# design 1

$ cat src/rtl/ama_riscv_reg_file_sb_if.sv
// Register file / scoreboard bus.
// Groups the writeback port, the read ports, the issue port and the
// scoreboard status outputs of ama_riscv_reg_file_sb.
//   master : decode/writeback side (drives requests, observes read data/status)
//   slave  : the register file itself
// Signals:
//   we, addr_d, data_d  writeback write enable / destination / data
//   rd_addr, rd_data    packed read addresses / read data, port i at slice i
//   rd_busy             per-port "operand still in flight" flag
//   issue_v, issue_rd   instruction issued with destination issue_rd
//   pending_cnt         number of registers marked pending
//   any_pending         pending_cnt != 0
interface ama_riscv_reg_file_sb_if #(
  parameter int XLEN  = 32,
  parameter int NREGS = 32,
  parameter int NRD   = 2
);
  localparam int AW = $clog2(NREGS);
  localparam int CW = $clog2(NREGS);

  logic                we;
  logic [AW-1:0]       addr_d;
  logic [XLEN-1:0]     data_d;
  logic [NRD*AW-1:0]   rd_addr;
  logic [NRD*XLEN-1:0] rd_data;
  logic [NRD-1:0]      rd_busy;
  logic                issue_v;
  logic [AW-1:0]       issue_rd;
  logic [CW-1:0]       pending_cnt;
  logic                any_pending;

  modport master (
    output we, addr_d, data_d, rd_addr, issue_v, issue_rd,
    input  rd_data, rd_busy, pending_cnt, any_pending
  );

  modport slave (
    input  we, addr_d, data_d, rd_addr, issue_v, issue_rd,
    output rd_data, rd_busy, pending_cnt, any_pending
  );
endinterface

$ cat src/rtl/ama_riscv_reg_file_sb.sv
// Integer register file with integrated pending-write scoreboard.
// NRD combinational read ports with same-cycle writeback bypass, one
// synchronous write port, and a per-register pending bit set on issue and
// cleared on writeback so decode can stall on RAW hazards.
// Ports:
//   clk    clock, all state updates on the rising edge
//   rst_n  synchronous active-low reset (clears array, scoreboard, count)
//   bus    ama_riscv_reg_file_sb_if.slave (write, read, issue, status)
module ama_riscv_reg_file_sb #(
  parameter int XLEN  = 32,
  parameter int NREGS = 32,
  parameter int NRD   = 2
) (
  input  logic                    clk,
  input  logic                    rst_n,
  ama_riscv_reg_file_sb_if.slave  bus
);
  localparam int AW = $clog2(NREGS);
  localparam int CW = $clog2(NREGS);

  // Entry 0 is held at zero and never read, so it reduces to constants.
  logic [XLEN-1:0]  rf [NREGS];
  logic [NREGS-1:0] pending;
  logic [NREGS-1:0] pending_nxt;
  logic [CW-1:0]    cnt;
  logic [CW-1:0]    cnt_nxt;
  logic [AW-1:0]    ra [NRD];
  logic             wr_hit;
  logic             set_hit;
  logic             inc;
  logic             dec;

  for (genvar g = 0; g < NRD; g++) begin : g_ra
    assign ra[g] = bus.rd_addr[g*AW +: AW];
  end

  assign wr_hit  = bus.we && (bus.addr_d != '0);
  assign set_hit = bus.issue_v && (bus.issue_rd != '0);

  // Count moves only on a real 0->1 or 1->0 transition. A set and clear of
  // the same register leaves it pending, so that case is never a decrement.
  assign inc = set_hit && !pending[bus.issue_rd];
  assign dec = wr_hit && pending[bus.addr_d] &&
               !(set_hit && (bus.issue_rd == bus.addr_d));

  always_comb begin
    pending_nxt = pending;
    if (wr_hit)  pending_nxt[bus.addr_d]   = 1'b0;
    // Set applied after clear: the issued producer is younger.
    if (set_hit) pending_nxt[bus.issue_rd] = 1'b1;
    pending_nxt[0] = 1'b0;

    cnt_nxt = cnt;
    if (inc && !dec)      cnt_nxt = cnt + CW'(1);
    else if (dec && !inc) cnt_nxt = cnt - CW'(1);
  end

  always_ff @(posedge clk) begin
    if (!rst_n) begin
      for (int i = 0; i < NREGS; i++) rf[i] <= '0;
      pending <= '0;
      cnt     <= '0;
    end else begin
      rf[0] <= '0;
      if (wr_hit) rf[bus.addr_d] <= bus.data_d;
      pending <= pending_nxt;
      cnt     <= cnt_nxt;
    end
  end

  // Read ports: x0 reads zero, a same-cycle write bypasses the array and
  // also resolves the pending hazard for that operand.
  always_comb begin
    bus.rd_data = '0;
    bus.rd_busy = '0;
    for (int i = 0; i < NRD; i++) begin
      if (ra[i] != '0) begin
        if (bus.we && (bus.addr_d == ra[i])) begin
          bus.rd_data[i*XLEN +: XLEN] = bus.data_d;
        end else begin
          bus.rd_data[i*XLEN +: XLEN] = rf[ra[i]];
          bus.rd_busy[i]              = pending[ra[i]];
        end
      end
    end
  end

  assign bus.pending_cnt = cnt;
  assign bus.any_pending = (cnt != '0);
endmodule

$ cat src/flat_wrapper.sv
// flat-port wrapper written by rule: the top's interface ports become plain ports
module ama_riscv_reg_file_sb_flat 
#(
  parameter int XLEN  = 32,
  parameter int NREGS = 32,
  parameter int NRD   = 2
)
  (clk, rst_n, bus_we, bus_addr_d, bus_data_d, bus_rd_addr, bus_issue_v, bus_issue_rd, bus_rd_data, bus_rd_busy, bus_pending_cnt, bus_any_pending);
  ama_riscv_reg_file_sb_if #(.XLEN(XLEN), .NREGS(NREGS), .NRD(NRD)) bus_i ();
  input  logic clk;
  input  logic rst_n;
  input wire logic [$bits(bus_i.we)-1:0] bus_we;
  input wire logic [$bits(bus_i.addr_d)-1:0] bus_addr_d;
  input wire logic [$bits(bus_i.data_d)-1:0] bus_data_d;
  input wire logic [$bits(bus_i.rd_addr)-1:0] bus_rd_addr;
  input wire logic [$bits(bus_i.issue_v)-1:0] bus_issue_v;
  input wire logic [$bits(bus_i.issue_rd)-1:0] bus_issue_rd;
  output wire logic [$bits(bus_i.rd_data)-1:0] bus_rd_data;
  output wire logic [$bits(bus_i.rd_busy)-1:0] bus_rd_busy;
  output wire logic [$bits(bus_i.pending_cnt)-1:0] bus_pending_cnt;
  output wire logic [$bits(bus_i.any_pending)-1:0] bus_any_pending;
  assign bus_i.we = bus_we;
  assign bus_i.addr_d = bus_addr_d;
  assign bus_i.data_d = bus_data_d;
  assign bus_i.rd_addr = bus_rd_addr;
  assign bus_i.issue_v = bus_issue_v;
  assign bus_i.issue_rd = bus_issue_rd;
  assign bus_rd_data = bus_i.rd_data;
  assign bus_rd_busy = bus_i.rd_busy;
  assign bus_pending_cnt = bus_i.pending_cnt;
  assign bus_any_pending = bus_i.any_pending;
  ama_riscv_reg_file_sb #(.XLEN(XLEN), .NREGS(NREGS), .NRD(NRD)) u_core (.clk(clk), .rst_n(rst_n), .bus(bus_i));
endmodule
$ cat config.mk
export PLATFORM = sky130hd
export DESIGN_NAME = ama_riscv_reg_file_sb_flat
export DESIGN_NICKNAME = d
export VERILOG_FILES = /design/src/rtl/ama_riscv_reg_file_sb_if.sv /design/src/rtl/ama_riscv_reg_file_sb.sv /design/src/flat_wrapper.sv
export SDC_FILE = /design/constraint.sdc
export NUM_CORES = 2
export LEC_CHECK = 0
export CAP_MARGIN = 20
export CELL_PAD_IN_SITES_DETAIL_PLACEMENT = 1
export CELL_PAD_IN_SITES_GLOBAL_PLACEMENT = 1
export CORE_MARGIN = 10
export CORE_UTILIZATION = 50
export CTS_CLUSTER_SIZE = 16
export DETAILED_ROUTE_END_ITERATION = 6
export HOLD_SLACK_MARGIN = 0.12
export PLACE_DENSITY_LB_ADDON = 0.1
export SLEW_MARGIN = 25
export SYNTH_ARGS = -nofsm -noshare
export SYNTH_HDL_FRONTEND = slang
export SYNTH_SLANG_ARGS = --single-unit
$ cat constraint.sdc
create_clock -name clk -period 9.07 [get_ports clk]
set_clock_uncertainty 0.05 [all_clocks]
set_input_delay 1.814 -clock clk [delete_from_list [all_inputs] [get_ports clk]]
set_output_delay 1.814 -clock clk [all_outputs]
set_load 0.03 [all_outputs]
==> run notes <==
run results: status=finished clean, clock sinks=1060, # Cells Yosys=4006, post-cts gate resize count=0, top sig layer=met5, cell mode on critical path=o22ai_1, gp weighted congestion=0.9078, Vias/cell=6.899, hold crit path type=register to register, routed wl met3=between 15 and 20 mm, met3 usage=0.05620, pre-CTS setup slack=between 1.5 and 2 ns, wire length per cell=about 38 microns, clock power share=0.385, total CTS buffers=118, Commonest flop=edfxtp_1, Leakage=22.02 nW, Pwr Total=between 10 and 15 mW, Yosys chip area=57290 sq um, Largest area class, layout=sequential cells, FF+latch count=1060, critical path's slowest cell=buf_4
[state kept, by name (all words and copies together), names as in the netlist]
register / flops
u_core.bus.pending_cnt: 5
u_core.rf: 1024
u_core.pending: 31
[power by group through the flow]
| stage | clock network (mW) | logic (mW) | registers (mW) |
|---|---|---|---|
| after global placement | 0 | 1.70 | 5.83 |
| after detailed placement | 0 | 1.72 | 5.86 |
| after CTS | 4.75 | 1.73 | 5.76 |
| final | 4.71 | 1.75 | 5.77 |
| after floorplan | 0 | 1.03 | 5.82 |
| after global routing | 4.94 | 1.80 | 5.79 |
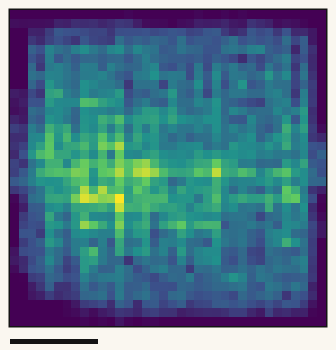
Fig. 1. Signal metal coverage by tile (design 1).
Bar = 100 microns. The die is cut into 36 by 36 equal tiles; dark purple is low, yellow is high, scaled to the fullest tile. Values are wire area over tile area, all layers added.
mean over tiles = 0.28
tiles over half the peak = 20%
fullest tile = 0.83

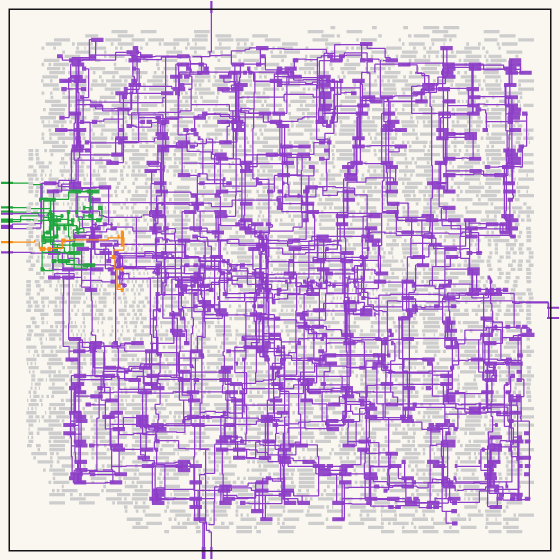
Fig. 2. I/O nets highlighted (design 1).
bus_we -> orange  # direction input, edge west, end cells 12, wire 145 microns
bus_issue_rd -> green  # direction input, edge west, end cells 35, wire 673 microns
bus_rd_addr -> purple  # direction input, edge 4 west, 3 south, 2 east, 1 north, end cells 847, wire 26.9 mm


# design 2

==> src/rtl/reg_file_multiport_pkg.sv <==
// Shared types for the multiport register file.
// Holds the clear-sequencer state encoding.
package reg_file_multiport_pkg;

  typedef enum logic {
    RF_IDLE  = 1'b0,
    RF_CLEAR = 1'b1
  } rf_state_e;

endpackage

==> src/rtl/reg_file_multiport_clear_seq.sv <==
// Clear sequencer: walks every entry once, writing zero.
// Entered on reset or on a clear request while idle.
module reg_file_multiport_clear_seq
  import reg_file_multiport_pkg::*;
#(
  parameter int ADDR_W = 5
) (
  input  logic              clk,
  input  logic              rst,
  input  logic              clear_req,
  output logic              busy,
  output logic              clr_we,
  output logic [ADDR_W-1:0] clr_addr
);

  localparam logic [ADDR_W-1:0] LAST = {ADDR_W{1'b1}};

  rf_state_e         state, state_d;
  logic [ADDR_W-1:0] ptr, ptr_d;

  always_ff @(posedge clk) begin
    if (rst) begin
      state <= RF_CLEAR;
      ptr   <= '0;
    end else begin
      state <= state_d;
      ptr   <= ptr_d;
    end
  end

  always_comb begin
    state_d = state;
    ptr_d   = ptr;
    unique case (state)
      RF_IDLE: begin
        if (clear_req) begin
          state_d = RF_CLEAR;
          ptr_d   = '0;
        end
      end
      RF_CLEAR: begin
        ptr_d = ptr + 1'b1;
        if (ptr == LAST) state_d = RF_IDLE;
      end
      default: state_d = RF_CLEAR;
    endcase
  end

  assign clr_we   = (state == RF_CLEAR);
  assign busy     = clr_we;
  assign clr_addr = ptr;

endmodule

==> src/rtl/reg_file_multiport.sv <==
// Parametrised register file: N registered read ports,
// one write port, bypass, optional zero register, clear sweep.
module reg_file_multiport
  import reg_file_multiport_pkg::*;
#(
  parameter int DATA_W   = 8,
  parameter int ADDR_W   = 5,
  parameter int NUM_RD   = 2,
  parameter bit ZERO_REG = 1'b1,
  parameter bit BYPASS   = 1'b1
) (
  input  logic                     clk,
  input  logic                     rst,
  input  logic                     clear_req,
  output logic                     busy,
  input  logic [NUM_RD-1:0]        rd_en,
  input  logic [NUM_RD*ADDR_W-1:0] rd_addr,
  output logic [NUM_RD*DATA_W-1:0] rd_data,
  output logic [NUM_RD-1:0]        rd_valid,
  input  logic                     wr_en,
  input  logic [ADDR_W-1:0]        wr_addr,
  input  logic [DATA_W-1:0]        wr_data
);

  localparam int DEPTH = 2 ** ADDR_W;

  logic [DATA_W-1:0] mem [DEPTH];
  logic              clr_we;
  logic [ADDR_W-1:0] clr_addr;
  logic              wr_live;
  logic              wr_ok;

  reg_file_multiport_clear_seq #(
    .ADDR_W(ADDR_W)
  ) u_clear_seq (
    .clk      (clk),
    .rst      (rst),
    .clear_req(clear_req),
    .busy     (busy),
    .clr_we   (clr_we),
    .clr_addr (clr_addr)
  );

  // A user write only lands when idle and no clear is starting.
  assign wr_live = wr_en && !busy && !clear_req;
  assign wr_ok   = wr_live && !(ZERO_REG && wr_addr == '0);

  always_ff @(posedge clk) begin
    if (clr_we) begin
      mem[clr_addr] <= '0;
    end else if (wr_ok) begin
      mem[wr_addr] <= wr_data;
    end
  end

  for (genvar p = 0; p < NUM_RD; p++) begin : g_rd
    logic [ADDR_W-1:0] addr;
    logic [DATA_W-1:0] val;
    logic [DATA_W-1:0] data_q;
    logic              valid_q;

    assign addr = rd_addr[p*ADDR_W +: ADDR_W];

    always_comb begin
      val = mem[addr];
      if (ZERO_REG && addr == '0) begin
        val = '0;
      end else if (BYPASS && wr_live && wr_addr == addr) begin
        val = wr_data;
      end
    end

    always_ff @(posedge clk) begin
      if (rst) begin
        data_q  <= '0;
        valid_q <= 1'b0;
      end else if (busy || !rd_en[p]) begin
        valid_q <= 1'b0;
      end else begin
        data_q  <= val;
        valid_q <= 1'b1;
      end
    end

    assign rd_data[p*DATA_W +: DATA_W] = data_q;
    assign rd_valid[p]                 = valid_q;
  end

endmodule

==> config.mk <==
export PLATFORM = sky130hd
export DESIGN_NAME = reg_file_multiport
export DESIGN_NICKNAME = d
export VERILOG_FILES = /design/src/rtl/reg_file_multiport_pkg.sv /design/src/rtl/reg_file_multiport_clear_seq.sv /design/src/rtl/reg_file_multiport.sv
export SDC_FILE = /design/constraint.sdc
export NUM_CORES = 1
export LEC_CHECK = 0
export CAP_MARGIN = 40
export CORE_UTILIZATION = 35
export DETAILED_ROUTE_END_ITERATION = 7
export GPL_TIMING_DRIVEN = 0
export SLEW_MARGIN = 20
export SYNTH_ARGS = -nofsm -noshare
export SYNTH_HDL_FRONTEND = slang
export SYNTH_SLANG_ARGS = --single-unit
==> constraint.sdc <==
create_clock -name clk -period 6.4 [get_ports clk]
set_input_delay 1.92 -clock clk [delete_from_list [all_inputs] [get_ports clk]]
set_output_delay 1.92 -clock clk [all_outputs]
set_load 0.1 [all_outputs]
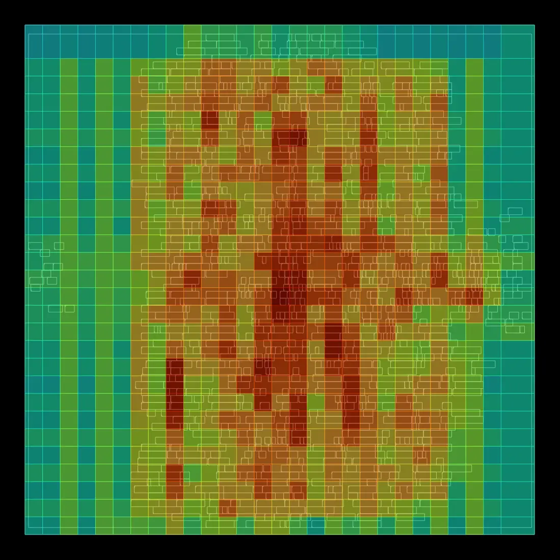
Fig. 3. Track usage over the die (design 2).
post-layout util: 0.4227
Tot GR Track Use: 0.2105
wire length per cell: 26.84 microns

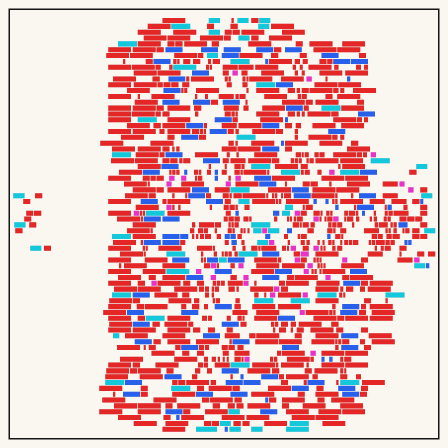
Fig. 4. Cell sizes after repair (design 2).
x2 -> blue  # cells 119, share 12%
x6 and larger -> cyan  # cells 59, share 5.8%
x1 and smaller -> red  # cells 808, share 79%
x3 and x4 -> magenta  # cells 40, share 3.9%

[sequential cells by signal, indices dropped and copies added, names as in the netlist]
| register | count |
|---|---|
| u_clear_seq.clr_addr | 5 |
| g_rd.data_q | 16 |
| u_clear_seq.busy | 1 |
| g_rd.valid_q | 2 |
| mem | 256 |
[cell families (layout without fill, tap and decap cells)]
group	after synthesis	count (layout)	share of synthesized area
flops	280	280	0.5990
simple gates	199	199	0.07377
mux	196	196	0.2229
compound gates	135	135	0.06753
buf+inv	70	203	0.02798
xor+xnor	11	11	0.007065
fa+ha+maj	2	2	0.001835
==> run notes <==
run results: crit path time final=between 4 and 5 ns, Late-Pin Clk Latency=0.55 ns, slew margin rel.=0.4124, 1st-iter DRT viols=1003, buffer share of cell area=0.07785, Worst path depth=8, clk slew on worst S/H paths=about 0.07 ns, status=finished clean, Comb area share=0.3169, WL met2=18.32 mm, Final Hold Vio Count=0, Yosys chip area=between 10000 and 15000 sq um, Max clock buf depth=3, Hold Crit Start=g_rd[0].data_q[1], largest delay contributor family on the critical path=buffers and inverters, hold crit path type=register to register, fin cells=approximately 1500, Leakage=5.666 nW, unique cell type count in the Yosys netlist=53, root buf cell=clkbuf_16, RSZ-0062 raised after global routing=false, HPWL Detailed=29.51 mm, R2R Setup Slk=3.39 ns, r2r endpoint=mem[16][6], Worst setup SP type=primary input, Setup crit end kind=register, Clock group=1.64 mW, critical path's slowest cell=clkdlybuf4s50_1, Final Cycle Share=0.7092, post-cts gate resize count=0

# design 3

Fig. 5: design 3, I/O nets highlighted
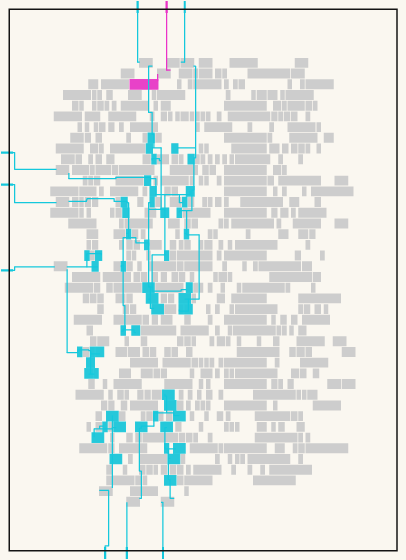
<file path="src/rtl/rs_cd_pkg.sv">
// GF(2^8) helpers and shared types for the CD CIRC Reed-Solomon syndrome engine.
package rs_cd_pkg;

    localparam logic [8:0] GF_POLY = 9'h11D;

    typedef enum logic [1:0] {
        CELL_HOLD,
        CELL_CLEAR,
        CELL_LOAD,
        CELL_ACC
    } cell_op_e;

    typedef enum logic {
        ST_IDLE,
        ST_SEND
    } out_state_e;

    function automatic logic [7:0] gf_xtime(input logic [7:0] a, input logic [8:0] poly);
        return a[7] ? ({a[6:0], 1'b0} ^ poly[7:0]) : {a[6:0], 1'b0};
    endfunction

    function automatic logic [7:0] gf_alpha_pow(input int e, input logic [8:0] poly = GF_POLY);
        logic [7:0] r;
        r = 8'h01;
        for (int i = 0; i < (e % 255); i++) begin
            r = gf_xtime(r, poly);
        end
        return r;
    endfunction

    // Shift-and-add product; with c constant this folds into an XOR network.
    function automatic logic [7:0] gf_mul_const(input logic [7:0] a, input logic [7:0] c,
                                                input logic [8:0] poly = GF_POLY);
        logic [7:0] acc;
        logic [7:0] b;
        acc = 8'h00;
        b   = a;
        for (int i = 0; i < 8; i++) begin
            if (c[i]) acc = acc ^ b;
            b = gf_xtime(b, poly);
        end
        return acc;
    endfunction

endpackage

</file>
<file path="src/rtl/rs_syndrome_engine_if.sv">
// Byte-serial syndrome stream with valid/ready handshake, status flags travel alongside.
interface rs_syndrome_engine_if;
    logic [7:0] o_syn_data;
    logic       o_syn_valid;
    logic       i_syn_ready;
    logic       o_syn_last;
    logic       o_zero;

    modport master (output o_syn_data, o_syn_valid, o_syn_last, o_zero, input i_syn_ready);
    modport slave  (input o_syn_data, o_syn_valid, o_syn_last, o_zero, output i_syn_ready);
endinterface

</file>
<file path="src/rtl/rs_syn_cell.sv">
// One syndrome accumulator: Horner step S <= S*alpha^ROOT_EXP ^ data over GF(2^8).
module rs_syn_cell
    import rs_cd_pkg::*;
#(
    parameter int         ROOT_EXP = 0,
    parameter logic [8:0] POLY     = GF_POLY
) (
    input  logic       i_clk,
    input  logic       i_resb,
    input  cell_op_e   i_op,
    input  logic [7:0] i_data,
    output logic [7:0] o_syn
);
    localparam logic [7:0] ROOT = gf_alpha_pow(ROOT_EXP, POLY);

    logic [7:0] syn_q;
    logic [7:0] syn_d;

    // NOTE: next-state defaults to the held value first, so no path can infer a latch.
    always_comb begin
        syn_d = syn_q;
        unique case (i_op)
            CELL_CLEAR: syn_d = 8'h00;
            CELL_LOAD:  syn_d = i_data;
            CELL_ACC:   syn_d = gf_mul_const(syn_q, ROOT, POLY) ^ i_data;
            default:    syn_d = syn_q;
        endcase
    end

    // NOTE: state registers use non-blocking assignment so every flop samples pre-edge values.
    always_ff @(posedge i_clk) begin
        if (!i_resb) syn_q <= 8'h00;
        else         syn_q <= syn_d;
    end

    assign o_syn = syn_q;

endmodule

</file>
<file path="src/rtl/rs_syndrome_engine.sv">
// Syndrome engine top: byte counter and frame handling, NSYN Horner cells, and a
// single-entry output buffer streamed byte-serially by a two-state FSM.
module rs_syndrome_engine
    import rs_cd_pkg::*;
#(
    parameter int         NSYN    = 4,
    parameter int         N_BYTES = 32,
    parameter int         FCR     = 0,
    parameter logic [8:0] POLY    = GF_POLY
) (
    input  logic                        i_clk,
    input  logic                        i_resb,
    input  logic                        i_frame_sync,
    input  logic [7:0]                  i_data,
    input  logic                        i_data_sync,
    rs_syndrome_engine_if.master        syn_if,
    output logic                        o_overrun,
    output logic                        o_short
);
    localparam int              CW       = $clog2(N_BYTES + 1);
    localparam int              IW       = $clog2(NSYN);
    localparam logic [CW-1:0]   CNT_FULL = CW'(N_BYTES);
    localparam logic [CW-1:0]   CNT_LAST = CW'(N_BYTES - 1);
    localparam logic [IW-1:0]   IDX_LAST = IW'(NSYN - 1);

    logic [CW-1:0] cnt_q, cnt_d;
    logic          done_q, done_d;
    logic          short_q, short_d;
    cell_op_e      cell_op;
    logic [7:0]    syn [NSYN];

    for (genvar j = 0; j < NSYN; j++) begin : g_cell
        rs_syn_cell #(.ROOT_EXP(FCR + j), .POLY(POLY)) u_cell (
            .i_clk  (i_clk),
            .i_resb (i_resb),
            .i_op   (cell_op),
            .i_data (i_data),
            .o_syn  (syn[j])
        );
    end

    // A frame sync outranks the post-completion clear so byte 0 of the next word is never lost.
    always_comb begin
        cell_op = CELL_HOLD;
        cnt_d   = cnt_q;
        done_d  = 1'b0;
        short_d = 1'b0;
        if (done_q) cell_op = CELL_CLEAR;
        if (i_frame_sync) begin
            short_d = (cnt_q != '0) && (cnt_q < CNT_FULL);
            cell_op = i_data_sync ? CELL_LOAD : CELL_CLEAR;
            cnt_d   = i_data_sync ? CW'(1) : '0;
        end else if (i_data_sync && (cnt_q < CNT_FULL)) begin
            cell_op = CELL_ACC;
            cnt_d   = cnt_q + CW'(1);
            done_d  = (cnt_q == CNT_LAST);
        end
    end

    always_ff @(posedge i_clk) begin
        if (!i_resb) begin
            cnt_q   <= '0;
            done_q  <= 1'b0;
            short_q <= 1'b0;
        end else begin
            cnt_q   <= cnt_d;
            done_q  <= done_d;
            short_q <= short_d;
        end
    end

    out_state_e    state_q;
    logic [7:0]    buf_q [NSYN];
    logic [IW-1:0] idx_q;
    logic [IW-1:0] idx_nxt;
    logic [7:0]    data_q;
    logic          last_q, zero_q, overrun_q;
    logic          hs, buf_free, set_zero;

    assign hs       = (state_q == ST_SEND) && syn_if.i_syn_ready;
    assign buf_free = (state_q == ST_IDLE) || (hs && last_q);
    assign idx_nxt  = idx_q + IW'(1);

    always_comb begin
        set_zero = 1'b1;
        for (int j = 0; j < NSYN; j++) begin
            if (syn[j] != 8'h00) set_zero = 1'b0;
        end
    end

    // NOTE: the buffer array is reset explicitly because the stream must read back zero after reset.
    always_ff @(posedge i_clk) begin
        if (!i_resb) begin
            state_q   <= ST_IDLE;
            idx_q     <= '0;
            data_q    <= 8'h00;
            last_q    <= 1'b0;
            zero_q    <= 1'b0;
            overrun_q <= 1'b0;
            for (int j = 0; j < NSYN; j++) buf_q[j] <= 8'h00;
        end else begin
            overrun_q <= 1'b0;
            if (hs) begin
                if (last_q) begin
                    state_q <= ST_IDLE;
                    last_q  <= 1'b0;
                    zero_q  <= 1'b0;
                end else begin
                    idx_q  <= idx_nxt;
                    data_q <= buf_q[idx_nxt];
                    last_q <= (idx_nxt == IDX_LAST);
                end
            end
            if (done_q) begin
                if (buf_free) begin
                    for (int j = 0; j < NSYN; j++) buf_q[j] <= syn[j];
                    state_q <= ST_SEND;
                    idx_q   <= '0;
                    data_q  <= syn[0];
                    last_q  <= 1'b0;
                    zero_q  <= set_zero;
                end else begin
                    overrun_q <= 1'b1;
                end
            end
        end
    end

    assign syn_if.o_syn_valid = (state_q == ST_SEND);
    assign syn_if.o_syn_data  = data_q;
    assign syn_if.o_syn_last  = last_q;
    assign syn_if.o_zero      = zero_q;
    assign o_overrun          = overrun_q;
    assign o_short            = short_q;

endmodule
</file>
<file path="src/flat_wrapper.sv">
// flat-port wrapper written by rule: the top's interface ports become plain ports
module rs_syndrome_engine_flat import rs_cd_pkg::*;
#(
    parameter int         NSYN    = 4,
    parameter int         N_BYTES = 32,
    parameter int         FCR     = 0,
    parameter logic [8:0] POLY    = GF_POLY
)
  (i_clk, i_resb, i_frame_sync, i_data, i_data_sync, o_overrun, o_short, syn_if_o_syn_data, syn_if_o_syn_valid, syn_if_o_syn_last, syn_if_o_zero, syn_if_i_syn_ready);
  rs_syndrome_engine_if syn_if_i ();
  input  logic i_clk;
  input  logic i_resb;
  input  logic i_frame_sync;
  input  logic [7:0] i_data;
  input  logic i_data_sync;
  output logic o_overrun;
  output logic o_short;
  output wire logic [$bits(syn_if_i.o_syn_data)-1:0] syn_if_o_syn_data;
  output wire logic [$bits(syn_if_i.o_syn_valid)-1:0] syn_if_o_syn_valid;
  output wire logic [$bits(syn_if_i.o_syn_last)-1:0] syn_if_o_syn_last;
  output wire logic [$bits(syn_if_i.o_zero)-1:0] syn_if_o_zero;
  input wire logic [$bits(syn_if_i.i_syn_ready)-1:0] syn_if_i_syn_ready;
  assign syn_if_o_syn_data = syn_if_i.o_syn_data;
  assign syn_if_o_syn_valid = syn_if_i.o_syn_valid;
  assign syn_if_o_syn_last = syn_if_i.o_syn_last;
  assign syn_if_o_zero = syn_if_i.o_zero;
  assign syn_if_i.i_syn_ready = syn_if_i_syn_ready;
  rs_syndrome_engine #(.NSYN(NSYN), .N_BYTES(N_BYTES), .FCR(FCR), .POLY(POLY)) u_core (.i_clk(i_clk), .i_resb(i_resb), .i_frame_sync(i_frame_sync), .i_data(i_data), .i_data_sync(i_data_sync), .syn_if(syn_if_i), .o_overrun(o_overrun), .o_short(o_short));
endmodule
</file>
<file path="config.mk">
export PLATFORM = sky130hd
export DESIGN_NAME = rs_syndrome_engine_flat
export DESIGN_NICKNAME = d
export VERILOG_FILES = /design/src/rtl/rs_cd_pkg.sv /design/src/rtl/rs_syndrome_engine_if.sv /design/src/rtl/rs_syn_cell.sv /design/src/rtl/rs_syndrome_engine.sv /design/src/flat_wrapper.sv
export SDC_FILE = /design/constraint.sdc
export NUM_CORES = 1
export LEC_CHECK = 0
export ABC_AREA = 1
export CAP_MARGIN = 20
export CORE_ASPECT_RATIO = 1.5
export CORE_MARGIN = 10
export CORE_UTILIZATION = 46
export DETAILED_ROUTE_END_ITERATION = 8
export GPL_ROUTABILITY_DRIVEN = 0
export HOLD_SLACK_MARGIN = 0.08
export PLACE_DENSITY = 0.64
export SLEW_MARGIN = 20
export SYNTH_ARGS = -nofsm -noshare
export SYNTH_HDL_FRONTEND = slang
export SYNTH_SLANG_ARGS = --single-unit
</file>
<file path="constraint.sdc">
create_clock -name i_clk -period 2.7 [get_ports i_clk]
set_input_delay 0.54 -clock i_clk [delete_from_list [all_inputs] [get_ports i_clk]]
set_output_delay 0.54 -clock i_clk [all_outputs]
set_load 0.01 [all_outputs]
</file>
==> run notes <==
run results: status=finished clean, Largest area class, layout=sequential cells, sw power=0.7154 mW, post-cts gate resize count=0, slew margin rel.=0.4759, maximum vdd drop=0.4265 mV, Fmax=0.4868 GHz, FF+latch count=~86, placed insts=644, Pre-Place Util=0.4742, sw frac=0.2440, Final WS setup=0.6457 ns, grt total ovfl=0, most numerous logic cell after layout=nor2_1, Basic Gates by Area=0.1857, IO Count=26, Routed WL=9.845 mm, Synth Register Bits=between 80 and 90, WL met2=5.213 mm, Clock group=1.18 mW, buffer share of cell area=0.06573, P per Cell Area=611.3 nW/um^2, fin cells=660, Setup crit end kind=register, Cell area leaders=dfxtp_1 26%, edfxtp_1 23%, a21oi_1 7.2%, nor2_1 6.5%, nand2_1 6.1%, Seq area share=0.4257, PortBufs=25, MI comb cells=345, Comb area share=0.3652, buffers outside the clock class=32, worst path arrival time=2.14 ns, Post-Syn Area per Cell=roughly 7.9 sq um, largest net degree at the start of global routing=36, num tapcells=110
About Fig. 5:
i_data -> cyan  # direction input, edge 3 south, 3 west, 2 north, end cells 52, wire 560 microns
o_overrun -> magenta  # direction output, edge north, end cells 1, wire 17.8 microns

[cell usage after synthesis]
cell type  count
inv_4          1
ha_1           3
clkbuf_2       1
o22ai_1        8
clkinv_2       1
nor2_4         1
inv_2          4
o21ai_2        5
nor3_1         4
xor2_1        20
o21bai_1       8
nand2_1       68
nor3b_1        1
buf_6          2
nor2_2         1
nand4_1        4
clkbuf_1       8
edfxtp_1      32
or2_2          7
o21ai_0       44
nand3_1       23
buf_2         15
inv_1         65
buf_4          2
o21ai_1        5
nand2_2        2
xnor2_1        6
dfxtp_1       54
nor2_1        73
a21oi_1       61
nand2_4        1

# design 4

Fig. 6: design 4, placement by cell class
Bar = 50 microns.
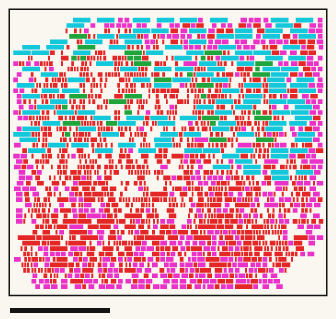
Fig. 7: design 4, cell sizes after repair
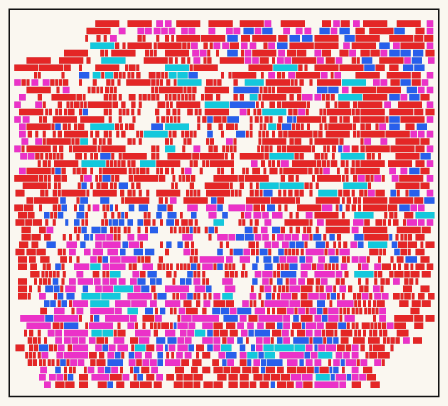
`config.mk`:
```
export PLATFORM = sky130hd
export DESIGN_NAME = pc_sequencer
export DESIGN_NICKNAME = d
export VERILOG_FILES = /design/src/rtl/pc_sequencer_pkg.sv /design/src/rtl/pc_sequencer_br_cond.sv /design/src/rtl/pc_sequencer.sv
export SDC_FILE = /design/constraint.sdc
export NUM_CORES = 1
export LEC_CHECK = 0
export ABC_AREA = 1
export CAP_MARGIN = 15
export CORE_ASPECT_RATIO = 0.9
export CORE_UTILIZATION = 45
export DETAILED_ROUTE_END_ITERATION = 6
export PLACE_DENSITY = 0.79
export SKIP_LAST_GASP = 1
export SLEW_MARGIN = 20
export SYNTH_ARGS = -nofsm -noshare
export SYNTH_HDL_FRONTEND = slang
export SYNTH_SLANG_ARGS = --single-unit
```
`constraint.sdc`:
```
create_clock -name clk -period 2.7 [get_ports clk]
set_input_delay 0.54 -clock clk [delete_from_list [all_inputs] [get_ports clk]]
set_output_delay 0.54 -clock clk [all_outputs]
set_load 0.1 [all_outputs]
```
`src/rtl/pc_sequencer_pkg.sv`:
```
// Shared encodings for the fetch sequencer: branch kinds, FSM states, reset PC.
package pc_sequencer_pkg;

  localparam logic [31:0] RESET_PC_DEF = 32'h0000_3000;

  localparam logic [2:0] BR_BEQ  = 3'b000;
  localparam logic [2:0] BR_BNE  = 3'b001;
  localparam logic [2:0] BR_BLEZ = 3'b010;
  localparam logic [2:0] BR_BGTZ = 3'b011;
  localparam logic [2:0] BR_BLTZ = 3'b100;
  localparam logic [2:0] BR_BGEZ = 3'b101;
  localparam logic [2:0] BR_J    = 3'b110;
  localparam logic [2:0] BR_JR   = 3'b111;

  typedef enum logic [1:0] {
    ST_IDLE = 2'd0,
    ST_REQ  = 2'd1,
    ST_HOLD = 2'd2
  } state_e;

endpackage

```
`src/rtl/pc_sequencer_br_cond.sv`:
```
// Branch condition and target evaluation from the ID-stage compare flags.
// Purely combinational; the caller decides when the result is consumed.
module pc_sequencer_br_cond
  import pc_sequencer_pkg::*;
(
  input  logic [2:0]  kind,
  input  logic        cmp_eq,
  input  logic        rs_neg,
  input  logic        rs_zero,
  input  logic [31:0] br_pc,
  input  logic [15:0] imm16,
  input  logic [25:0] j_index,
  input  logic [31:0] jr_target,
  output logic        taken,
  output logic [31:0] target,
  output logic        misalign
);

  logic [31:0] pc_plus4;
  logic [31:0] br_off;

  assign pc_plus4 = br_pc + 32'd4;
  assign br_off   = {{14{imm16[15]}}, imm16, 2'b00};

  always_comb begin
    taken    = 1'b0;
    target   = pc_plus4 + br_off;
    misalign = 1'b0;
    case (kind)
      BR_BEQ:  taken = cmp_eq;
      BR_BNE:  taken = ~cmp_eq;
      BR_BLEZ: taken = rs_neg | rs_zero;
      BR_BGTZ: taken = ~rs_neg & ~rs_zero;
      BR_BLTZ: taken = rs_neg;
      BR_BGEZ: taken = ~rs_neg;
      BR_J: begin
        taken  = 1'b1;
        target = {pc_plus4[31:28], j_index, 2'b00};
      end
      BR_JR: begin
        // Misaligned JR still redirects, just with the low bits dropped.
        taken    = 1'b1;
        target   = {jr_target[31:2], 2'b00};
        misalign = |jr_target[1:0];
      end
    endcase
  end

endmodule

```
`src/rtl/pc_sequencer.sv`:
```
// Owns the PC and the single-outstanding fetch handshake; resolves branches with delay slot.
// ack -> fetch_valid 1 cycle, accept -> next imem_req 1 cycle; stall_id holds the fetched word.
module pc_sequencer
  import pc_sequencer_pkg::*;
#(
  parameter logic [31:0] RESET_PC = RESET_PC_DEF
) (
  input  logic        clk,
  input  logic        reset_n,
  input  logic        stall_id,
  input  logic        br_valid,
  input  logic [2:0]  br_kind,
  input  logic        cmp_eq,
  input  logic        rs_neg,
  input  logic        rs_zero,
  input  logic [31:0] br_pc,
  input  logic [15:0] imm16,
  input  logic [25:0] j_index,
  input  logic [31:0] jr_target,
  output logic        imem_req,
  output logic [31:0] imem_addr,
  input  logic        imem_ack,
  input  logic [31:0] imem_rdata,
  output logic        fetch_valid,
  output logic [31:0] fetch_pc,
  output logic [31:0] fetch_instr,
  output logic        br_taken,
  output logic        addr_err
);

  state_e      state_q, state_d;
  logic [31:0] pc_q, pc_d;
  logic [31:0] fetch_pc_q, fetch_pc_d;
  logic [31:0] fetch_instr_q, fetch_instr_d;
  logic [31:0] redir_tgt_q, redir_tgt_d;
  logic        fetch_valid_q, fetch_valid_d;
  logic        redir_pend_q, redir_pend_d;
  logic        br_taken_q, br_taken_d;
  logic        addr_err_q, addr_err_d;

  logic        taken;
  logic        misalign;
  logic [31:0] target;
  logic        resolve;
  logic        accept;
  logic [31:0] next_pc;

  pc_sequencer_br_cond u_br_cond (
    .kind      (br_kind),
    .cmp_eq    (cmp_eq),
    .rs_neg    (rs_neg),
    .rs_zero   (rs_zero),
    .br_pc     (br_pc),
    .imm16     (imm16),
    .j_index   (j_index),
    .jr_target (jr_target),
    .taken     (taken),
    .target    (target),
    .misalign  (misalign)
  );

  assign resolve = br_valid & ~stall_id;
  assign accept  = (state_q == ST_HOLD) & ~stall_id;

  // Resolving in HOLD means the slot leaves IF this very cycle, so bypass the target.
  always_comb begin
    if (resolve && taken && state_q == ST_HOLD) next_pc = target;
    else if (redir_pend_q)                       next_pc = redir_tgt_q;
    else                                         next_pc = pc_q + 32'd4;
  end

  always_ff @(posedge clk or negedge reset_n) begin
    if (!reset_n) state_q <= ST_IDLE;
    else          state_q <= state_d;
  end

  always_comb begin
    state_d = state_q;
    unique case (state_q)
      ST_IDLE: state_d = ST_REQ;
      ST_REQ:  if (imem_ack)  state_d = ST_HOLD;
      ST_HOLD: if (!stall_id) state_d = ST_REQ;
      default: state_d = ST_IDLE;
    endcase
  end

  always_comb begin
    imem_req  = (state_q == ST_REQ);
    imem_addr = pc_q;
  end

  always_comb begin
    pc_d          = pc_q;
    fetch_pc_d    = fetch_pc_q;
    fetch_instr_d = fetch_instr_q;
    fetch_valid_d = fetch_valid_q;
    redir_pend_d  = redir_pend_q;
    redir_tgt_d   = redir_tgt_q;
    br_taken_d    = resolve & taken;
    addr_err_d    = resolve & misalign;
    if (state_q == ST_REQ && imem_ack) begin
      fetch_instr_d = imem_rdata;
      fetch_pc_d    = pc_q;
      fetch_valid_d = 1'b1;
    end
    if (accept) begin
      pc_d          = next_pc;
      fetch_valid_d = 1'b0;
      redir_pend_d  = 1'b0;
    end
    // Slot still in flight: remember the target until the slot has been handed over.
    if (resolve && taken && state_q != ST_HOLD) begin
      redir_pend_d = 1'b1;
      redir_tgt_d  = target;
    end
  end

  always_ff @(posedge clk or negedge reset_n) begin
    if (!reset_n) begin
      pc_q          <= RESET_PC;
      fetch_pc_q    <= 32'd0;
      fetch_instr_q <= 32'd0;
      fetch_valid_q <= 1'b0;
      redir_pend_q  <= 1'b0;
      redir_tgt_q   <= 32'd0;
      br_taken_q    <= 1'b0;
      addr_err_q    <= 1'b0;
    end else begin
      pc_q          <= pc_d;
      fetch_pc_q    <= fetch_pc_d;
      fetch_instr_q <= fetch_instr_d;
      fetch_valid_q <= fetch_valid_d;
      redir_pend_q  <= redir_pend_d;
      redir_tgt_q   <= redir_tgt_d;
      br_taken_q    <= br_taken_d;
      addr_err_q    <= addr_err_d;
    end
  end

  assign fetch_valid = fetch_valid_q;
  assign fetch_pc    = fetch_pc_q;
  assign fetch_instr = fetch_instr_q;
  assign br_taken    = br_taken_q;
  assign addr_err    = addr_err_q;

endmodule

```
==> run notes <==
run results: die width=around 160 microns, Worst setup SP type=primary input, grt total ovfl=0, Final WS setup=-0.1859 ns, final setup fails=27, clock sinks=134, unique cell type count in the Yosys netlist=45, clock power share=0.132, violated checks=negative setup slack, crit path time final=2.886 ns, status=complete, but fails checks, Die Height=approximately 140 microns, tool warnings=33, CP Class=primary input to register, Late-Pin Clk Latency=0.42 ns, Top cells excl fill/tap=388 x nand2_1, 277 x buf_4, 167 x inv_1, 132 x dfrtp_1, 124 x clkdlybuf4s50_1, top cells by count=472 x nand2_1, 179 x inv_1, 132 x dfrtp_1, 95 x nand3_1, 95 x o21ai_0, routed wl met3=2.704 mm, RSZ-0062 raised after global routing=true
About Fig. 6:
clock drivers and dummy loads -> green  # cells 32, share of their area 3.7%
registers -> cyan  # cells 134, share of their area 22%
remaining logic cells -> red  # cells 1255, share of their area 49%
remaining buffers and delay cells -> magenta  # cells 447, share of their area 25%

About Fig. 7:
x2 -> blue  # cells 221, share 12%
x3 and x4 -> magenta  # cells 370, share 20%
x1 and smaller -> red  # cells 1223, share 65%
x6 and larger -> cyan  # cells 54, share 2.9%

## metal layers
layer,up-vias,GRT usage
met5,-,0
met4,0,0.08350
li1,5496,-
met1,5401,0.4217
met2,488,0.5367
met3,57,0.04811
## repair_timing
item	CTS	global route
setup buffers	25	17
pin swaps	90	102
hold endpoints to repair	0	0
setup endpoints to repair	47	45
resized	198	152
## cell type report
cell class | count | area, sq um
timing repair buffer | 447 | 3845
multi-input combinational | 1073 | 6799
clock buffer | 17 | 425.4
tap | 286 | 357.8
inverter | 182 | 683.2
sequential | 134 | 3356
clock inverter | 15 | 136.4
fill | 1627 | 5543

# design 5

Fig. 8: design 5, track usage over the die
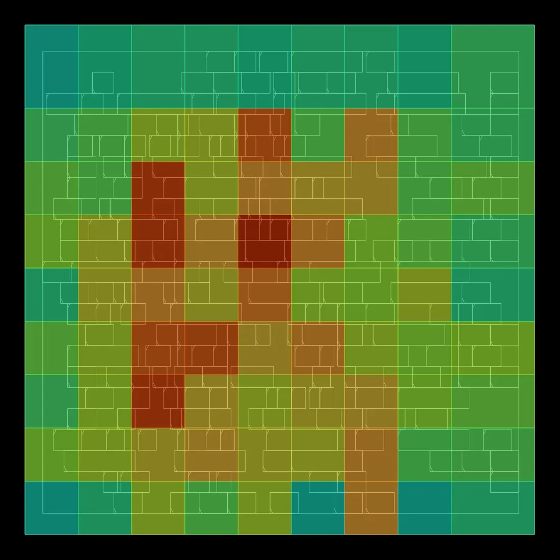
File: config.mk
export PLATFORM = sky130hd
export DESIGN_NAME = rom_port_arbiter
export DESIGN_NICKNAME = d
export VERILOG_FILES = /design/src/rtl/rom_port_arbiter.sv
export SDC_FILE = /design/constraint.sdc
export NUM_CORES = 1
export LEC_CHECK = 0
export ABC_AREA = 0
export CORE_MARGIN = 2
export CORE_UTILIZATION = 40
export CTS_BUF_LIST = sky130_fd_sc_hd__clkbuf_4 sky130_fd_sc_hd__clkbuf_8 sky130_fd_sc_hd__clkbuf_16
export DETAILED_ROUTE_END_ITERATION = 6
export PLACE_DENSITY_LB_ADDON = 0.1
export SYNTH_ARGS = -nofsm -noshare
export SYNTH_HDL_FRONTEND = slang
export SYNTH_SLANG_ARGS = --single-unit
File: constraint.sdc
create_clock -name clk -period 2.5 [get_ports clk]
set_input_delay 0.75 -clock clk [delete_from_list [all_inputs] [get_ports clk]]
set_output_delay 0.75 -clock clk [all_outputs]
set_load 0.03 [all_outputs]
File: src/rtl/rom_port_arbiter.sv
// Two-requester round-robin arbiter streaming ROM bursts back to the winning port.
// Response latency 2 cycles from handshake; no response backpressure, request side stalls (req_ready=0) during BURST.
module rom_port_arbiter #(
    parameter int ADDR_W = 10,
    parameter int DATA_W = 8,
    parameter int LEN_W  = 2
) (
    input  logic              clk,
    input  logic              rst,
    input  logic [1:0]        req_valid,
    output logic [1:0]        req_ready,
    input  logic [ADDR_W-1:0] req_addr0,
    input  logic [ADDR_W-1:0] req_addr1,
    input  logic [LEN_W-1:0]  req_len0,
    input  logic [LEN_W-1:0]  req_len1,
    output logic [1:0]        rsp_valid,
    output logic [DATA_W-1:0] rsp_data,
    output logic              rsp_last,
    output logic [ADDR_W-1:0] rom_addr,
    input  logic [DATA_W-1:0] rom_data,
    output logic              busy
);

    localparam logic [0:0] S_IDLE  = 1'b0;
    localparam logic [0:0] S_BURST = 1'b1;

    logic [0:0]        state_q, state_d;
    logic [ADDR_W-1:0] rom_addr_q, rom_addr_d;
    logic [LEN_W-1:0]  remaining_q, remaining_d;
    logic              last_grant_q, last_grant_d;
    logic              owner_q, owner_d;
    logic              iss_vld_q, iss_vld_d;
    logic              iss_owner_q, iss_owner_d;
    logic              iss_last_q, iss_last_d;
    logic [1:0]        rsp_valid_q, rsp_valid_d;
    logic [DATA_W-1:0] rsp_data_q, rsp_data_d;
    logic              rsp_last_q, rsp_last_d;

    logic [1:0]        grant;
    logic              win;
    logic [ADDR_W-1:0] sel_addr;
    logic [LEN_W-1:0]  sel_len;

    // On a tie the requester that was not granted last wins.
    always_comb begin
        grant = 2'b00;
        if (!rst && state_q == S_IDLE) begin
            if (req_valid == 2'b11) begin
                grant = last_grant_q ? 2'b01 : 2'b10;
            end else begin
                grant = req_valid;
            end
        end
    end

    assign win      = grant[1];
    assign sel_addr = win ? req_addr1 : req_addr0;
    assign sel_len  = win ? req_len1 : req_len0;

    always_comb begin
        state_d      = state_q;
        rom_addr_d   = rom_addr_q;
        remaining_d  = remaining_q;
        last_grant_d = last_grant_q;
        owner_d      = owner_q;
        iss_vld_d    = 1'b0;
        iss_owner_d  = iss_owner_q;
        iss_last_d   = 1'b0;
        if (state_q == S_IDLE) begin
            if (grant != 2'b00) begin
                rom_addr_d   = sel_addr;
                remaining_d  = sel_len;
                last_grant_d = win;
                owner_d      = win;
                iss_vld_d    = 1'b1;
                iss_owner_d  = win;
                iss_last_d   = (sel_len == '0);
                state_d      = (sel_len == '0) ? S_IDLE : S_BURST;
            end
        end else begin
            rom_addr_d  = rom_addr_q + ADDR_W'(1);
            remaining_d = remaining_q - LEN_W'(1);
            iss_vld_d   = 1'b1;
            iss_owner_d = owner_q;
            iss_last_d  = (remaining_q == LEN_W'(1));
            if (remaining_q == LEN_W'(1)) begin
                state_d = S_IDLE;
            end
        end
    end

    // rom_data reflects the address issued on the previous edge; capture it here.
    always_comb begin
        rsp_valid_d = 2'b00;
        rsp_last_d  = 1'b0;
        rsp_data_d  = rsp_data_q;
        if (iss_vld_q) begin
            rsp_valid_d = iss_owner_q ? 2'b10 : 2'b01;
            rsp_last_d  = iss_last_q;
            rsp_data_d  = rom_data;
        end
    end

    always_ff @(posedge clk or posedge rst) begin
        if (rst) begin
            state_q      <= S_IDLE;
            rom_addr_q   <= '0;
            remaining_q  <= '0;
            last_grant_q <= 1'b1;
            owner_q      <= 1'b0;
            iss_vld_q    <= 1'b0;
            iss_owner_q  <= 1'b0;
            iss_last_q   <= 1'b0;
            rsp_valid_q  <= 2'b00;
            rsp_data_q   <= '0;
            rsp_last_q   <= 1'b0;
        end else begin
            state_q      <= state_d;
            rom_addr_q   <= rom_addr_d;
            remaining_q  <= remaining_d;
            last_grant_q <= last_grant_d;
            owner_q      <= owner_d;
            iss_vld_q    <= iss_vld_d;
            iss_owner_q  <= iss_owner_d;
            iss_last_q   <= iss_last_d;
            rsp_valid_q  <= rsp_valid_d;
            rsp_data_q   <= rsp_data_d;
            rsp_last_q   <= rsp_last_d;
        end
    end

    assign req_ready = grant;
    assign rom_addr  = rom_addr_q;
    assign rsp_valid = rsp_valid_q;
    assign rsp_data  = rsp_data_q;
    assign rsp_last  = rsp_last_q;
    assign busy      = (state_q == S_BURST) || iss_vld_q;

endmodule

==> run notes <==
run results: area of the multi-input gates=765.7 sq um, r2r endpoint=rom_addr[6], Leakage=1.080 nW, Nets=260, Max clock buf depth=2, Seq area share=0.3051, # DRC=0, largest net degree at the start of global routing=25, Fmax=0.4346 GHz, status=finished clean, Layout Skew=0.005208 ns, yosys warns=0, CTS tree=done, buffers outside the clock class=73, final setup fails=0
Notes on Fig. 8 above:
M2 GR Usage: 0.3497
M1 GR Usage: 0.2336
wire length per cell: 15.02 microns
met3 usage: 0.04770

power breakdown:
group / switching (mW) / total, mW / internal, mW
clock: 0.182 / 0.430 / 0.248
combinational: 0.762 / 1.41 / 0.649
sequential: 0.181 / 0.863 / 0.682
total: 1.12 / 2.70 / 1.58
flip-flops by register name (all words and copies together), names as in the netlist:
name / cells
rom_addr: 10
rsp_data: 8
remaining_q: 2
rsp_valid: 2
iss_last_q: 1
iss_owner_q: 1
iss_vld_q: 1
last_grant_q: 1
owner_q: 1
rsp_last: 1
state_q: 1

# design 6

**src/rtl/subneg_sequencer_if.sv**
```systemverilog
// rtl/subneg_sequencer_if.sv - ROM, data-memory and datapath strobe bundle for the SUBNEG sequencer
interface subneg_sequencer_if #(
    parameter int ADDR_W = 8
);
    logic              rom_req;
    logic [ADDR_W-1:0] rom_addr;
    logic              rom_ack;
    logic [ADDR_W-1:0] rom_data;
    logic              dmem_req;
    logic [ADDR_W-1:0] dmem_addr;
    logic              dmem_ack;
    logic              write_op1;
    logic              write_op2;
    logic              write_mem;
    logic              neg;
    logic              sel_pc;
    logic [ADDR_W-1:0] pc_next;
    logic              write_pc;

    modport master (
        output rom_req, rom_addr, dmem_req, dmem_addr,
        output write_op1, write_op2, write_mem, sel_pc, pc_next, write_pc,
        input  rom_ack, rom_data, dmem_ack, neg
    );

    modport slave (
        input  rom_req, rom_addr, dmem_req, dmem_addr,
        input  write_op1, write_op2, write_mem, sel_pc, pc_next, write_pc,
        output rom_ack, rom_data, dmem_ack, neg
    );
endinterface

```
**src/rtl/subneg_sequencer.sv**
```systemverilog
// rtl/subneg_sequencer.sv - SUBNEG control sequencer; INSTR_COUNT_EN adds a saturating retired-instruction counter
module subneg_sequencer #(
    parameter int WIDTH  = 8,
    parameter int ADDR_W = 8
) (
    input  logic                clk,
    input  logic                rst,
    input  logic                start,
    input  logic [ADDR_W-1:0]   pc_in,
    subneg_sequencer_if.master  bus,
    output logic                halted
`ifdef INSTR_COUNT_EN
    ,
    output logic [15:0]         instr_count
`endif
);

    // The sequencer never touches data words; WIDTH only has to describe a real datapath.
    if (WIDTH < 1) begin : g_width_check
        $error("subneg_sequencer: WIDTH must be at least 1");
    end

    typedef enum logic [2:0] {
        IDLE,
        FETCH,
        RD_A,
        RD_B,
        EXEC,
        WB,
        HALT
    } state_t;

    state_t            state, state_n;
    logic [1:0]        idx, idx_n;
    logic [ADDR_W-1:0] a_q, b_q, c_q;
    logic              neg_q;

    logic              rom_req_c;
    logic [ADDR_W-1:0] rom_addr_c;
    logic              dmem_req_c;
    logic [ADDR_W-1:0] dmem_addr_c;
    logic              write_op1_c;
    logic              write_op2_c;
    logic              write_mem_c;
    logic              sel_pc_c;
    logic [ADDR_W-1:0] pc_next_c;
    logic              write_pc_c;
    logic              halted_c;

    // State register, operand capture and sign capture
    always_ff @(posedge clk or posedge rst) begin
        if (rst) begin
            state <= IDLE;
            idx   <= 2'd0;
            a_q   <= '0;
            b_q   <= '0;
            c_q   <= '0;
            neg_q <= 1'b0;
        end else begin
            state <= state_n;
            idx   <= idx_n;
            if (state == FETCH && bus.rom_ack) begin
                case (idx)
                    2'd0:    a_q <= bus.rom_data;
                    2'd1:    b_q <= bus.rom_data;
                    default: c_q <= bus.rom_data;
                endcase
            end
            if (state == EXEC) begin
                neg_q <= bus.neg;
            end
        end
    end

    // Next state and all outputs; strobes are combinational on the ack so zero-wait memory works
    always_comb begin
        state_n     = state;
        idx_n       = idx;
        rom_req_c   = 1'b0;
        rom_addr_c  = '0;
        dmem_req_c  = 1'b0;
        dmem_addr_c = '0;
        write_op1_c = 1'b0;
        write_op2_c = 1'b0;
        write_mem_c = 1'b0;
        sel_pc_c    = 1'b0;
        pc_next_c   = '0;
        write_pc_c  = 1'b0;
        halted_c    = 1'b0;
        case (state)
            IDLE: begin
                if (start) begin
                    state_n = FETCH;
                    idx_n   = 2'd0;
                end
            end
            FETCH: begin
                rom_req_c  = 1'b1;
                rom_addr_c = pc_in + ADDR_W'(idx);
                if (bus.rom_ack) begin
                    if (idx == 2'd2) begin
                        idx_n   = 2'd0;
                        state_n = RD_A;
                    end else begin
                        idx_n = idx + 2'd1;
                    end
                end
            end
            RD_A: begin
                dmem_req_c  = 1'b1;
                dmem_addr_c = a_q;
                if (bus.dmem_ack) begin
                    write_op1_c = 1'b1;
                    state_n     = RD_B;
                end
            end
            RD_B: begin
                dmem_req_c  = 1'b1;
                dmem_addr_c = b_q;
                if (bus.dmem_ack) begin
                    write_op2_c = 1'b1;
                    state_n     = EXEC;
                end
            end
            EXEC: begin
                state_n = WB;
            end
            WB: begin
                dmem_req_c  = 1'b1;
                write_mem_c = 1'b1;
                dmem_addr_c = b_q;
                sel_pc_c    = neg_q;
                pc_next_c   = neg_q ? c_q : pc_in + ADDR_W'(3);
                if (bus.dmem_ack) begin
                    write_pc_c = 1'b1;
                    idx_n      = 2'd0;
                    // A taken branch onto itself can never make progress: stop.
                    state_n    = (neg_q && c_q == pc_in) ? HALT : FETCH;
                end
            end
            HALT: begin
                halted_c = 1'b1;
            end
            default: begin
                state_n = IDLE;
            end
        endcase
    end

    assign bus.rom_req   = rom_req_c;
    assign bus.rom_addr  = rom_addr_c;
    assign bus.dmem_req  = dmem_req_c;
    assign bus.dmem_addr = dmem_addr_c;
    assign bus.write_op1 = write_op1_c;
    assign bus.write_op2 = write_op2_c;
    assign bus.write_mem = write_mem_c;
    assign bus.sel_pc    = sel_pc_c;
    assign bus.pc_next   = pc_next_c;
    assign bus.write_pc  = write_pc_c;
    assign halted        = halted_c;

`ifdef INSTR_COUNT_EN
    logic [15:0] count_q;

    // Retired-instruction counter, saturating at all ones
    always_ff @(posedge clk or posedge rst) begin
        if (rst) begin
            count_q <= 16'd0;
        end else if (write_pc_c && count_q != 16'hFFFF) begin
            count_q <= count_q + 16'd1;
        end
    end

    assign instr_count = count_q;
`endif

endmodule
```
**src/flat_wrapper.sv**
```systemverilog
// flat-port wrapper written by rule: the top's interface ports become plain ports
module subneg_sequencer_flat 
#(
    parameter int WIDTH  = 8,
    parameter int ADDR_W = 8
)
  (clk, rst, start, pc_in, halted, bus_rom_req, bus_rom_addr, bus_dmem_req, bus_dmem_addr, bus_write_op1, bus_write_op2, bus_write_mem, bus_sel_pc, bus_pc_next, bus_write_pc, bus_rom_ack, bus_rom_data, bus_dmem_ack, bus_neg);
  subneg_sequencer_if #(.ADDR_W(ADDR_W)) bus_i ();
  input  logic clk;
  input  logic rst;
  input  logic start;
  input  logic [ADDR_W-1:0] pc_in;
  output logic halted;
  output wire logic [$bits(bus_i.rom_req)-1:0] bus_rom_req;
  output wire logic [$bits(bus_i.rom_addr)-1:0] bus_rom_addr;
  output wire logic [$bits(bus_i.dmem_req)-1:0] bus_dmem_req;
  output wire logic [$bits(bus_i.dmem_addr)-1:0] bus_dmem_addr;
  output wire logic [$bits(bus_i.write_op1)-1:0] bus_write_op1;
  output wire logic [$bits(bus_i.write_op2)-1:0] bus_write_op2;
  output wire logic [$bits(bus_i.write_mem)-1:0] bus_write_mem;
  output wire logic [$bits(bus_i.sel_pc)-1:0] bus_sel_pc;
  output wire logic [$bits(bus_i.pc_next)-1:0] bus_pc_next;
  output wire logic [$bits(bus_i.write_pc)-1:0] bus_write_pc;
  input wire logic [$bits(bus_i.rom_ack)-1:0] bus_rom_ack;
  input wire logic [$bits(bus_i.rom_data)-1:0] bus_rom_data;
  input wire logic [$bits(bus_i.dmem_ack)-1:0] bus_dmem_ack;
  input wire logic [$bits(bus_i.neg)-1:0] bus_neg;
  assign bus_rom_req = bus_i.rom_req;
  assign bus_rom_addr = bus_i.rom_addr;
  assign bus_dmem_req = bus_i.dmem_req;
  assign bus_dmem_addr = bus_i.dmem_addr;
  assign bus_write_op1 = bus_i.write_op1;
  assign bus_write_op2 = bus_i.write_op2;
  assign bus_write_mem = bus_i.write_mem;
  assign bus_sel_pc = bus_i.sel_pc;
  assign bus_pc_next = bus_i.pc_next;
  assign bus_write_pc = bus_i.write_pc;
  assign bus_i.rom_ack = bus_rom_ack;
  assign bus_i.rom_data = bus_rom_data;
  assign bus_i.dmem_ack = bus_dmem_ack;
  assign bus_i.neg = bus_neg;
  subneg_sequencer #(.WIDTH(WIDTH), .ADDR_W(ADDR_W)) u_core (.clk(clk), .rst(rst), .start(start), .pc_in(pc_in), .bus(bus_i), .halted(halted));
endmodule
```
**config.mk**
```make
export PLATFORM = sky130hd
export DESIGN_NAME = subneg_sequencer_flat
export DESIGN_NICKNAME = d
export VERILOG_FILES = /design/src/rtl/subneg_sequencer_if.sv /design/src/rtl/subneg_sequencer.sv /design/src/flat_wrapper.sv
export SDC_FILE = /design/constraint.sdc
export NUM_CORES = 1
export LEC_CHECK = 0
export ABC_AREA = 1
export CORE_ASPECT_RATIO = 0.9
export CORE_MARGIN = 8
export CORE_UTILIZATION = 53
export CTS_CLUSTER_SIZE = 28
export DETAILED_ROUTE_END_ITERATION = 16
export PLACE_DENSITY_LB_ADDON = 0.2
export SLEW_MARGIN = 40
export SYNTH_ARGS = -nofsm -noshare
export SYNTH_HDL_FRONTEND = slang
export SYNTH_SLANG_ARGS = --single-unit
```
**constraint.sdc**
```tcl
create_clock -name clk -period 3.6 [get_ports clk]
set_input_delay 0.36 -clock clk [delete_from_list [all_inputs] [get_ports clk]]
set_output_delay 0.36 -clock clk [all_outputs]
set_load 0.02 [all_outputs]
```
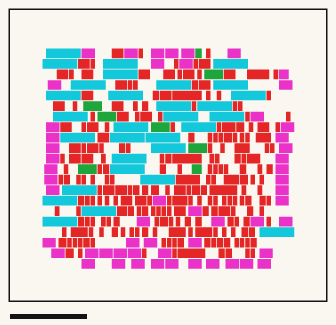
Fig. 9. Placement by cell class (design 6).
Bar = 20 microns.
remaining buffers and delay cells -> magenta  # cells 54, share of their area 20%
remaining logic cells -> red  # cells 231, share of their area 48%
registers -> cyan  # cells 30, share of their area 28%
clock drivers and dummy loads -> green  # cells 8, share of their area 3.6%

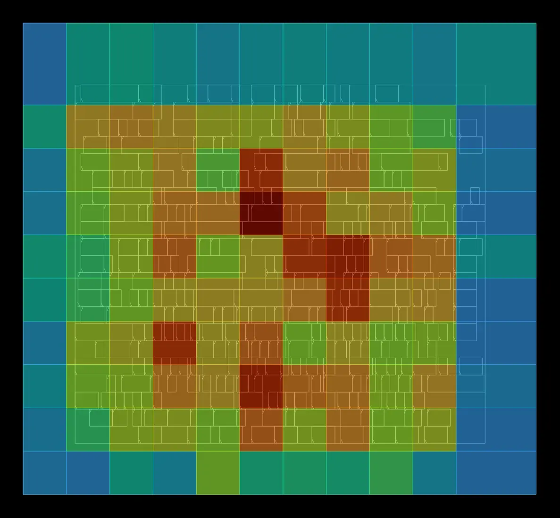
Fig. 10. Track usage over the die (design 6).
wire length per cell: 14.12 microns
M2 GR Usage: 0.2986
most used routing layer: met2
M1 GR Usage: 0.2336
met3 usage: 0.04415

[power by group through the flow]
stage | combinational [mW] | sequential [mW] | clock (mW)
CTS | 1.02 | 0.624 | 0.285
global placement | 0.995 | 0.622 | 0
finish | 1.02 | 0.623 | 0.280
detailed placement | 1.02 | 0.629 | 0
floorplan | 0.736 | 0.572 | 0
global route | 1.12 | 0.642 | 0.299
[cell families after synthesis]
family,Yosys count
buffers and inverters,51
xor gates and xnor gates,6
and+or+nand+nor,117
DFF,30
AOI/OAI and AO/OA,59
adders and majority gates,4
==> run notes <==
run results: hold crit path type=primary input to asynchronous set/reset pin, Vias/cell=approximately 5.2, Critical Path Max Stage Delay=0.61 ns, final setup fails=0, Final WS setup=~0.64 ns, largest net degree at the start of global routing=31, area fraction in compound gates=0.1919, Final Hold Vio Count=0, Late-Pin Clk Latency=0.28 ns, Worst path depth=10, top sig layer=met4, root buf cell=clkbuf_8, CTS tree=done, sw power=0.8622 mW, total CTS buffers=5, status=finished clean, layout cell share with drive strength beyond 1=0.1486, largest delay contributor family on the critical path=buffers and inverters, n_diodes=0, Pre-Place Util=0.5523, CP Class=primary input to primary output, combinational power share=0.529, MI comb cells=186, buffer share of cell area=0.1988, Mux area share=0, IO Count=approximately 54, Commonest flop=dfrtp_1, Internal=1.056 mW, XOR Share, Synth=0.02550, 1st-iter DRT viols=107, placed insts=361, first-pass GRT wire length=between 8 and 9 mm, slew margin rel.=0.6298

# design 7

Fig. 11: design 7, track usage over the die
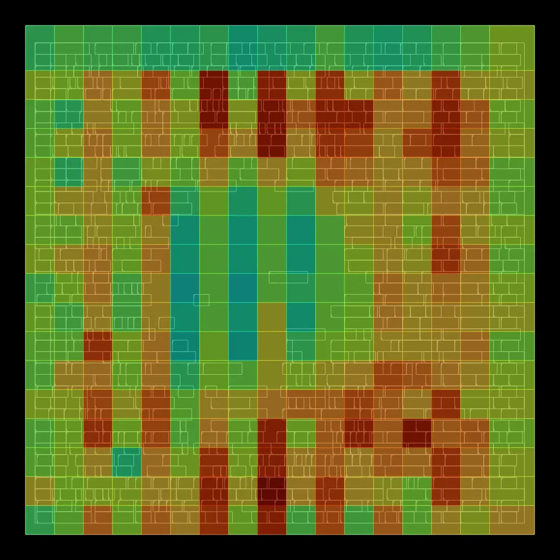
Fig. 12: design 7, cell sizes after repair
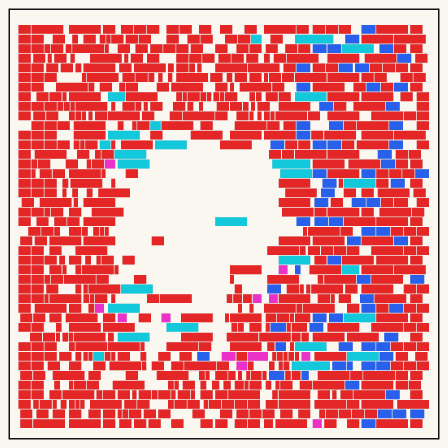
Fig. 13: design 7, signal metal coverage by tile
Bar = 20 microns. The die is cut into 24 by 24 equal tiles; dark purple is low, yellow is high, scaled to the fullest tile. Values are wire area over tile area, all layers added.
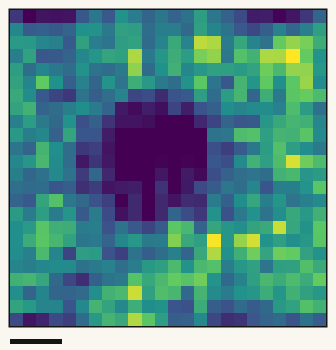
`src/rtl/sdram_arb_pkg.sv`:
```
// Shared encodings and constants for the SDRAM request arbiter.
// State codes, the memory-mapped window tag and the default controller sequence length.
package sdram_arb_pkg;

  localparam logic [2:0] ST_IDLE  = 3'd0;
  localparam logic [2:0] ST_ISSUE = 3'd1;
  localparam logic [2:0] ST_WAIT  = 3'd2;
  localparam logic [2:0] ST_DONE  = 3'd3;
  localparam logic [2:0] ST_ERR   = 3'd4;

  localparam logic [1:0] MMIO_TAG       = 2'b10;
  localparam int         SEQ_CYCLES_DEF = 5;

  typedef enum logic [2:0] {
    S_IDLE  = ST_IDLE,
    S_ISSUE = ST_ISSUE,
    S_WAIT  = ST_WAIT,
    S_DONE  = ST_DONE,
    S_ERR   = ST_ERR
  } arb_state_e;

  // Only the top two address bits select the SDRAM window.
  function automatic logic addr_in_window(input logic [31:0] addr);
    return addr[31:30] == MMIO_TAG;
  endfunction

endpackage

```
`src/rtl/sdram_req_arbiter_if.sv`:
```
// Requester, controller and status signals of the SDRAM request arbiter.
// The slave modport is the arbiter's view; master is the surrounding system's view.
interface sdram_req_arbiter_if;

  logic        in_req0;
  logic        in_req1;
  logic        in_wr0;
  logic        in_wr1;
  logic [31:0] in_addr0;
  logic [31:0] in_addr1;
  logic [31:0] in_wdata0;
  logic [31:0] in_wdata1;
  logic        out_ack0;
  logic        out_ack1;
  logic        out_err0;
  logic        out_err1;
  logic [31:0] out_rdata0;
  logic [31:0] out_rdata1;
  logic        out_HSEL;
  logic        out_HWRITE;
  logic [31:0] out_HADDR;
  logic [31:0] out_HWDATA;
  logic        in_HREADY;
  logic [31:0] in_HRDATA;
  logic        out_grant;
  logic        out_busy;

  modport slave (
    input  in_req0, in_req1, in_wr0, in_wr1, in_addr0, in_addr1,
           in_wdata0, in_wdata1, in_HREADY, in_HRDATA,
    output out_ack0, out_ack1, out_err0, out_err1, out_rdata0, out_rdata1,
           out_HSEL, out_HWRITE, out_HADDR, out_HWDATA, out_grant, out_busy
  );

  modport master (
    output in_req0, in_req1, in_wr0, in_wr1, in_addr0, in_addr1,
           in_wdata0, in_wdata1, in_HREADY, in_HRDATA,
    input  out_ack0, out_ack1, out_err0, out_err1, out_rdata0, out_rdata1,
           out_HSEL, out_HWRITE, out_HADDR, out_HWDATA, out_grant, out_busy
  );

endinterface

```
`src/rtl/sdram_rr_pick.sv`:
```
// Combinational two-way pick between the CPU and DMA request lines.
// SDRAM_ARB_FIXED_PRIO_EN makes port 0 always win and leaves the pointer input unused.
module sdram_rr_pick (
  input  logic req0_i,
  input  logic req1_i,
  input  logic ptr_i,
  output logic valid_o,
  output logic winner_o
);

  assign valid_o = req0_i | req1_i;

`ifdef SDRAM_ARB_FIXED_PRIO_EN
  logic unused_ptr;
  assign unused_ptr = ptr_i;
  assign winner_o   = ~req0_i & req1_i;
`else
  assign winner_o   = (req0_i & req1_i) ? ptr_i : req1_i;
`endif

endmodule

```
`src/rtl/sdram_req_arbiter.sv`:
```
// Two-port arbiter and command sequencer in front of the single-port SDRAM controller.
// Define SDRAM_ARB_FIXED_PRIO_EN for fixed port-0 priority instead of round-robin.
module sdram_req_arbiter
  import sdram_arb_pkg::*;
#(
  parameter int SEQ_CYCLES = SEQ_CYCLES_DEF,
  parameter int CNT_W      = 4
) (
  input logic               in_HCLK,
  input logic               in_HRESET,
  sdram_req_arbiter_if.slave bus
);

  localparam logic [CNT_W-1:0] CNT_LAST = CNT_W'(SEQ_CYCLES - 1);

  arb_state_e       state_q;
  logic [CNT_W-1:0] cnt_q;
  logic             grant_q;
  logic             hwrite_q;
  logic [31:0]      haddr_q;
  logic [31:0]      hwdata_q;
  logic             ack0_q, ack1_q;
  logic             err0_q, err1_q;
  logic [31:0]      rdata0_q, rdata1_q;
  logic             ptr_d;

  logic             pick_valid;
  logic             pick_winner;
  logic             win_wr;
  logic [31:0]      win_addr;
  logic [31:0]      win_wdata;

`ifdef SDRAM_ARB_FIXED_PRIO_EN
  assign ptr_d = 1'b0;
`else
  logic ptr_q;
  assign ptr_d = ptr_q;
`endif

  sdram_rr_pick u_pick (
    .req0_i   (bus.in_req0),
    .req1_i   (bus.in_req1),
    .ptr_i    (ptr_d),
    .valid_o  (pick_valid),
    .winner_o (pick_winner)
  );

  assign win_wr    = pick_winner ? bus.in_wr1    : bus.in_wr0;
  assign win_addr  = pick_winner ? bus.in_addr1  : bus.in_addr0;
  assign win_wdata = pick_winner ? bus.in_wdata1 : bus.in_wdata0;

  always_ff @(posedge in_HCLK or posedge in_HRESET) begin
    if (in_HRESET) begin
      state_q  <= S_IDLE;
      cnt_q    <= '0;
      grant_q  <= 1'b0;
      hwrite_q <= 1'b0;
      haddr_q  <= '0;
      hwdata_q <= '0;
      ack0_q   <= 1'b0;
      ack1_q   <= 1'b0;
      err0_q   <= 1'b0;
      err1_q   <= 1'b0;
      rdata0_q <= '0;
      rdata1_q <= '0;
`ifndef SDRAM_ARB_FIXED_PRIO_EN
      ptr_q    <= 1'b0;
`endif
    end else begin
      // Acks and errors are single-cycle pulses unless re-armed below.
      ack0_q <= 1'b0;
      ack1_q <= 1'b0;
      err0_q <= 1'b0;
      err1_q <= 1'b0;
      case (state_q)
        S_IDLE: begin
          if (pick_valid) begin
            grant_q  <= pick_winner;
            hwrite_q <= win_wr;
            haddr_q  <= win_addr;
            hwdata_q <= win_wdata;
            if (addr_in_window(win_addr)) begin
              state_q <= S_ISSUE;
            end else begin
              // Decode errors are acknowledged straight away; SDRAM is never selected.
              state_q <= S_ERR;
              if (pick_winner) begin
                ack1_q <= 1'b1;
                err1_q <= 1'b1;
              end else begin
                ack0_q <= 1'b1;
                err0_q <= 1'b1;
              end
            end
          end
        end
        S_ISSUE: begin
          if (bus.in_HREADY) begin
            cnt_q   <= '0;
            state_q <= S_WAIT;
          end
        end
        S_WAIT: begin
          if (cnt_q == CNT_LAST) begin
            if (!hwrite_q) begin
              if (grant_q) rdata1_q <= bus.in_HRDATA;
              else         rdata0_q <= bus.in_HRDATA;
            end
            if (grant_q) ack1_q <= 1'b1;
            else         ack0_q <= 1'b1;
            state_q <= S_DONE;
          end else begin
            cnt_q <= cnt_q + CNT_W'(1);
          end
        end
        S_DONE, S_ERR: begin
`ifndef SDRAM_ARB_FIXED_PRIO_EN
          ptr_q   <= ~grant_q;
`endif
          state_q <= S_IDLE;
        end
        default: state_q <= S_IDLE;
      endcase
    end
  end

  // The select depends on this cycle's ready, so it cannot be registered ahead of time.
  assign bus.out_HSEL   = (state_q == S_ISSUE) && bus.in_HREADY;
  assign bus.out_busy   = (state_q != S_IDLE);
  assign bus.out_grant  = grant_q;
  assign bus.out_HWRITE = hwrite_q;
  assign bus.out_HADDR  = haddr_q;
  assign bus.out_HWDATA = hwdata_q;
  assign bus.out_ack0   = ack0_q;
  assign bus.out_ack1   = ack1_q;
  assign bus.out_err0   = err0_q;
  assign bus.out_err1   = err1_q;
  assign bus.out_rdata0 = rdata0_q;
  assign bus.out_rdata1 = rdata1_q;

endmodule

```
`src/flat_wrapper.sv`:
```
// flat-port wrapper written by rule: the top's interface ports become plain ports
module sdram_req_arbiter_flat import sdram_arb_pkg::*;
#(
  parameter int SEQ_CYCLES = SEQ_CYCLES_DEF,
  parameter int CNT_W      = 4
)
  (in_HCLK, in_HRESET, bus_in_req0, bus_in_req1, bus_in_wr0, bus_in_wr1, bus_in_addr0, bus_in_addr1, bus_in_wdata0, bus_in_wdata1, bus_in_HREADY, bus_in_HRDATA, bus_out_ack0, bus_out_ack1, bus_out_err0, bus_out_err1, bus_out_rdata0, bus_out_rdata1, bus_out_HSEL, bus_out_HWRITE, bus_out_HADDR, bus_out_HWDATA, bus_out_grant, bus_out_busy);
  sdram_req_arbiter_if bus_i ();
  input logic in_HCLK;
  input logic in_HRESET;
  input wire logic [$bits(bus_i.in_req0)-1:0] bus_in_req0;
  input wire logic [$bits(bus_i.in_req1)-1:0] bus_in_req1;
  input wire logic [$bits(bus_i.in_wr0)-1:0] bus_in_wr0;
  input wire logic [$bits(bus_i.in_wr1)-1:0] bus_in_wr1;
  input wire logic [$bits(bus_i.in_addr0)-1:0] bus_in_addr0;
  input wire logic [$bits(bus_i.in_addr1)-1:0] bus_in_addr1;
  input wire logic [$bits(bus_i.in_wdata0)-1:0] bus_in_wdata0;
  input wire logic [$bits(bus_i.in_wdata1)-1:0] bus_in_wdata1;
  input wire logic [$bits(bus_i.in_HREADY)-1:0] bus_in_HREADY;
  input wire logic [$bits(bus_i.in_HRDATA)-1:0] bus_in_HRDATA;
  output wire logic [$bits(bus_i.out_ack0)-1:0] bus_out_ack0;
  output wire logic [$bits(bus_i.out_ack1)-1:0] bus_out_ack1;
  output wire logic [$bits(bus_i.out_err0)-1:0] bus_out_err0;
  output wire logic [$bits(bus_i.out_err1)-1:0] bus_out_err1;
  output wire logic [$bits(bus_i.out_rdata0)-1:0] bus_out_rdata0;
  output wire logic [$bits(bus_i.out_rdata1)-1:0] bus_out_rdata1;
  output wire logic [$bits(bus_i.out_HSEL)-1:0] bus_out_HSEL;
  output wire logic [$bits(bus_i.out_HWRITE)-1:0] bus_out_HWRITE;
  output wire logic [$bits(bus_i.out_HADDR)-1:0] bus_out_HADDR;
  output wire logic [$bits(bus_i.out_HWDATA)-1:0] bus_out_HWDATA;
  output wire logic [$bits(bus_i.out_grant)-1:0] bus_out_grant;
  output wire logic [$bits(bus_i.out_busy)-1:0] bus_out_busy;
  assign bus_i.in_req0 = bus_in_req0;
  assign bus_i.in_req1 = bus_in_req1;
  assign bus_i.in_wr0 = bus_in_wr0;
  assign bus_i.in_wr1 = bus_in_wr1;
  assign bus_i.in_addr0 = bus_in_addr0;
  assign bus_i.in_addr1 = bus_in_addr1;
  assign bus_i.in_wdata0 = bus_in_wdata0;
  assign bus_i.in_wdata1 = bus_in_wdata1;
  assign bus_i.in_HREADY = bus_in_HREADY;
  assign bus_i.in_HRDATA = bus_in_HRDATA;
  assign bus_out_ack0 = bus_i.out_ack0;
  assign bus_out_ack1 = bus_i.out_ack1;
  assign bus_out_err0 = bus_i.out_err0;
  assign bus_out_err1 = bus_i.out_err1;
  assign bus_out_rdata0 = bus_i.out_rdata0;
  assign bus_out_rdata1 = bus_i.out_rdata1;
  assign bus_out_HSEL = bus_i.out_HSEL;
  assign bus_out_HWRITE = bus_i.out_HWRITE;
  assign bus_out_HADDR = bus_i.out_HADDR;
  assign bus_out_HWDATA = bus_i.out_HWDATA;
  assign bus_out_grant = bus_i.out_grant;
  assign bus_out_busy = bus_i.out_busy;
  sdram_req_arbiter #(.SEQ_CYCLES(SEQ_CYCLES), .CNT_W(CNT_W)) u_core (.in_HCLK(in_HCLK), .in_HRESET(in_HRESET), .bus(bus_i));
endmodule
```
`config.mk`:
```
export PLATFORM = sky130hd
export DESIGN_NAME = sdram_req_arbiter_flat
export DESIGN_NICKNAME = d
export VERILOG_FILES = /design/src/rtl/sdram_arb_pkg.sv /design/src/rtl/sdram_req_arbiter_if.sv /design/src/rtl/sdram_rr_pick.sv /design/src/rtl/sdram_req_arbiter.sv /design/src/flat_wrapper.sv
export SDC_FILE = /design/constraint.sdc
export NUM_CORES = 1
export LEC_CHECK = 0
export CAP_MARGIN = 20
export CORE_MARGIN = 2
export CORE_UTILIZATION = 44
export DETAILED_ROUTE_END_ITERATION = 12
export PLACE_DENSITY = 0.95
export REMOVE_ABC_BUFFERS = 1
export SYNTH_ARGS = -nofsm -noshare
export SYNTH_HDL_FRONTEND = slang
export SYNTH_SLANG_ARGS = --single-unit
export TNS_END_PERCENT = 5
```
`constraint.sdc`:
```
create_clock -name in_HCLK -period 10.1 [get_ports in_HCLK]
set_input_delay 1.01 -clock in_HCLK [delete_from_list [all_inputs] [get_ports in_HCLK]]
set_output_delay 1.01 -clock in_HCLK [all_outputs]
set_load 0.01 [all_outputs]
```
==> run notes <==
run results: Top cells excl fill/tap=302 x clkdlybuf4s50_1, 142 x dfrtp_1, 73 x nand2_1, 68 x mux2i_1, 64 x mux2_2, R2R Setup Slk=7.74 ns, CP Capture Point=bus_out_HSEL, max_cap viols=0, Slew @ Worst Pin=~1.1 ns, maximum vdd drop=0.1641 mV, status=finished clean, gp weighted congestion=0.8309, Commonest flop=dfrtp_1, Pre-Place Util=0.4538, worst r2r src=u_core.ptr_d, # Cells Yosys=493, r2r endpoint=u_core.state_q[0], R2R depth=4, Cell Area, Placed=9168 sq um, Routed WL=approximately 18 mm, Comb area share=0.2361, Reg area=around 3600 sq um, XOR Share, Synth=0, Critical Path RT=9.09 ns, FF+latch count=between 100 and 150, 1st-iter DRT viols=~230, Hold Crit Start=u_core.bus.out_HWDATA[15], Layout Skew=0.007294 ns, Vias/cell=5.074, post-cts gate resize count=0
## Picture notes: Fig. 11
wire length per cell: 18.54 microns
most used routing layer: met2

## Picture notes: Fig. 12
x6 and larger -> cyan  # cells 26, share 3.3%
x1 and smaller -> red  # cells 690, share 86%
x3 and x4 -> magenta  # cells 12, share 1.5%
x2 -> blue  # cells 71, share 8.9%

## Picture notes: Fig. 13
nearly empty tiles = 6.1%
mean over tiles = 0.20
emptiest ninth of the die = center

==> routing by layer <==
metal / up-vias / wire length, microns / GRT usage
met5: - / 0 / 0
met4: 0 / 471 / 0.09956
met3: 33 / 1400 / 0.06579
met2: 228 / 9638 / 0.4589
met1: 2390 / 6565 / 0.2639
li1: 2296 / - / -
==> where the power goes <==
| part | switching [mW] | internal, mW |
|---|---|---|
| combinational | 0.541 | 0.671 |
| sequential | 0.166 | 0.826 |
| clock | 0.245 | 0.403 |
| total | 0.953 | 1.90 |

# design 8

`src/rtl/vga_timing_gen.sv`:
```
// VGA raster timing generator: pixel-rate divider, x/y raster counters, and
// registered sync/blank decodes aligned to the current counter values.
module vga_timing_gen #(
    parameter int unsigned CLK_DIV   = 4,
    parameter int unsigned H_VISIBLE = 640,
    parameter int unsigned H_FP      = 16,
    parameter int unsigned H_SYNC    = 96,
    parameter int unsigned H_BP      = 48,
    parameter int unsigned V_VISIBLE = 480,
    parameter int unsigned V_FP      = 10,
    parameter int unsigned V_SYNC    = 2,
    parameter int unsigned V_BP      = 33
) (
    input  logic       clk,
    input  logic       rst_n,
    input  logic       en,
    output logic       Hsynq,
    output logic       Vsynq,
    output logic       video_on,
    output logic [9:0] pix_x,
    output logic [9:0] pix_y,
    output logic       pix_tick,
    output logic       frame_start
);

    localparam int unsigned PIX_W   = 10;
    localparam int unsigned DIV_W   = (CLK_DIV > 1) ? $clog2(CLK_DIV) : 1;
    localparam int unsigned H_TOTAL = H_VISIBLE + H_FP + H_SYNC + H_BP;
    localparam int unsigned V_TOTAL = V_VISIBLE + V_FP + V_SYNC + V_BP;

    localparam logic [DIV_W-1:0] DIV_LAST = DIV_W'(CLK_DIV - 1);
    localparam logic [PIX_W-1:0] H_LAST   = PIX_W'(H_TOTAL - 1);
    localparam logic [PIX_W-1:0] V_LAST   = PIX_W'(V_TOTAL - 1);
    localparam logic [PIX_W-1:0] H_VIS    = PIX_W'(H_VISIBLE);
    localparam logic [PIX_W-1:0] V_VIS    = PIX_W'(V_VISIBLE);
    localparam logic [PIX_W-1:0] HS_FIRST = PIX_W'(H_VISIBLE + H_FP);
    localparam logic [PIX_W-1:0] HS_LAST  = PIX_W'(H_VISIBLE + H_FP + H_SYNC - 1);
    localparam logic [PIX_W-1:0] VS_FIRST = PIX_W'(V_VISIBLE + V_FP);
    localparam logic [PIX_W-1:0] VS_LAST  = PIX_W'(V_VISIBLE + V_FP + V_SYNC - 1);

    logic [DIV_W-1:0] div_q, div_d;
    logic [PIX_W-1:0] x_q, x_d;
    logic [PIX_W-1:0] y_q, y_d;
    logic             hsynq_q, hsynq_d;
    logic             vsynq_q, vsynq_d;
    logic             video_q, video_d;
    logic             started_q, started_d;
    logic             tick_c;
    logic             line_end_c;
    logic             frame_end_c;

    // Next-state counters; sync/blank decode the next-state values so the
    // registered outputs line up with the counters they describe.
    always_comb begin
        div_d     = div_q;
        x_d       = x_q;
        y_d       = y_q;
        started_d = started_q;

        tick_c      = rst_n && en && (div_q == DIV_LAST);
        line_end_c  = (x_q == H_LAST);
        frame_end_c = line_end_c && (y_q == V_LAST);

        if (en) begin
            div_d = tick_c ? '0 : div_q + DIV_W'(1);
        end

        if (tick_c) begin
            started_d = 1'b1;
            if (line_end_c) begin
                x_d = '0;
                y_d = (y_q == V_LAST) ? '0 : y_q + PIX_W'(1);
            end else begin
                x_d = x_q + PIX_W'(1);
            end
        end

        hsynq_d = !((x_d >= HS_FIRST) && (x_d <= HS_LAST));
        vsynq_d = !((y_d >= VS_FIRST) && (y_d <= VS_LAST));
        // The reset pixel stays blanked until the first pixel advance.
        video_d = en && started_d && (x_d < H_VIS) && (y_d < V_VIS);
    end

    always_ff @(posedge clk or negedge rst_n) begin
        if (!rst_n) begin
            div_q     <= '0;
            x_q       <= '0;
            y_q       <= '0;
            hsynq_q   <= 1'b1;
            vsynq_q   <= 1'b1;
            video_q   <= 1'b0;
            started_q <= 1'b0;
        end else begin
            div_q     <= div_d;
            x_q       <= x_d;
            y_q       <= y_d;
            hsynq_q   <= hsynq_d;
            vsynq_q   <= vsynq_d;
            video_q   <= video_d;
            started_q <= started_d;
        end
    end

    assign Hsynq       = hsynq_q;
    assign Vsynq       = vsynq_q;
    assign video_on    = video_q;
    assign pix_x       = x_q;
    assign pix_y       = y_q;
    assign pix_tick    = tick_c;
    assign frame_start = tick_c && frame_end_c;

endmodule

```
`config.mk`:
```
export PLATFORM = sky130hd
export DESIGN_NAME = vga_timing_gen
export DESIGN_NICKNAME = d
export VERILOG_FILES = /design/src/rtl/vga_timing_gen.sv
export SDC_FILE = /design/constraint.sdc
export NUM_CORES = 1
export LEC_CHECK = 0
export ABC_AREA = 1
export CORE_MARGIN = 2
export CORE_UTILIZATION = 35
export CTS_BUF_LIST = sky130_fd_sc_hd__clkbuf_8 sky130_fd_sc_hd__clkbuf_16
export CTS_CLUSTER_SIZE = 40
export DETAILED_ROUTE_END_ITERATION = 10
export GPL_ROUTABILITY_DRIVEN = 0
export SKIP_LAST_GASP = 1
export SYNTH_ARGS = -nofsm -noshare
export SYNTH_HDL_FRONTEND = slang
export SYNTH_SLANG_ARGS = --single-unit
```
`constraint.sdc`:
```
create_clock -name clk -period 1.9 [get_ports clk]
set_input_delay 0.38 -clock clk [delete_from_list [all_inputs] [get_ports clk]]
set_output_delay 0.38 -clock clk [all_outputs]
set_load 0.02 [all_outputs]
```
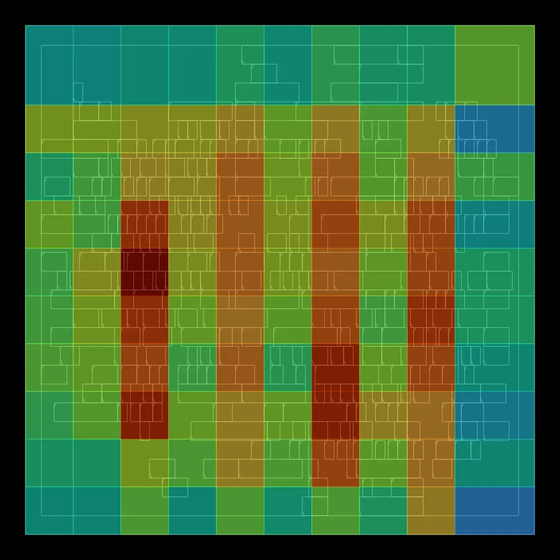
Fig. 14. Track usage over the die (design 8).
Tot GR Track Use: 0.1849
met3 usage: 0.01920

==> run notes <==
run results: status=finished clean, r2r endpoint=Hsynq, wire length per cell=between 10 and 15 microns, worst path arrival time=about 1.5 ns, Comb. pwr=0.406 mW, largest power group=sequential cells, maximum vdd drop=0.2990 mV, top area contributor share=0.3542, cell with the most instances after synthesis=nand2_1, HPWL Detailed=3.652 mm, crit-path max FO=2, Final WS setup=0.05644 ns, initial antenna violation count=0, total CTS buffers=3, clock network share of area=0.02725, MI comb cells=176, final setup fails=0, R2R depth=13, Reg area=~650 sq um, post-CTS setup buffers=1, IO Count=28, tool warnings=29, sw power=0.4175 mW, Die Height=73.60 microns, R2R Setup Slk=around 0.13 ns, Async SR Flop Fraction=1.000, die width=73.60 microns, layout overhead on the synthesized area=54.39%, Synth Register Bits=26, Syn Inst Count=around 250, combinational power share=0.271, Fillers=457, buffer share of cell area=0.2677, Cell Area, Placed=approximately 2400 sq um, yosys warns=0, XOR Share, Synth=0.01033, # Cells Yosys=~250, CP Cell Sequence=inv_2 > ha_4 > inv_2 > nor2_2 > nand3_2 > nor2_2 > nand2_1 > inv_2 > buf_6, Max Slew Vio Count=0, Basic Gates by Area=0.4288, Commonest flop=dfrtp_1, synthesized net count=253, clk slew on worst S/H paths=0.09 ns
[worst max path at each step]
stage,endpoint,from
3_3_place_gp,frame_start,rst_n
3_5_place_dp,Hsynq,rst_n
5_1_grt,video_on,pix_x[0]
4_1_cts,frame_start,pix_y[0]
6_report,frame_start,pix_y[0]
2_1_floorplan,frame_start,pix_x[0]
[sequential cells by signal, indices dropped and copies added (netlist names)]
register and cells:
div_q 2, Hsynq 1, pix_x 10, video_on 1
pix_y 10, Vsynq 1, started_q 1

# design 9

Fig. 15: design 9, I/O nets highlighted
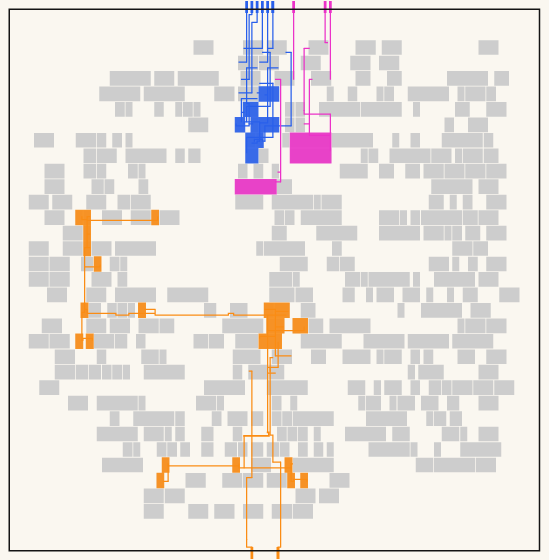
## src/rtl/alu_share_arbiter_if.sv

```systemverilog
// Request/response bundle between two requesters and the shared-ALU arbiter.
// Per-requester fields are packed with requester 1 in the upper slot.
interface alu_share_arbiter_if;
    logic [1:0]      req_valid;
    logic [1:0]      req_ready;
    logic [1:0][2:0] req_op;
    logic [1:0][7:0] req_a;
    logic [1:0][7:0] req_b;
    logic [1:0]      rsp_valid;
    logic [1:0]      rsp_ready;
    logic [7:0]      rsp_result;
    logic [3:0]      rsp_flags;

    modport master (
        output req_valid, req_op, req_a, req_b, rsp_ready,
        input  req_ready, rsp_valid, rsp_result, rsp_flags
    );

    modport slave (
        input  req_valid, req_op, req_a, req_b, rsp_ready,
        output req_ready, rsp_valid, rsp_result, rsp_flags
    );
endinterface

```

## src/rtl/alu_share_arbiter.sv

```systemverilog
// Round-robin arbiter sharing one combinational ALU between two requesters.
// One op in flight: IDLE accepts, EXEC drives the ALU, RESP holds the response.
module alu_share_arbiter #(
    parameter logic [2:0] ILLEGAL_OP = 3'b111
) (
    input  logic                 clk,
    input  logic                 rst_n,
    alu_share_arbiter_if.slave   bus,
    output logic [2:0]           alu_op_o,
    output logic [7:0]           alu_a_o,
    output logic [7:0]           alu_b_o,
    input  logic [7:0]           alu_result_i,
    input  logic                 alu_zero_i,
    input  logic                 alu_overflow_i,
    input  logic                 alu_carry_i,
    output logic [7:0]           ops_done_o
);

    typedef enum logic [1:0] {IDLE, EXEC, RESP} state_e;

    state_e      state_q;
    logic        last_grant_q;
    logic        gnt_q;
    logic        illegal_q;
    logic [2:0]  alu_op_q;
    logic [7:0]  alu_a_q;
    logic [7:0]  alu_b_q;
    logic [1:0]  rsp_valid_q;
    logic [7:0]  rsp_result_q;
    logic [3:0]  rsp_flags_q;
    logic [7:0]  ops_done_q;

    logic        gnt_d;
    logic        accept;
    logic        op_illegal;

    // On a tie the requester that did not win last time gets the grant.
    always_comb begin
        gnt_d = 1'b0;
        unique case (bus.req_valid)
            2'b01:   gnt_d = 1'b0;
            2'b10:   gnt_d = 1'b1;
            2'b11:   gnt_d = ~last_grant_q;
            default: gnt_d = 1'b0;
        endcase
    end

    assign accept     = rst_n && (state_q == IDLE) && (|bus.req_valid);
    assign op_illegal = (bus.req_op[gnt_d] == ILLEGAL_OP);

    assign bus.req_ready  = accept ? (gnt_d ? 2'b10 : 2'b01) : 2'b00;
    assign bus.rsp_valid  = rsp_valid_q;
    assign bus.rsp_result = rsp_result_q;
    assign bus.rsp_flags  = rsp_flags_q;

    assign alu_op_o   = alu_op_q;
    assign alu_a_o    = alu_a_q;
    assign alu_b_o    = alu_b_q;
    assign ops_done_o = ops_done_q;

    always_ff @(posedge clk) begin
        if (!rst_n) begin
            state_q      <= IDLE;
            last_grant_q <= 1'b1;
            gnt_q        <= 1'b0;
            illegal_q    <= 1'b0;
            alu_op_q     <= '0;
            alu_a_q      <= '0;
            alu_b_q      <= '0;
            rsp_valid_q  <= '0;
            rsp_result_q <= '0;
            rsp_flags_q  <= '0;
            ops_done_q   <= '0;
        end else begin
            unique case (state_q)
                IDLE: begin
                    if (accept) begin
                        last_grant_q <= gnt_d;
                        gnt_q        <= gnt_d;
                        illegal_q    <= op_illegal;
                        // Illegal ops never reach the ALU: its inputs stay at zero.
                        alu_op_q     <= op_illegal ? 3'b000 : bus.req_op[gnt_d];
                        alu_a_q      <= op_illegal ? 8'h00  : bus.req_a[gnt_d];
                        alu_b_q      <= op_illegal ? 8'h00  : bus.req_b[gnt_d];
                        state_q      <= EXEC;
                    end
                end
                EXEC: begin
                    alu_op_q     <= '0;
                    alu_a_q      <= '0;
                    alu_b_q      <= '0;
                    rsp_result_q <= illegal_q ? 8'h00 : alu_result_i;
                    rsp_flags_q  <= illegal_q ? 4'b1000
                                              : {1'b0, alu_carry_i, alu_overflow_i, alu_zero_i};
                    rsp_valid_q  <= gnt_q ? 2'b10 : 2'b01;
                    state_q      <= RESP;
                end
                RESP: begin
                    if (bus.rsp_ready[gnt_q]) begin
                        rsp_valid_q <= '0;
                        ops_done_q  <= ops_done_q + 8'd1;
                        state_q     <= IDLE;
                    end
                end
                default: state_q <= IDLE;
            endcase
        end
    end

endmodule

```

## src/flat_wrapper.sv

```systemverilog
// flat-port wrapper written by rule: the top's interface ports become plain ports
module alu_share_arbiter_flat 
#(
    parameter logic [2:0] ILLEGAL_OP = 3'b111
)
  (clk, rst_n, alu_op_o, alu_a_o, alu_b_o, alu_result_i, alu_zero_i, alu_overflow_i, alu_carry_i, ops_done_o, bus_req_valid, bus_req_op, bus_req_a, bus_req_b, bus_rsp_ready, bus_req_ready, bus_rsp_valid, bus_rsp_result, bus_rsp_flags);
  alu_share_arbiter_if bus_i ();
  input  logic clk;
  input  logic rst_n;
  output logic [2:0] alu_op_o;
  output logic [7:0] alu_a_o;
  output logic [7:0] alu_b_o;
  input  logic [7:0] alu_result_i;
  input  logic alu_zero_i;
  input  logic alu_overflow_i;
  input  logic alu_carry_i;
  output logic [7:0] ops_done_o;
  input wire logic [$bits(bus_i.req_valid)-1:0] bus_req_valid;
  input wire logic [$bits(bus_i.req_op)-1:0] bus_req_op;
  input wire logic [$bits(bus_i.req_a)-1:0] bus_req_a;
  input wire logic [$bits(bus_i.req_b)-1:0] bus_req_b;
  input wire logic [$bits(bus_i.rsp_ready)-1:0] bus_rsp_ready;
  output wire logic [$bits(bus_i.req_ready)-1:0] bus_req_ready;
  output wire logic [$bits(bus_i.rsp_valid)-1:0] bus_rsp_valid;
  output wire logic [$bits(bus_i.rsp_result)-1:0] bus_rsp_result;
  output wire logic [$bits(bus_i.rsp_flags)-1:0] bus_rsp_flags;
  assign bus_i.req_valid = bus_req_valid;
  assign bus_i.req_op = bus_req_op;
  assign bus_i.req_a = bus_req_a;
  assign bus_i.req_b = bus_req_b;
  assign bus_i.rsp_ready = bus_rsp_ready;
  assign bus_req_ready = bus_i.req_ready;
  assign bus_rsp_valid = bus_i.rsp_valid;
  assign bus_rsp_result = bus_i.rsp_result;
  assign bus_rsp_flags = bus_i.rsp_flags;
  alu_share_arbiter #(.ILLEGAL_OP(ILLEGAL_OP)) u_core (.clk(clk), .rst_n(rst_n), .bus(bus_i), .alu_op_o(alu_op_o), .alu_a_o(alu_a_o), .alu_b_o(alu_b_o), .alu_result_i(alu_result_i), .alu_zero_i(alu_zero_i), .alu_overflow_i(alu_overflow_i), .alu_carry_i(alu_carry_i), .ops_done_o(ops_done_o));
endmodule
```

## config.mk

```make
export PLATFORM = sky130hd
export DESIGN_NAME = alu_share_arbiter_flat
export DESIGN_NICKNAME = d
export VERILOG_FILES = /design/src/rtl/alu_share_arbiter_if.sv /design/src/rtl/alu_share_arbiter.sv /design/src/flat_wrapper.sv
export SDC_FILE = /design/constraint.sdc
export NUM_CORES = 1
export LEC_CHECK = 0
export CAP_MARGIN = 10
export CORE_AREA = 3 3 90 92
export CTS_BUF_LIST = sky130_fd_sc_hd__clkbuf_4 sky130_fd_sc_hd__clkbuf_8
export CTS_CLUSTER_SIZE = 30
export DETAILED_ROUTE_END_ITERATION = 10
export DIE_AREA = 0 0 93 95
export PLACE_DENSITY = 0.6
export SYNTH_ARGS = -nofsm -noshare
export SYNTH_HDL_FRONTEND = slang
export SYNTH_SLANG_ARGS = --single-unit
```

## constraint.sdc

```tcl
create_clock -name clk -period 2.5 [get_ports clk]
set_input_delay 0.25 -clock clk [delete_from_list [all_inputs] [get_ports clk]]
set_output_delay 0.25 -clock clk [all_outputs]
set_load 0.05 [all_outputs]
```

==> run notes <==
run results: status=finished clean, top cells by count=46 x dfxtp_1, 40 x nand2_1, 30 x a21oi_1, 22 x nor2_1, 17 x and3_1, wire length per cell=13.42 microns, R2R depth=5, Reg area=920.9 sq um, Basic Gates by Area=0.3164, CP Launch Point=rst_n, die width=93 microns, number of enable flip-flop cells=0, hold buffers post-CTS=0, initial antenna violation count=0, Largest area class, layout=multi-input combinational cells, Final Hold Vio Count=0, Mux area share=0.02342, Die ar.=8835 sq um, Worst path depth=4, hold path cells=2, Nets=421, Slew @ Worst Pin=~0.52 ns, clock sinks=46, gp weighted congestion=0.7842, CP Capture Point=bus_req_ready[0], sw frac=0.3219, total CTS buffers=5, Seq group=0.806 mW, buffer share of cell area=0.3167, DR pass1 iterations=5
## Picture notes: Fig. 15
alu_op_o -> magenta  # direction output, edge north, end cells 3, wire 88.7 microns
bus_req_op -> blue  # direction input, edge north, end cells 8, wire 175 microns
bus_req_valid -> orange  # direction input, edge south, end cells 21, wire 254 microns

-- placed cells by master (no fill, tap or decap), types with 3 or more instances in the layout --
master / count
clkdlybuf4s50_1: 95
nand2_1: 40
xnor2_1: 7
nor2_1: 22
nor3b_1: 13
buf_4: 10
inv_1: 3
clkbuf_8: 5
a21oi_1: 30
o21ai_0: 10
and3_1: 17
nor3_2: 10
dfxtp_1: 46
mux2i_1: 4
nand3_1: 5
o21ai_1: 12
nor3_1: 7
-- routing by layer --
metal / vias up / GRT usage
met5: - / 0
met4: 0 / 0.04396
met3: 6 / 0.04701
met2: 84 / 0.2340
met1: 989 / 0.1707
li1: 1123 / -

# design 10

Fig. 16: design 10, placement by cell class
Bar = 20 microns.
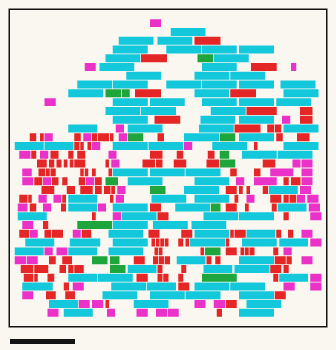
Fig. 17: design 10, I/O nets highlighted
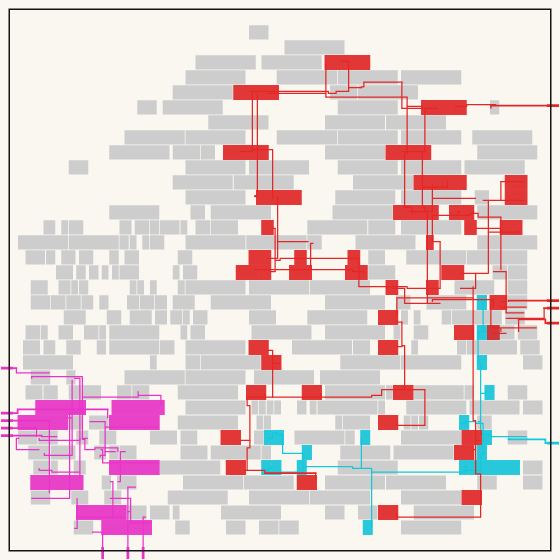
**src/rtl/top_result_sink.sv**
```systemverilog
// rtl/top_result_sink.sv - terminal sink that buffers one output tensor and exposes it on a registered read port
// Optional feature macro: TOP_RESULT_SINK_AUTO_RELEASE_EN (a read of the last element in FULL releases the buffer)
module top_result_sink #(
  parameter int DATA_IN_0_PRECISION_0       = 8,
  parameter int DATA_IN_0_TENSOR_SIZE_DIM_0 = 10,
  parameter int DATA_IN_0_TENSOR_SIZE_DIM_1 = 1,
  parameter int DATA_IN_0_PARALLELISM_DIM_0 = 1,
  parameter int DATA_IN_0_PARALLELISM_DIM_1 = 1,
  parameter int COUNT_WIDTH                 = 8,
  localparam int PAR    = DATA_IN_0_PARALLELISM_DIM_0 * DATA_IN_0_PARALLELISM_DIM_1,
  localparam int DEPTH  = DATA_IN_0_TENSOR_SIZE_DIM_0 * DATA_IN_0_TENSOR_SIZE_DIM_1,
  localparam int BEATS  = DEPTH / PAR,
  localparam int ADDR_W = (DEPTH > 1) ? $clog2(DEPTH) : 1
) (
  input  logic                             clk,
  input  logic                             rst,
  input  logic [DATA_IN_0_PRECISION_0-1:0] data_in_0 [PAR],
  input  logic                             data_in_0_valid,
  output logic                             data_in_0_ready,
  input  logic                             rd_en,
  input  logic [ADDR_W-1:0]                rd_addr,
  output logic [DATA_IN_0_PRECISION_0-1:0] rd_data,
  output logic                             rd_valid,
  input  logic                             clear,
  output logic                             frame_done,
  output logic [COUNT_WIDTH-1:0]           frame_count
);

  localparam int BW = (BEATS > 1) ? $clog2(BEATS) : 1;
  localparam logic [BW-1:0]     LAST_BEAT = BW'(BEATS - 1);
  localparam logic [ADDR_W-1:0] LAST_ADDR = ADDR_W'(DEPTH - 1);

  typedef enum logic [1:0] {IDLE, FILL, FULL} state_t;

  state_t                           state, state_d;
  logic [BW-1:0]                    beat_cnt, beat_d;
  logic [COUNT_WIDTH-1:0]           count_d;
  logic                             wr_en;
  logic                             auto_release;
  logic [ADDR_W-1:0]                wr_idx [PAR];
  logic [DATA_IN_0_PRECISION_0-1:0] mem [DEPTH];

`ifdef TOP_RESULT_SINK_AUTO_RELEASE_EN
  assign auto_release = rd_en && (rd_addr == LAST_ADDR);
`else
  assign auto_release = 1'b0;
`endif

  // Ready depends on state alone so upstream never sees a valid->ready loop.
  assign data_in_0_ready = (state == FILL);
  assign frame_done      = (state == FULL);

  always_comb begin
    state_d = state;
    beat_d  = beat_cnt;
    count_d = frame_count;
    wr_en   = 1'b0;
    case (state)
      IDLE: state_d = FILL;
      FILL: begin
        wr_en = data_in_0_valid;
        if (clear) begin
          beat_d = '0;
        end else if (data_in_0_valid) begin
          if (beat_cnt == LAST_BEAT) begin
            state_d = FULL;
            beat_d  = '0;
            count_d = frame_count + COUNT_WIDTH'(1);
          end else begin
            beat_d = beat_cnt + BW'(1);
          end
        end
      end
      FULL: if (clear || auto_release) state_d = FILL;
      default: state_d = IDLE;
    endcase
  end

  always_comb begin
    for (int i = 0; i < PAR; i++) begin
      wr_idx[i] = ADDR_W'(beat_cnt) * ADDR_W'(PAR) + ADDR_W'(i);
    end
  end

  always_ff @(posedge clk or posedge rst) begin
    if (rst) begin
      state       <= IDLE;
      beat_cnt    <= '0;
      frame_count <= '0;
      rd_data     <= '0;
      rd_valid    <= 1'b0;
    end else begin
      state       <= state_d;
      beat_cnt    <= beat_d;
      frame_count <= count_d;
      rd_valid    <= rd_en;
      // Nonblocking read sees the pre-write contents on a same-index collision.
      if (rd_en) rd_data <= (rd_addr > LAST_ADDR) ? '0 : mem[rd_addr];
    end
  end

  // Buffer storage carries no reset so it maps onto plain RAM.
  always_ff @(posedge clk) begin
    if (wr_en) begin
      for (int i = 0; i < PAR; i++) begin
        mem[wr_idx[i]] <= data_in_0[i];
      end
    end
  end

endmodule
```
**config.mk**
```make
export PLATFORM = sky130hd
export DESIGN_NAME = top_result_sink
export DESIGN_NICKNAME = d
export VERILOG_FILES = /design/src/rtl/top_result_sink.sv
export SDC_FILE = /design/constraint.sdc
export NUM_CORES = 1
export LEC_CHECK = 0
export CORE_UTILIZATION = 45
export DETAILED_ROUTE_END_ITERATION = 8
export PLACE_DENSITY = 0.67
export SYNTH_ARGS = -nofsm -noshare
export SYNTH_HDL_FRONTEND = slang
export SYNTH_SLANG_ARGS = --single-unit
```
**constraint.sdc**
```tcl
create_clock -name clk -period 2.3 [get_ports clk]
set_clock_uncertainty 0.2 [all_clocks]
set_input_delay 0.69 -clock clk [delete_from_list [all_inputs] [get_ports clk]]
set_output_delay 0.69 -clock clk [all_outputs]
set_load 0.01 [all_outputs]
```
==> run notes <==
run results: grt total ovfl=0, Synth Register Bits=103, fin cells=440, Final Hold Vio Count=0, cell with the most instances after synthesis=edfxtp_1, Die ar.=9585 sq um, Late-Pin Clk Latency=about 0.36 ns, status=complete, but fails checks, Max clock buf depth=2, slew margin rel.=0.7052, max_cap viols=0, r2r endpoint=mem[0][1], Nets=345, Cell Area, Placed=4765 sq um, DR pass1 iterations=6, fin area=5024 sq um, Adder Area Share=0.003023, violated checks=design-rule violations, first-pass GRT wire length=roughly 12 mm, DR vias=2337, CP bufs+invs=1, Basic Gates by Area=0.06711, # DRC=4, Final WS setup=between 0.07 and 0.08 ns, synthesized net count=281
About Fig. 16:
registers -> cyan  # cells 103, share of their area 61%
remaining buffers and delay cells -> magenta  # cells 65, share of their area 12%
clock drivers and dummy loads -> green  # cells 16, share of their area 4.7%
remaining logic cells -> red  # cells 148, share of their area 22%

About Fig. 17:
frame_count -> magenta  # direction output, edge 5 west, 3 south, end cells 8, wire 294 microns
rd_addr -> red  # direction input, edge east, end cells 44, wire 674 microns
rd_en -> cyan  # direction input, edge east, end cells 18, wire 132 microns

## area by class of cell
cell class | count | area [sq um]
clock buffers | 9 | 123.9
clock inverters | 7 | 105.1
fillers | 696 | 3782
inverters | 5 | 18.77
multi-input cells | 143 | 1067
flip-flops and latches | 103 | 2980
well taps | 108 | 135.1
repair buffers | 65 | 593.1
## metal layers
layer / global-route usage / wire length (microns)
met2: 0.2784 / 3683
met4: 0.06993 / 162
met1: 0.2134 / 3366
met5: 0 / 0
met3: 0.04653 / 303

# design 11

$ cat src/rtl/run_ctrl.sv
// run_ctrl: load / run / readback sequencer in front of the core.
// Preloads data memory, runs the core, then streams a result window.
module run_ctrl #(
    parameter logic [15:0] MAX_CYCLES = 16'hFFFF,
    parameter int          CW         = 16
) (
    input  logic          Clk,
    input  logic          Reset,
    input  logic          start,
    input  logic [7:0]    rd_base,
    input  logic [7:0]    rd_len,
    input  logic          ld_valid,
    output logic          ld_ready,
    input  logic [7:0]    ld_addr,
    input  logic [7:0]    ld_data,
    input  logic          ld_last,
    output logic          mem_own,
    output logic          mem_wr_en,
    output logic          mem_rd_en,
    output logic [7:0]    mem_addr,
    output logic [7:0]    mem_wdata,
    input  logic [7:0]    mem_rdata,
    output logic          core_reset,
    input  logic          core_done,
    output logic          out_valid,
    input  logic          out_ready,
    output logic [7:0]    out_data,
    output logic          busy,
    output logic          done,
    output logic          timeout,
    output logic [CW-1:0] cycle_count
);

    typedef enum logic [2:0] {
        S_IDLE,
        S_LOAD,
        S_HOLD,
        S_RUN,
        S_DRAIN,
        S_FIN
    } state_e;

    localparam int unsigned LIMIT = MAX_CYCLES;

    state_e        state_q, state_d;
    logic [7:0]    base_q, base_d;
    logic [7:0]    len_q, len_d;
    logic [7:0]    idx_q, idx_d;
    logic          hold_q, hold_d;
    logic          tmo_q, tmo_d;
    logic [CW-1:0] cnt_q, cnt_d;
    logic [CW-1:0] cnt_inc;

    // Saturating increment of the run-cycle counter
    always_comb begin
        cnt_inc = (&cnt_q) ? cnt_q : cnt_q + CW'(1);
    end

    // State register
    always_ff @(posedge Clk or negedge Reset) begin
        if (!Reset) begin
            state_q <= S_IDLE;
        end else begin
            state_q <= state_d;
        end
    end

    // Captured window, index, hold timer, run counter and timeout flag
    always_ff @(posedge Clk or negedge Reset) begin
        if (!Reset) begin
            base_q <= '0;
            len_q  <= '0;
            idx_q  <= '0;
            hold_q <= 1'b0;
            tmo_q  <= 1'b0;
            cnt_q  <= '0;
        end else begin
            base_q <= base_d;
            len_q  <= len_d;
            idx_q  <= idx_d;
            hold_q <= hold_d;
            tmo_q  <= tmo_d;
            cnt_q  <= cnt_d;
        end
    end

    // Next-state and output decode
    always_comb begin
        state_d    = state_q;
        base_d     = base_q;
        len_d      = len_q;
        idx_d      = idx_q;
        hold_d     = hold_q;
        tmo_d      = tmo_q;
        cnt_d      = cnt_q;
        ld_ready   = 1'b0;
        mem_own    = 1'b1;
        mem_wr_en  = 1'b0;
        mem_rd_en  = 1'b0;
        mem_addr   = '0;
        mem_wdata  = '0;
        core_reset = 1'b1;
        out_valid  = 1'b0;
        out_data   = '0;
        busy       = 1'b1;
        done       = 1'b0;
        case (state_q)
            S_IDLE: begin
                busy = 1'b0;
                if (start) begin
                    base_d  = rd_base;
                    len_d   = rd_len;
                    idx_d   = '0;
                    tmo_d   = 1'b0;
                    state_d = S_LOAD;
                end
            end
            S_LOAD: begin
                ld_ready  = 1'b1;
                mem_wr_en = ld_valid;
                mem_addr  = ld_addr;
                mem_wdata = ld_data;
                if (ld_valid && ld_last) begin
                    hold_d  = 1'b0;
                    cnt_d   = '0;
                    state_d = S_HOLD;
                end
            end
            S_HOLD: begin
                if (hold_q) begin
                    state_d = S_RUN;
                end else begin
                    hold_d = 1'b1;
                end
            end
            S_RUN: begin
                core_reset = 1'b0;
                mem_own    = 1'b0;
                cnt_d      = cnt_inc;
                if (core_done) begin
                    state_d = S_DRAIN;
                end else if (32'(cnt_inc) >= LIMIT) begin
                    tmo_d   = 1'b1;
                    state_d = S_DRAIN;
                end
            end
            S_DRAIN: begin
                if (len_q == 8'd0) begin
                    state_d = S_FIN;
                end else begin
                    mem_rd_en = 1'b1;
                    mem_addr  = base_q + idx_q;
                    out_data  = mem_rdata;
                    out_valid = 1'b1;
                    if (out_ready) begin
                        idx_d = idx_q + 8'd1;
                        if (idx_q == len_q - 8'd1) begin
                            state_d = S_FIN;
                        end
                    end
                end
            end
            S_FIN: begin
                done    = 1'b1;
                state_d = S_IDLE;
            end
            default: begin
                state_d = S_IDLE;
            end
        endcase
    end

    assign timeout     = tmo_q;
    assign cycle_count = cnt_q;

endmodule

$ cat config.mk
export PLATFORM = sky130hd
export DESIGN_NAME = run_ctrl
export DESIGN_NICKNAME = d
export VERILOG_FILES = /design/src/rtl/run_ctrl.sv
export SDC_FILE = /design/constraint.sdc
export NUM_CORES = 1
export LEC_CHECK = 0
export ABC_AREA = 1
export CORE_UTILIZATION = 40
export DETAILED_ROUTE_END_ITERATION = 12
export DONT_BUFFER_PORTS = 1
export HOLD_SLACK_MARGIN = 0.02
export PLACE_DENSITY = 0.61
export SETUP_SLACK_MARGIN = 0.15
export SKIP_LAST_GASP = 1
export SYNTH_ARGS = -nofsm -noshare
export SYNTH_HDL_FRONTEND = slang
export SYNTH_SLANG_ARGS = --single-unit
$ cat constraint.sdc
create_clock -name Clk -period 2.3 [get_ports Clk]
set_input_delay 0.23 -clock Clk [delete_from_list [all_inputs] [get_ports Clk]]
set_output_delay 0.23 -clock Clk [all_outputs]
set_load 0.01 [all_outputs]
==> run notes <==
run results: CP Capture Point=mem_addr[6], yosys warns=0, unique cell type count in the Yosys netlist=36, 1st-iter DRT viols=~130, Final WS setup=-0.02512 ns, buffer share of cell area=0.08364, status=complete, but fails checks, total CTS buffers=5, root buf cell=clkbuf_8, # DRC=0, HPWL Detailed=between 6 and 7 mm, Worst path depth=9, top area contributor share=0.3423, post-layout util=0.5147, violated checks=negative setup slack, gp weighted congestion=0.9077, final setup fails=1
## cells in the mapped netlist, types with 2 or more instances
library cell  count
nand2_1         137
inv_1            78
nor2_1           54
dfrtp_1          45
nand3_1          31
o21ai_0          17
o22ai_1          15
xor2_1           12
ha_1             11
a21oi_1          10
nand4_1          10
nand2_2           8
nor3_1            8
clkbuf_1          7
inv_2             5
xnor2_1           5
o21ai_1           4
nor2_4            3
nor4_1            3
a22o_1            2
buf_4             2
nor2_2            2
o31ai_1           2
xnor3_1           2
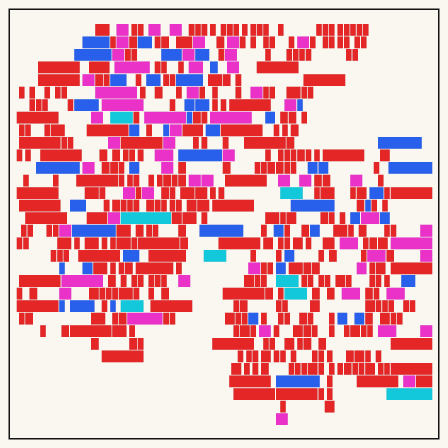
Fig. 18. Cell sizes after repair (design 11).
x6 and larger -> cyan  # cells 8, share 1.5%
x2 -> blue  # cells 48, share 9.2%
x1 and smaller -> red  # cells 411, share 78%
x3 and x4 -> magenta  # cells 57, share 11%

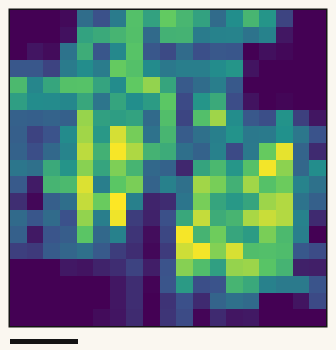
Fig. 19. Signal metal coverage by tile (design 11).
Bar = 20 microns. The die is cut into 19 by 19 equal tiles; dark purple is low, yellow is high, scaled to the fullest tile. Values are wire area over tile area, all layers added.
fullest tile = 0.42
emptiest ninth of the die = south-west
nearly empty tiles = 16%


# design 12

[config.mk]
export PLATFORM = sky130hd
export DESIGN_NAME = uart_rx_async
export DESIGN_NICKNAME = d
export VERILOG_FILES = /design/src/rtl/uart_rx_async.sv
export SDC_FILE = /design/constraint.sdc
export NUM_CORES = 1
export LEC_CHECK = 0
export CAP_MARGIN = 20
export CORE_MARGIN = 3
export CORE_UTILIZATION = 50
export CTS_BUF_LIST = sky130_fd_sc_hd__clkbuf_4
export CTS_CLUSTER_DIAMETER = 30
export DETAILED_ROUTE_END_ITERATION = 16
export PLACE_DENSITY = 0.73
export SLEW_MARGIN = 20
export SYNTH_ARGS = -nofsm -noshare
export SYNTH_HDL_FRONTEND = slang
export SYNTH_SLANG_ARGS = --single-unit
[constraint.sdc]
create_clock -name clk_i -period 2.9 [get_ports clk_i]
set_input_delay 0.435 -clock clk_i [delete_from_list [all_inputs] [get_ports clk_i]]
set_output_delay 0.435 -clock clk_i [all_outputs]
set_load 0.02 [all_outputs]
[src/rtl/uart_rx_async.sv]
// Asynchronous UART receiver with 16x oversampling, optional parity and stop-bit check.
// Bytes go to a holding register (RX_FIFO=0) or out through a FIFO write strobe (RX_FIFO=1).
module uart_rx_async #(
    parameter bit RX_FIFO = 1'b0
) (
    input  logic       clk_i,
    input  logic       rst_ni,
    input  logic       baud_clock_i,
    input  logic       rx_i,
    input  logic       bit8_i,
    input  logic       parity_en_i,
    input  logic       odd_n_even_i,
    input  logic       read_rx_byte_i,
    input  logic       clear_errors_i,
    input  logic       fifo_full_i,
    input  logic       fifo_empty_i,
    output logic [7:0] rx_byte_o,
    output logic       rxrdy_o,
    output logic       parity_err_o,
    output logic       framing_err_o,
    output logic       overflow_o,
    output logic       fifo_write_o
);

    typedef enum logic [2:0] {
        StIdle, StStartCheck, StDataBits, StParity, StStop, StStore, StBreakWait
    } state_e;

    state_e     state_q, state_d;
    logic       rx_meta_q, rx_s_q;
    logic [3:0] samp_cnt_q, samp_cnt_d;
    logic [2:0] bit_cnt_q, bit_cnt_d;
    logic [7:0] shift_q, shift_d;
    logic       par_q, par_d;
    logic       par_err_q, par_err_d;
    logic       frm_err_q, frm_err_d;
    logic [7:0] rx_byte_q, rx_byte_d;
    logic       rxrdy_q, rxrdy_d;
    logic       parity_err_q, parity_err_d;
    logic       framing_err_q, framing_err_d;
    logic       overflow_q, overflow_d;
    logic       fifo_write_q, fifo_write_d;
    logic       last_bit, store, lost;

    always_ff @(posedge clk_i or negedge rst_ni) begin
        if (!rst_ni) begin
            rx_meta_q <= 1'b1;
            rx_s_q    <= 1'b1;
        end else begin
            rx_meta_q <= rx_i;
            rx_s_q    <= rx_meta_q;
        end
    end

    always_comb begin
        state_d    = state_q;
        samp_cnt_d = samp_cnt_q;
        bit_cnt_d  = bit_cnt_q;
        shift_d    = shift_q;
        par_d      = par_q;
        par_err_d  = par_err_q;
        frm_err_d  = frm_err_q;
        last_bit   = bit8_i ? (bit_cnt_q == 3'd7) : (bit_cnt_q == 3'd6);
        unique case (state_q)
            StIdle: begin
                samp_cnt_d = '0;
                if (baud_clock_i && !rx_s_q) begin
                    state_d   = StStartCheck;
                    shift_d   = '0;
                    par_d     = 1'b0;
                    par_err_d = 1'b0;
                    frm_err_d = 1'b0;
                end
            end
            StStartCheck: begin
                if (baud_clock_i) begin
                    if (samp_cnt_q == 4'd7) begin
                        samp_cnt_d = '0;
                        bit_cnt_d  = '0;
                        state_d    = rx_s_q ? StIdle : StDataBits;
                    end else begin
                        samp_cnt_d = samp_cnt_q + 4'd1;
                    end
                end
            end
            StDataBits: begin
                if (baud_clock_i) begin
                    samp_cnt_d = samp_cnt_q + 4'd1;
                    if (samp_cnt_q == 4'd15) begin
                        shift_d[bit_cnt_q] = rx_s_q;
                        par_d              = par_q ^ rx_s_q;
                        bit_cnt_d          = bit_cnt_q + 3'd1;
                        if (last_bit) begin
                            state_d = parity_en_i ? StParity : StStop;
                        end
                    end
                end
            end
            StParity: begin
                if (baud_clock_i) begin
                    samp_cnt_d = samp_cnt_q + 4'd1;
                    if (samp_cnt_q == 4'd15) begin
                        par_err_d = rx_s_q != (odd_n_even_i ^ par_q);
                        state_d   = StStop;
                    end
                end
            end
            StStop: begin
                if (baud_clock_i) begin
                    samp_cnt_d = samp_cnt_q + 4'd1;
                    if (samp_cnt_q == 4'd15) begin
                        frm_err_d = !rx_s_q;
                        state_d   = StStore;
                    end
                end
            end
            // Single-clk state; a baud tick landing here is deliberately dropped.
            StStore: state_d = frm_err_q ? StBreakWait : StIdle;
            StBreakWait: begin
                if (baud_clock_i && rx_s_q) begin
                    state_d = StIdle;
                end
            end
            default: state_d = StIdle;
        endcase
    end

    always_comb begin
        store     = (state_q == StStore);
        rx_byte_d = store ? {bit8_i & shift_q[7], shift_q[6:0]} : rx_byte_q;
        if (RX_FIFO) begin
            lost         = store && fifo_full_i;
            rxrdy_d      = !fifo_empty_i;
            fifo_write_d = !(store && !fifo_full_i);
        end else begin
            lost         = store && rxrdy_q && !read_rx_byte_i;
            rxrdy_d      = store || (rxrdy_q && !read_rx_byte_i);
            fifo_write_d = 1'b1;
        end
        parity_err_d  = (store && par_err_q) || (parity_err_q && !clear_errors_i);
        framing_err_d = (store && frm_err_q) || (framing_err_q && !clear_errors_i);
        overflow_d    = lost || (overflow_q && !clear_errors_i);
    end

    always_ff @(posedge clk_i or negedge rst_ni) begin
        if (!rst_ni) begin
            state_q       <= StIdle;
            samp_cnt_q    <= '0;
            bit_cnt_q     <= '0;
            shift_q       <= '0;
            par_q         <= 1'b0;
            par_err_q     <= 1'b0;
            frm_err_q     <= 1'b0;
            rx_byte_q     <= '0;
            rxrdy_q       <= 1'b0;
            parity_err_q  <= 1'b0;
            framing_err_q <= 1'b0;
            overflow_q    <= 1'b0;
            fifo_write_q  <= 1'b1;
        end else begin
            state_q       <= state_d;
            samp_cnt_q    <= samp_cnt_d;
            bit_cnt_q     <= bit_cnt_d;
            shift_q       <= shift_d;
            par_q         <= par_d;
            par_err_q     <= par_err_d;
            frm_err_q     <= frm_err_d;
            rx_byte_q     <= rx_byte_d;
            rxrdy_q       <= rxrdy_d;
            parity_err_q  <= parity_err_d;
            framing_err_q <= framing_err_d;
            overflow_q    <= overflow_d;
            fifo_write_q  <= fifo_write_d;
        end
    end

    assign rx_byte_o     = rx_byte_q;
    assign rxrdy_o       = rxrdy_q;
    assign parity_err_o  = parity_err_q;
    assign framing_err_o = framing_err_q;
    assign overflow_o    = overflow_q;
    assign fifo_write_o  = fifo_write_q;

endmodule

==> run notes <==
run results: status=finished clean, Worst setup SP type=register, CP Class=register to register, sw power=0.5746 mW, Die Height=roughly 68 microns, slew margin rel.=0.5667, Die ar.=roughly 4600 sq um, Final Hold Vio Count=0, Top logic family=simple AND/OR/NAND/NOR gates, Fmax=0.4591 GHz, Worst Hold End=rx_s_q, sw frac=0.3448, final setup fails=0, Signal inverters=7, grt total ovfl=0, Routed WL=roughly 3.9 mm, yosys warns=0, Reg area=just under 900 sq um, XOR Share, Synth=0.01382, MI comb cells=136, pre-CTS setup slack=0.6243 ns, Hold Slack=0.3610 ns, Seq group=0.740 mW, Yosys chip area=approximately 1900 sq um, HPWL Detailed=around 2.7 mm, Fillers=284, Max Slew Vio Count=0, Largest area class, layout=multi-input combinational cells, gp weighted congestion=0.8851, hold buffers post-CTS=0, Synth Seq Share=0.4618, clock power share=0.264, die width=67.68 microns, fin cells=around 250, Top cells excl fill/tap=33 x dfrtp_1, 20 x clkdlybuf4s50_1, 18 x nand2_1, 13 x o21ai_0, cell with the most instances after synthesis=dfrtp_1, Max clock buf depth=2, P per Cell Area=755.1 nW/um^2, number of enable flip-flop cells=0, crit-path max FO=24, RSZ-0062 raised after global routing=false, Internal=1.092 mW, layout overhead on the synthesized area=16.05%
-- flip-flops by register name, indices dropped and copies added, names as in the netlist, 3 cells and up --
register / cells
rx_byte_o: 8
bit_cnt_q: 3
shift_q: 8
samp_cnt_q: 4
state_q: 3
-- metal layers --
layer | global-route usage | share of wire
met1 | 0.2614 | 0.46
met2 | 0.3098 | 0.47
met3 | 0.04493 | 0.054
met4 | 0.09114 | 0.017
met5 | 0 | 0
-- worst register-to-register path, delay by kind of cell (launching register included) --
kind | cells | cell delay [ns]
and+or+nand+nor | 1 | 0.30
AOI/OAI and AO/OA | 3 | 1.02
DFF | 1 | 0.77
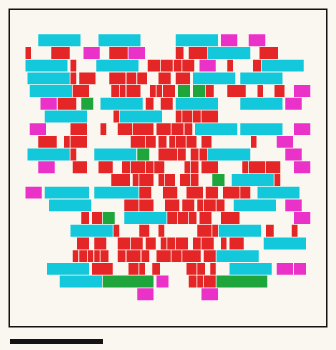
Fig. 20. Placement by cell class (design 12).
Bar = 20 microns.
remaining buffers and delay cells -> magenta  # cells 22, share of their area 10%
remaining logic cells -> red  # cells 143, share of their area 44%
registers -> cyan  # cells 35, share of their area 41%
clock drivers and dummy loads -> green  # cells 8, share of their area 4.9%

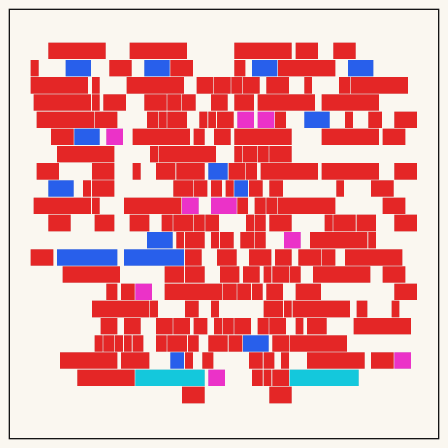
Fig. 21. Cell sizes after repair (design 12).
x3 and x4 -> magenta  # cells 9, share 4.3%
x6 and larger -> cyan  # cells 2, share 0.96%
x1 and smaller -> red  # cells 183, share 88%
x2 -> blue  # cells 14, share 6.7%

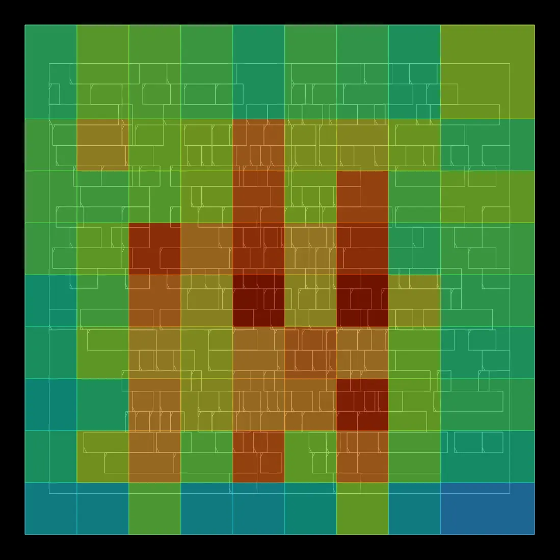
Fig. 22. Track usage over the die (design 12).
Tot GR Track Use: 0.1987
post-layout util: 0.6316
wire length per cell: 15.47 microns
most used routing layer: met2
M2 GR Usage: 0.3098



==> layout pictures side by side <==
Placement by cell class.
picture 1
Bar = 20 microns.
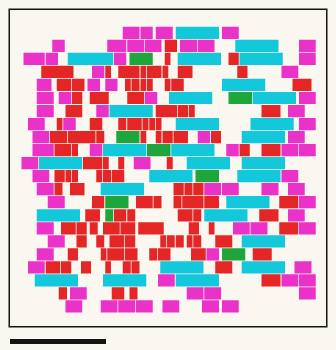
picture 2
Bar = 20 microns.
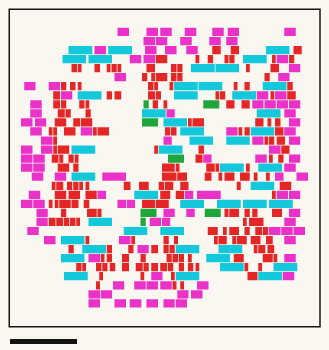
picture 3
Bar = 20 microns.
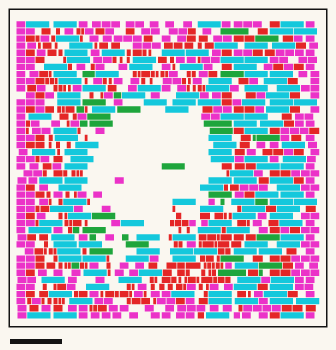
picture 4
Bar = 20 microns.
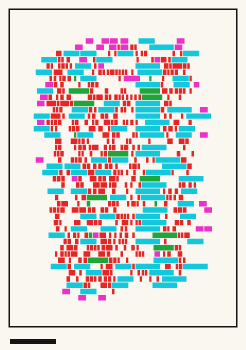
picture 5
Bar = 50 microns.
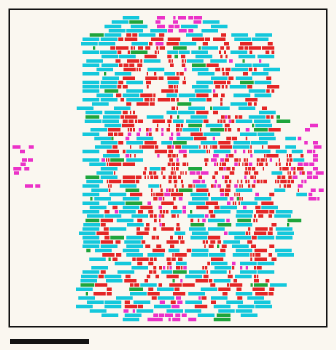
picture 6
Bar = 20 microns.
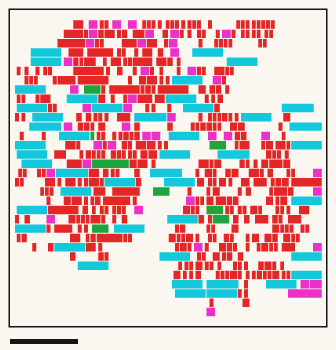
- design 5 = picture 1
- design 11 = picture 6
- design 9 = picture 2
- design 2 = picture 5
- design 7 = picture 3
- design 3 = picture 4


==> screenshots <==
Signal metal coverage by tile.
panel A
Bar = 20 microns. The die is cut into 19 by 19 equal tiles; dark purple is low, yellow is high, scaled to the fullest tile. Values are wire area over tile area, all layers added.
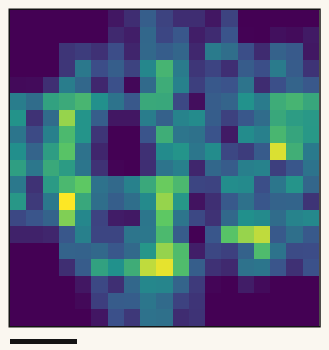
panel B
Bar = 20 microns. The die is cut into 14 by 14 equal tiles; dark purple is low, yellow is high, scaled to the fullest tile. Values are wire area over tile area, all layers added.
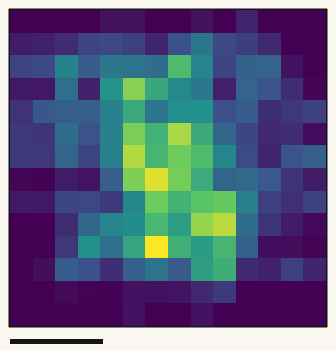
panel C
Bar = 20 microns. The die is cut into 15 by 15 equal tiles; dark purple is low, yellow is high, scaled to the fullest tile. Values are wire area over tile area, all layers added.
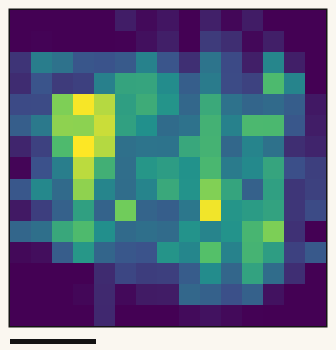
panel D
Bar = 20 microns. The die is cut into 13 by 13 equal tiles; dark purple is low, yellow is high, scaled to the fullest tile. Values are wire area over tile area, all layers added.
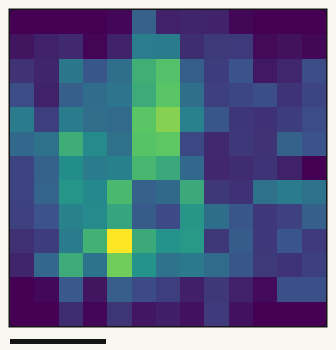
panel E
Bar = 20 microns. The die is cut into 20 by 27 equal tiles; dark purple is low, yellow is high, scaled to the fullest tile. Values are wire area over tile area, all layers added.
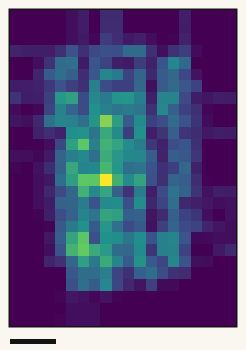
panel F
Bar = 50 microns. The die is cut into 32 by 28 equal tiles; dark purple is low, yellow is high, scaled to the fullest tile. Values are wire area over tile area, all layers added.
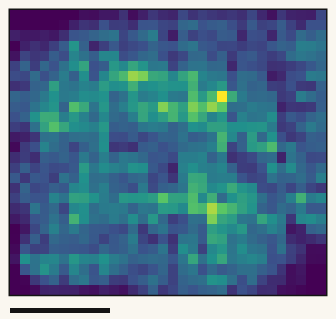
| from | picture |
|---|---|
| design 4 | panel F |
| design 12 | panel B |
| design 3 | panel E |
| design 9 | panel A |
| design 8 | panel C |
| design 5 | panel D |

Power figures rest on the tool's default switching activity, not on a simulated workload.
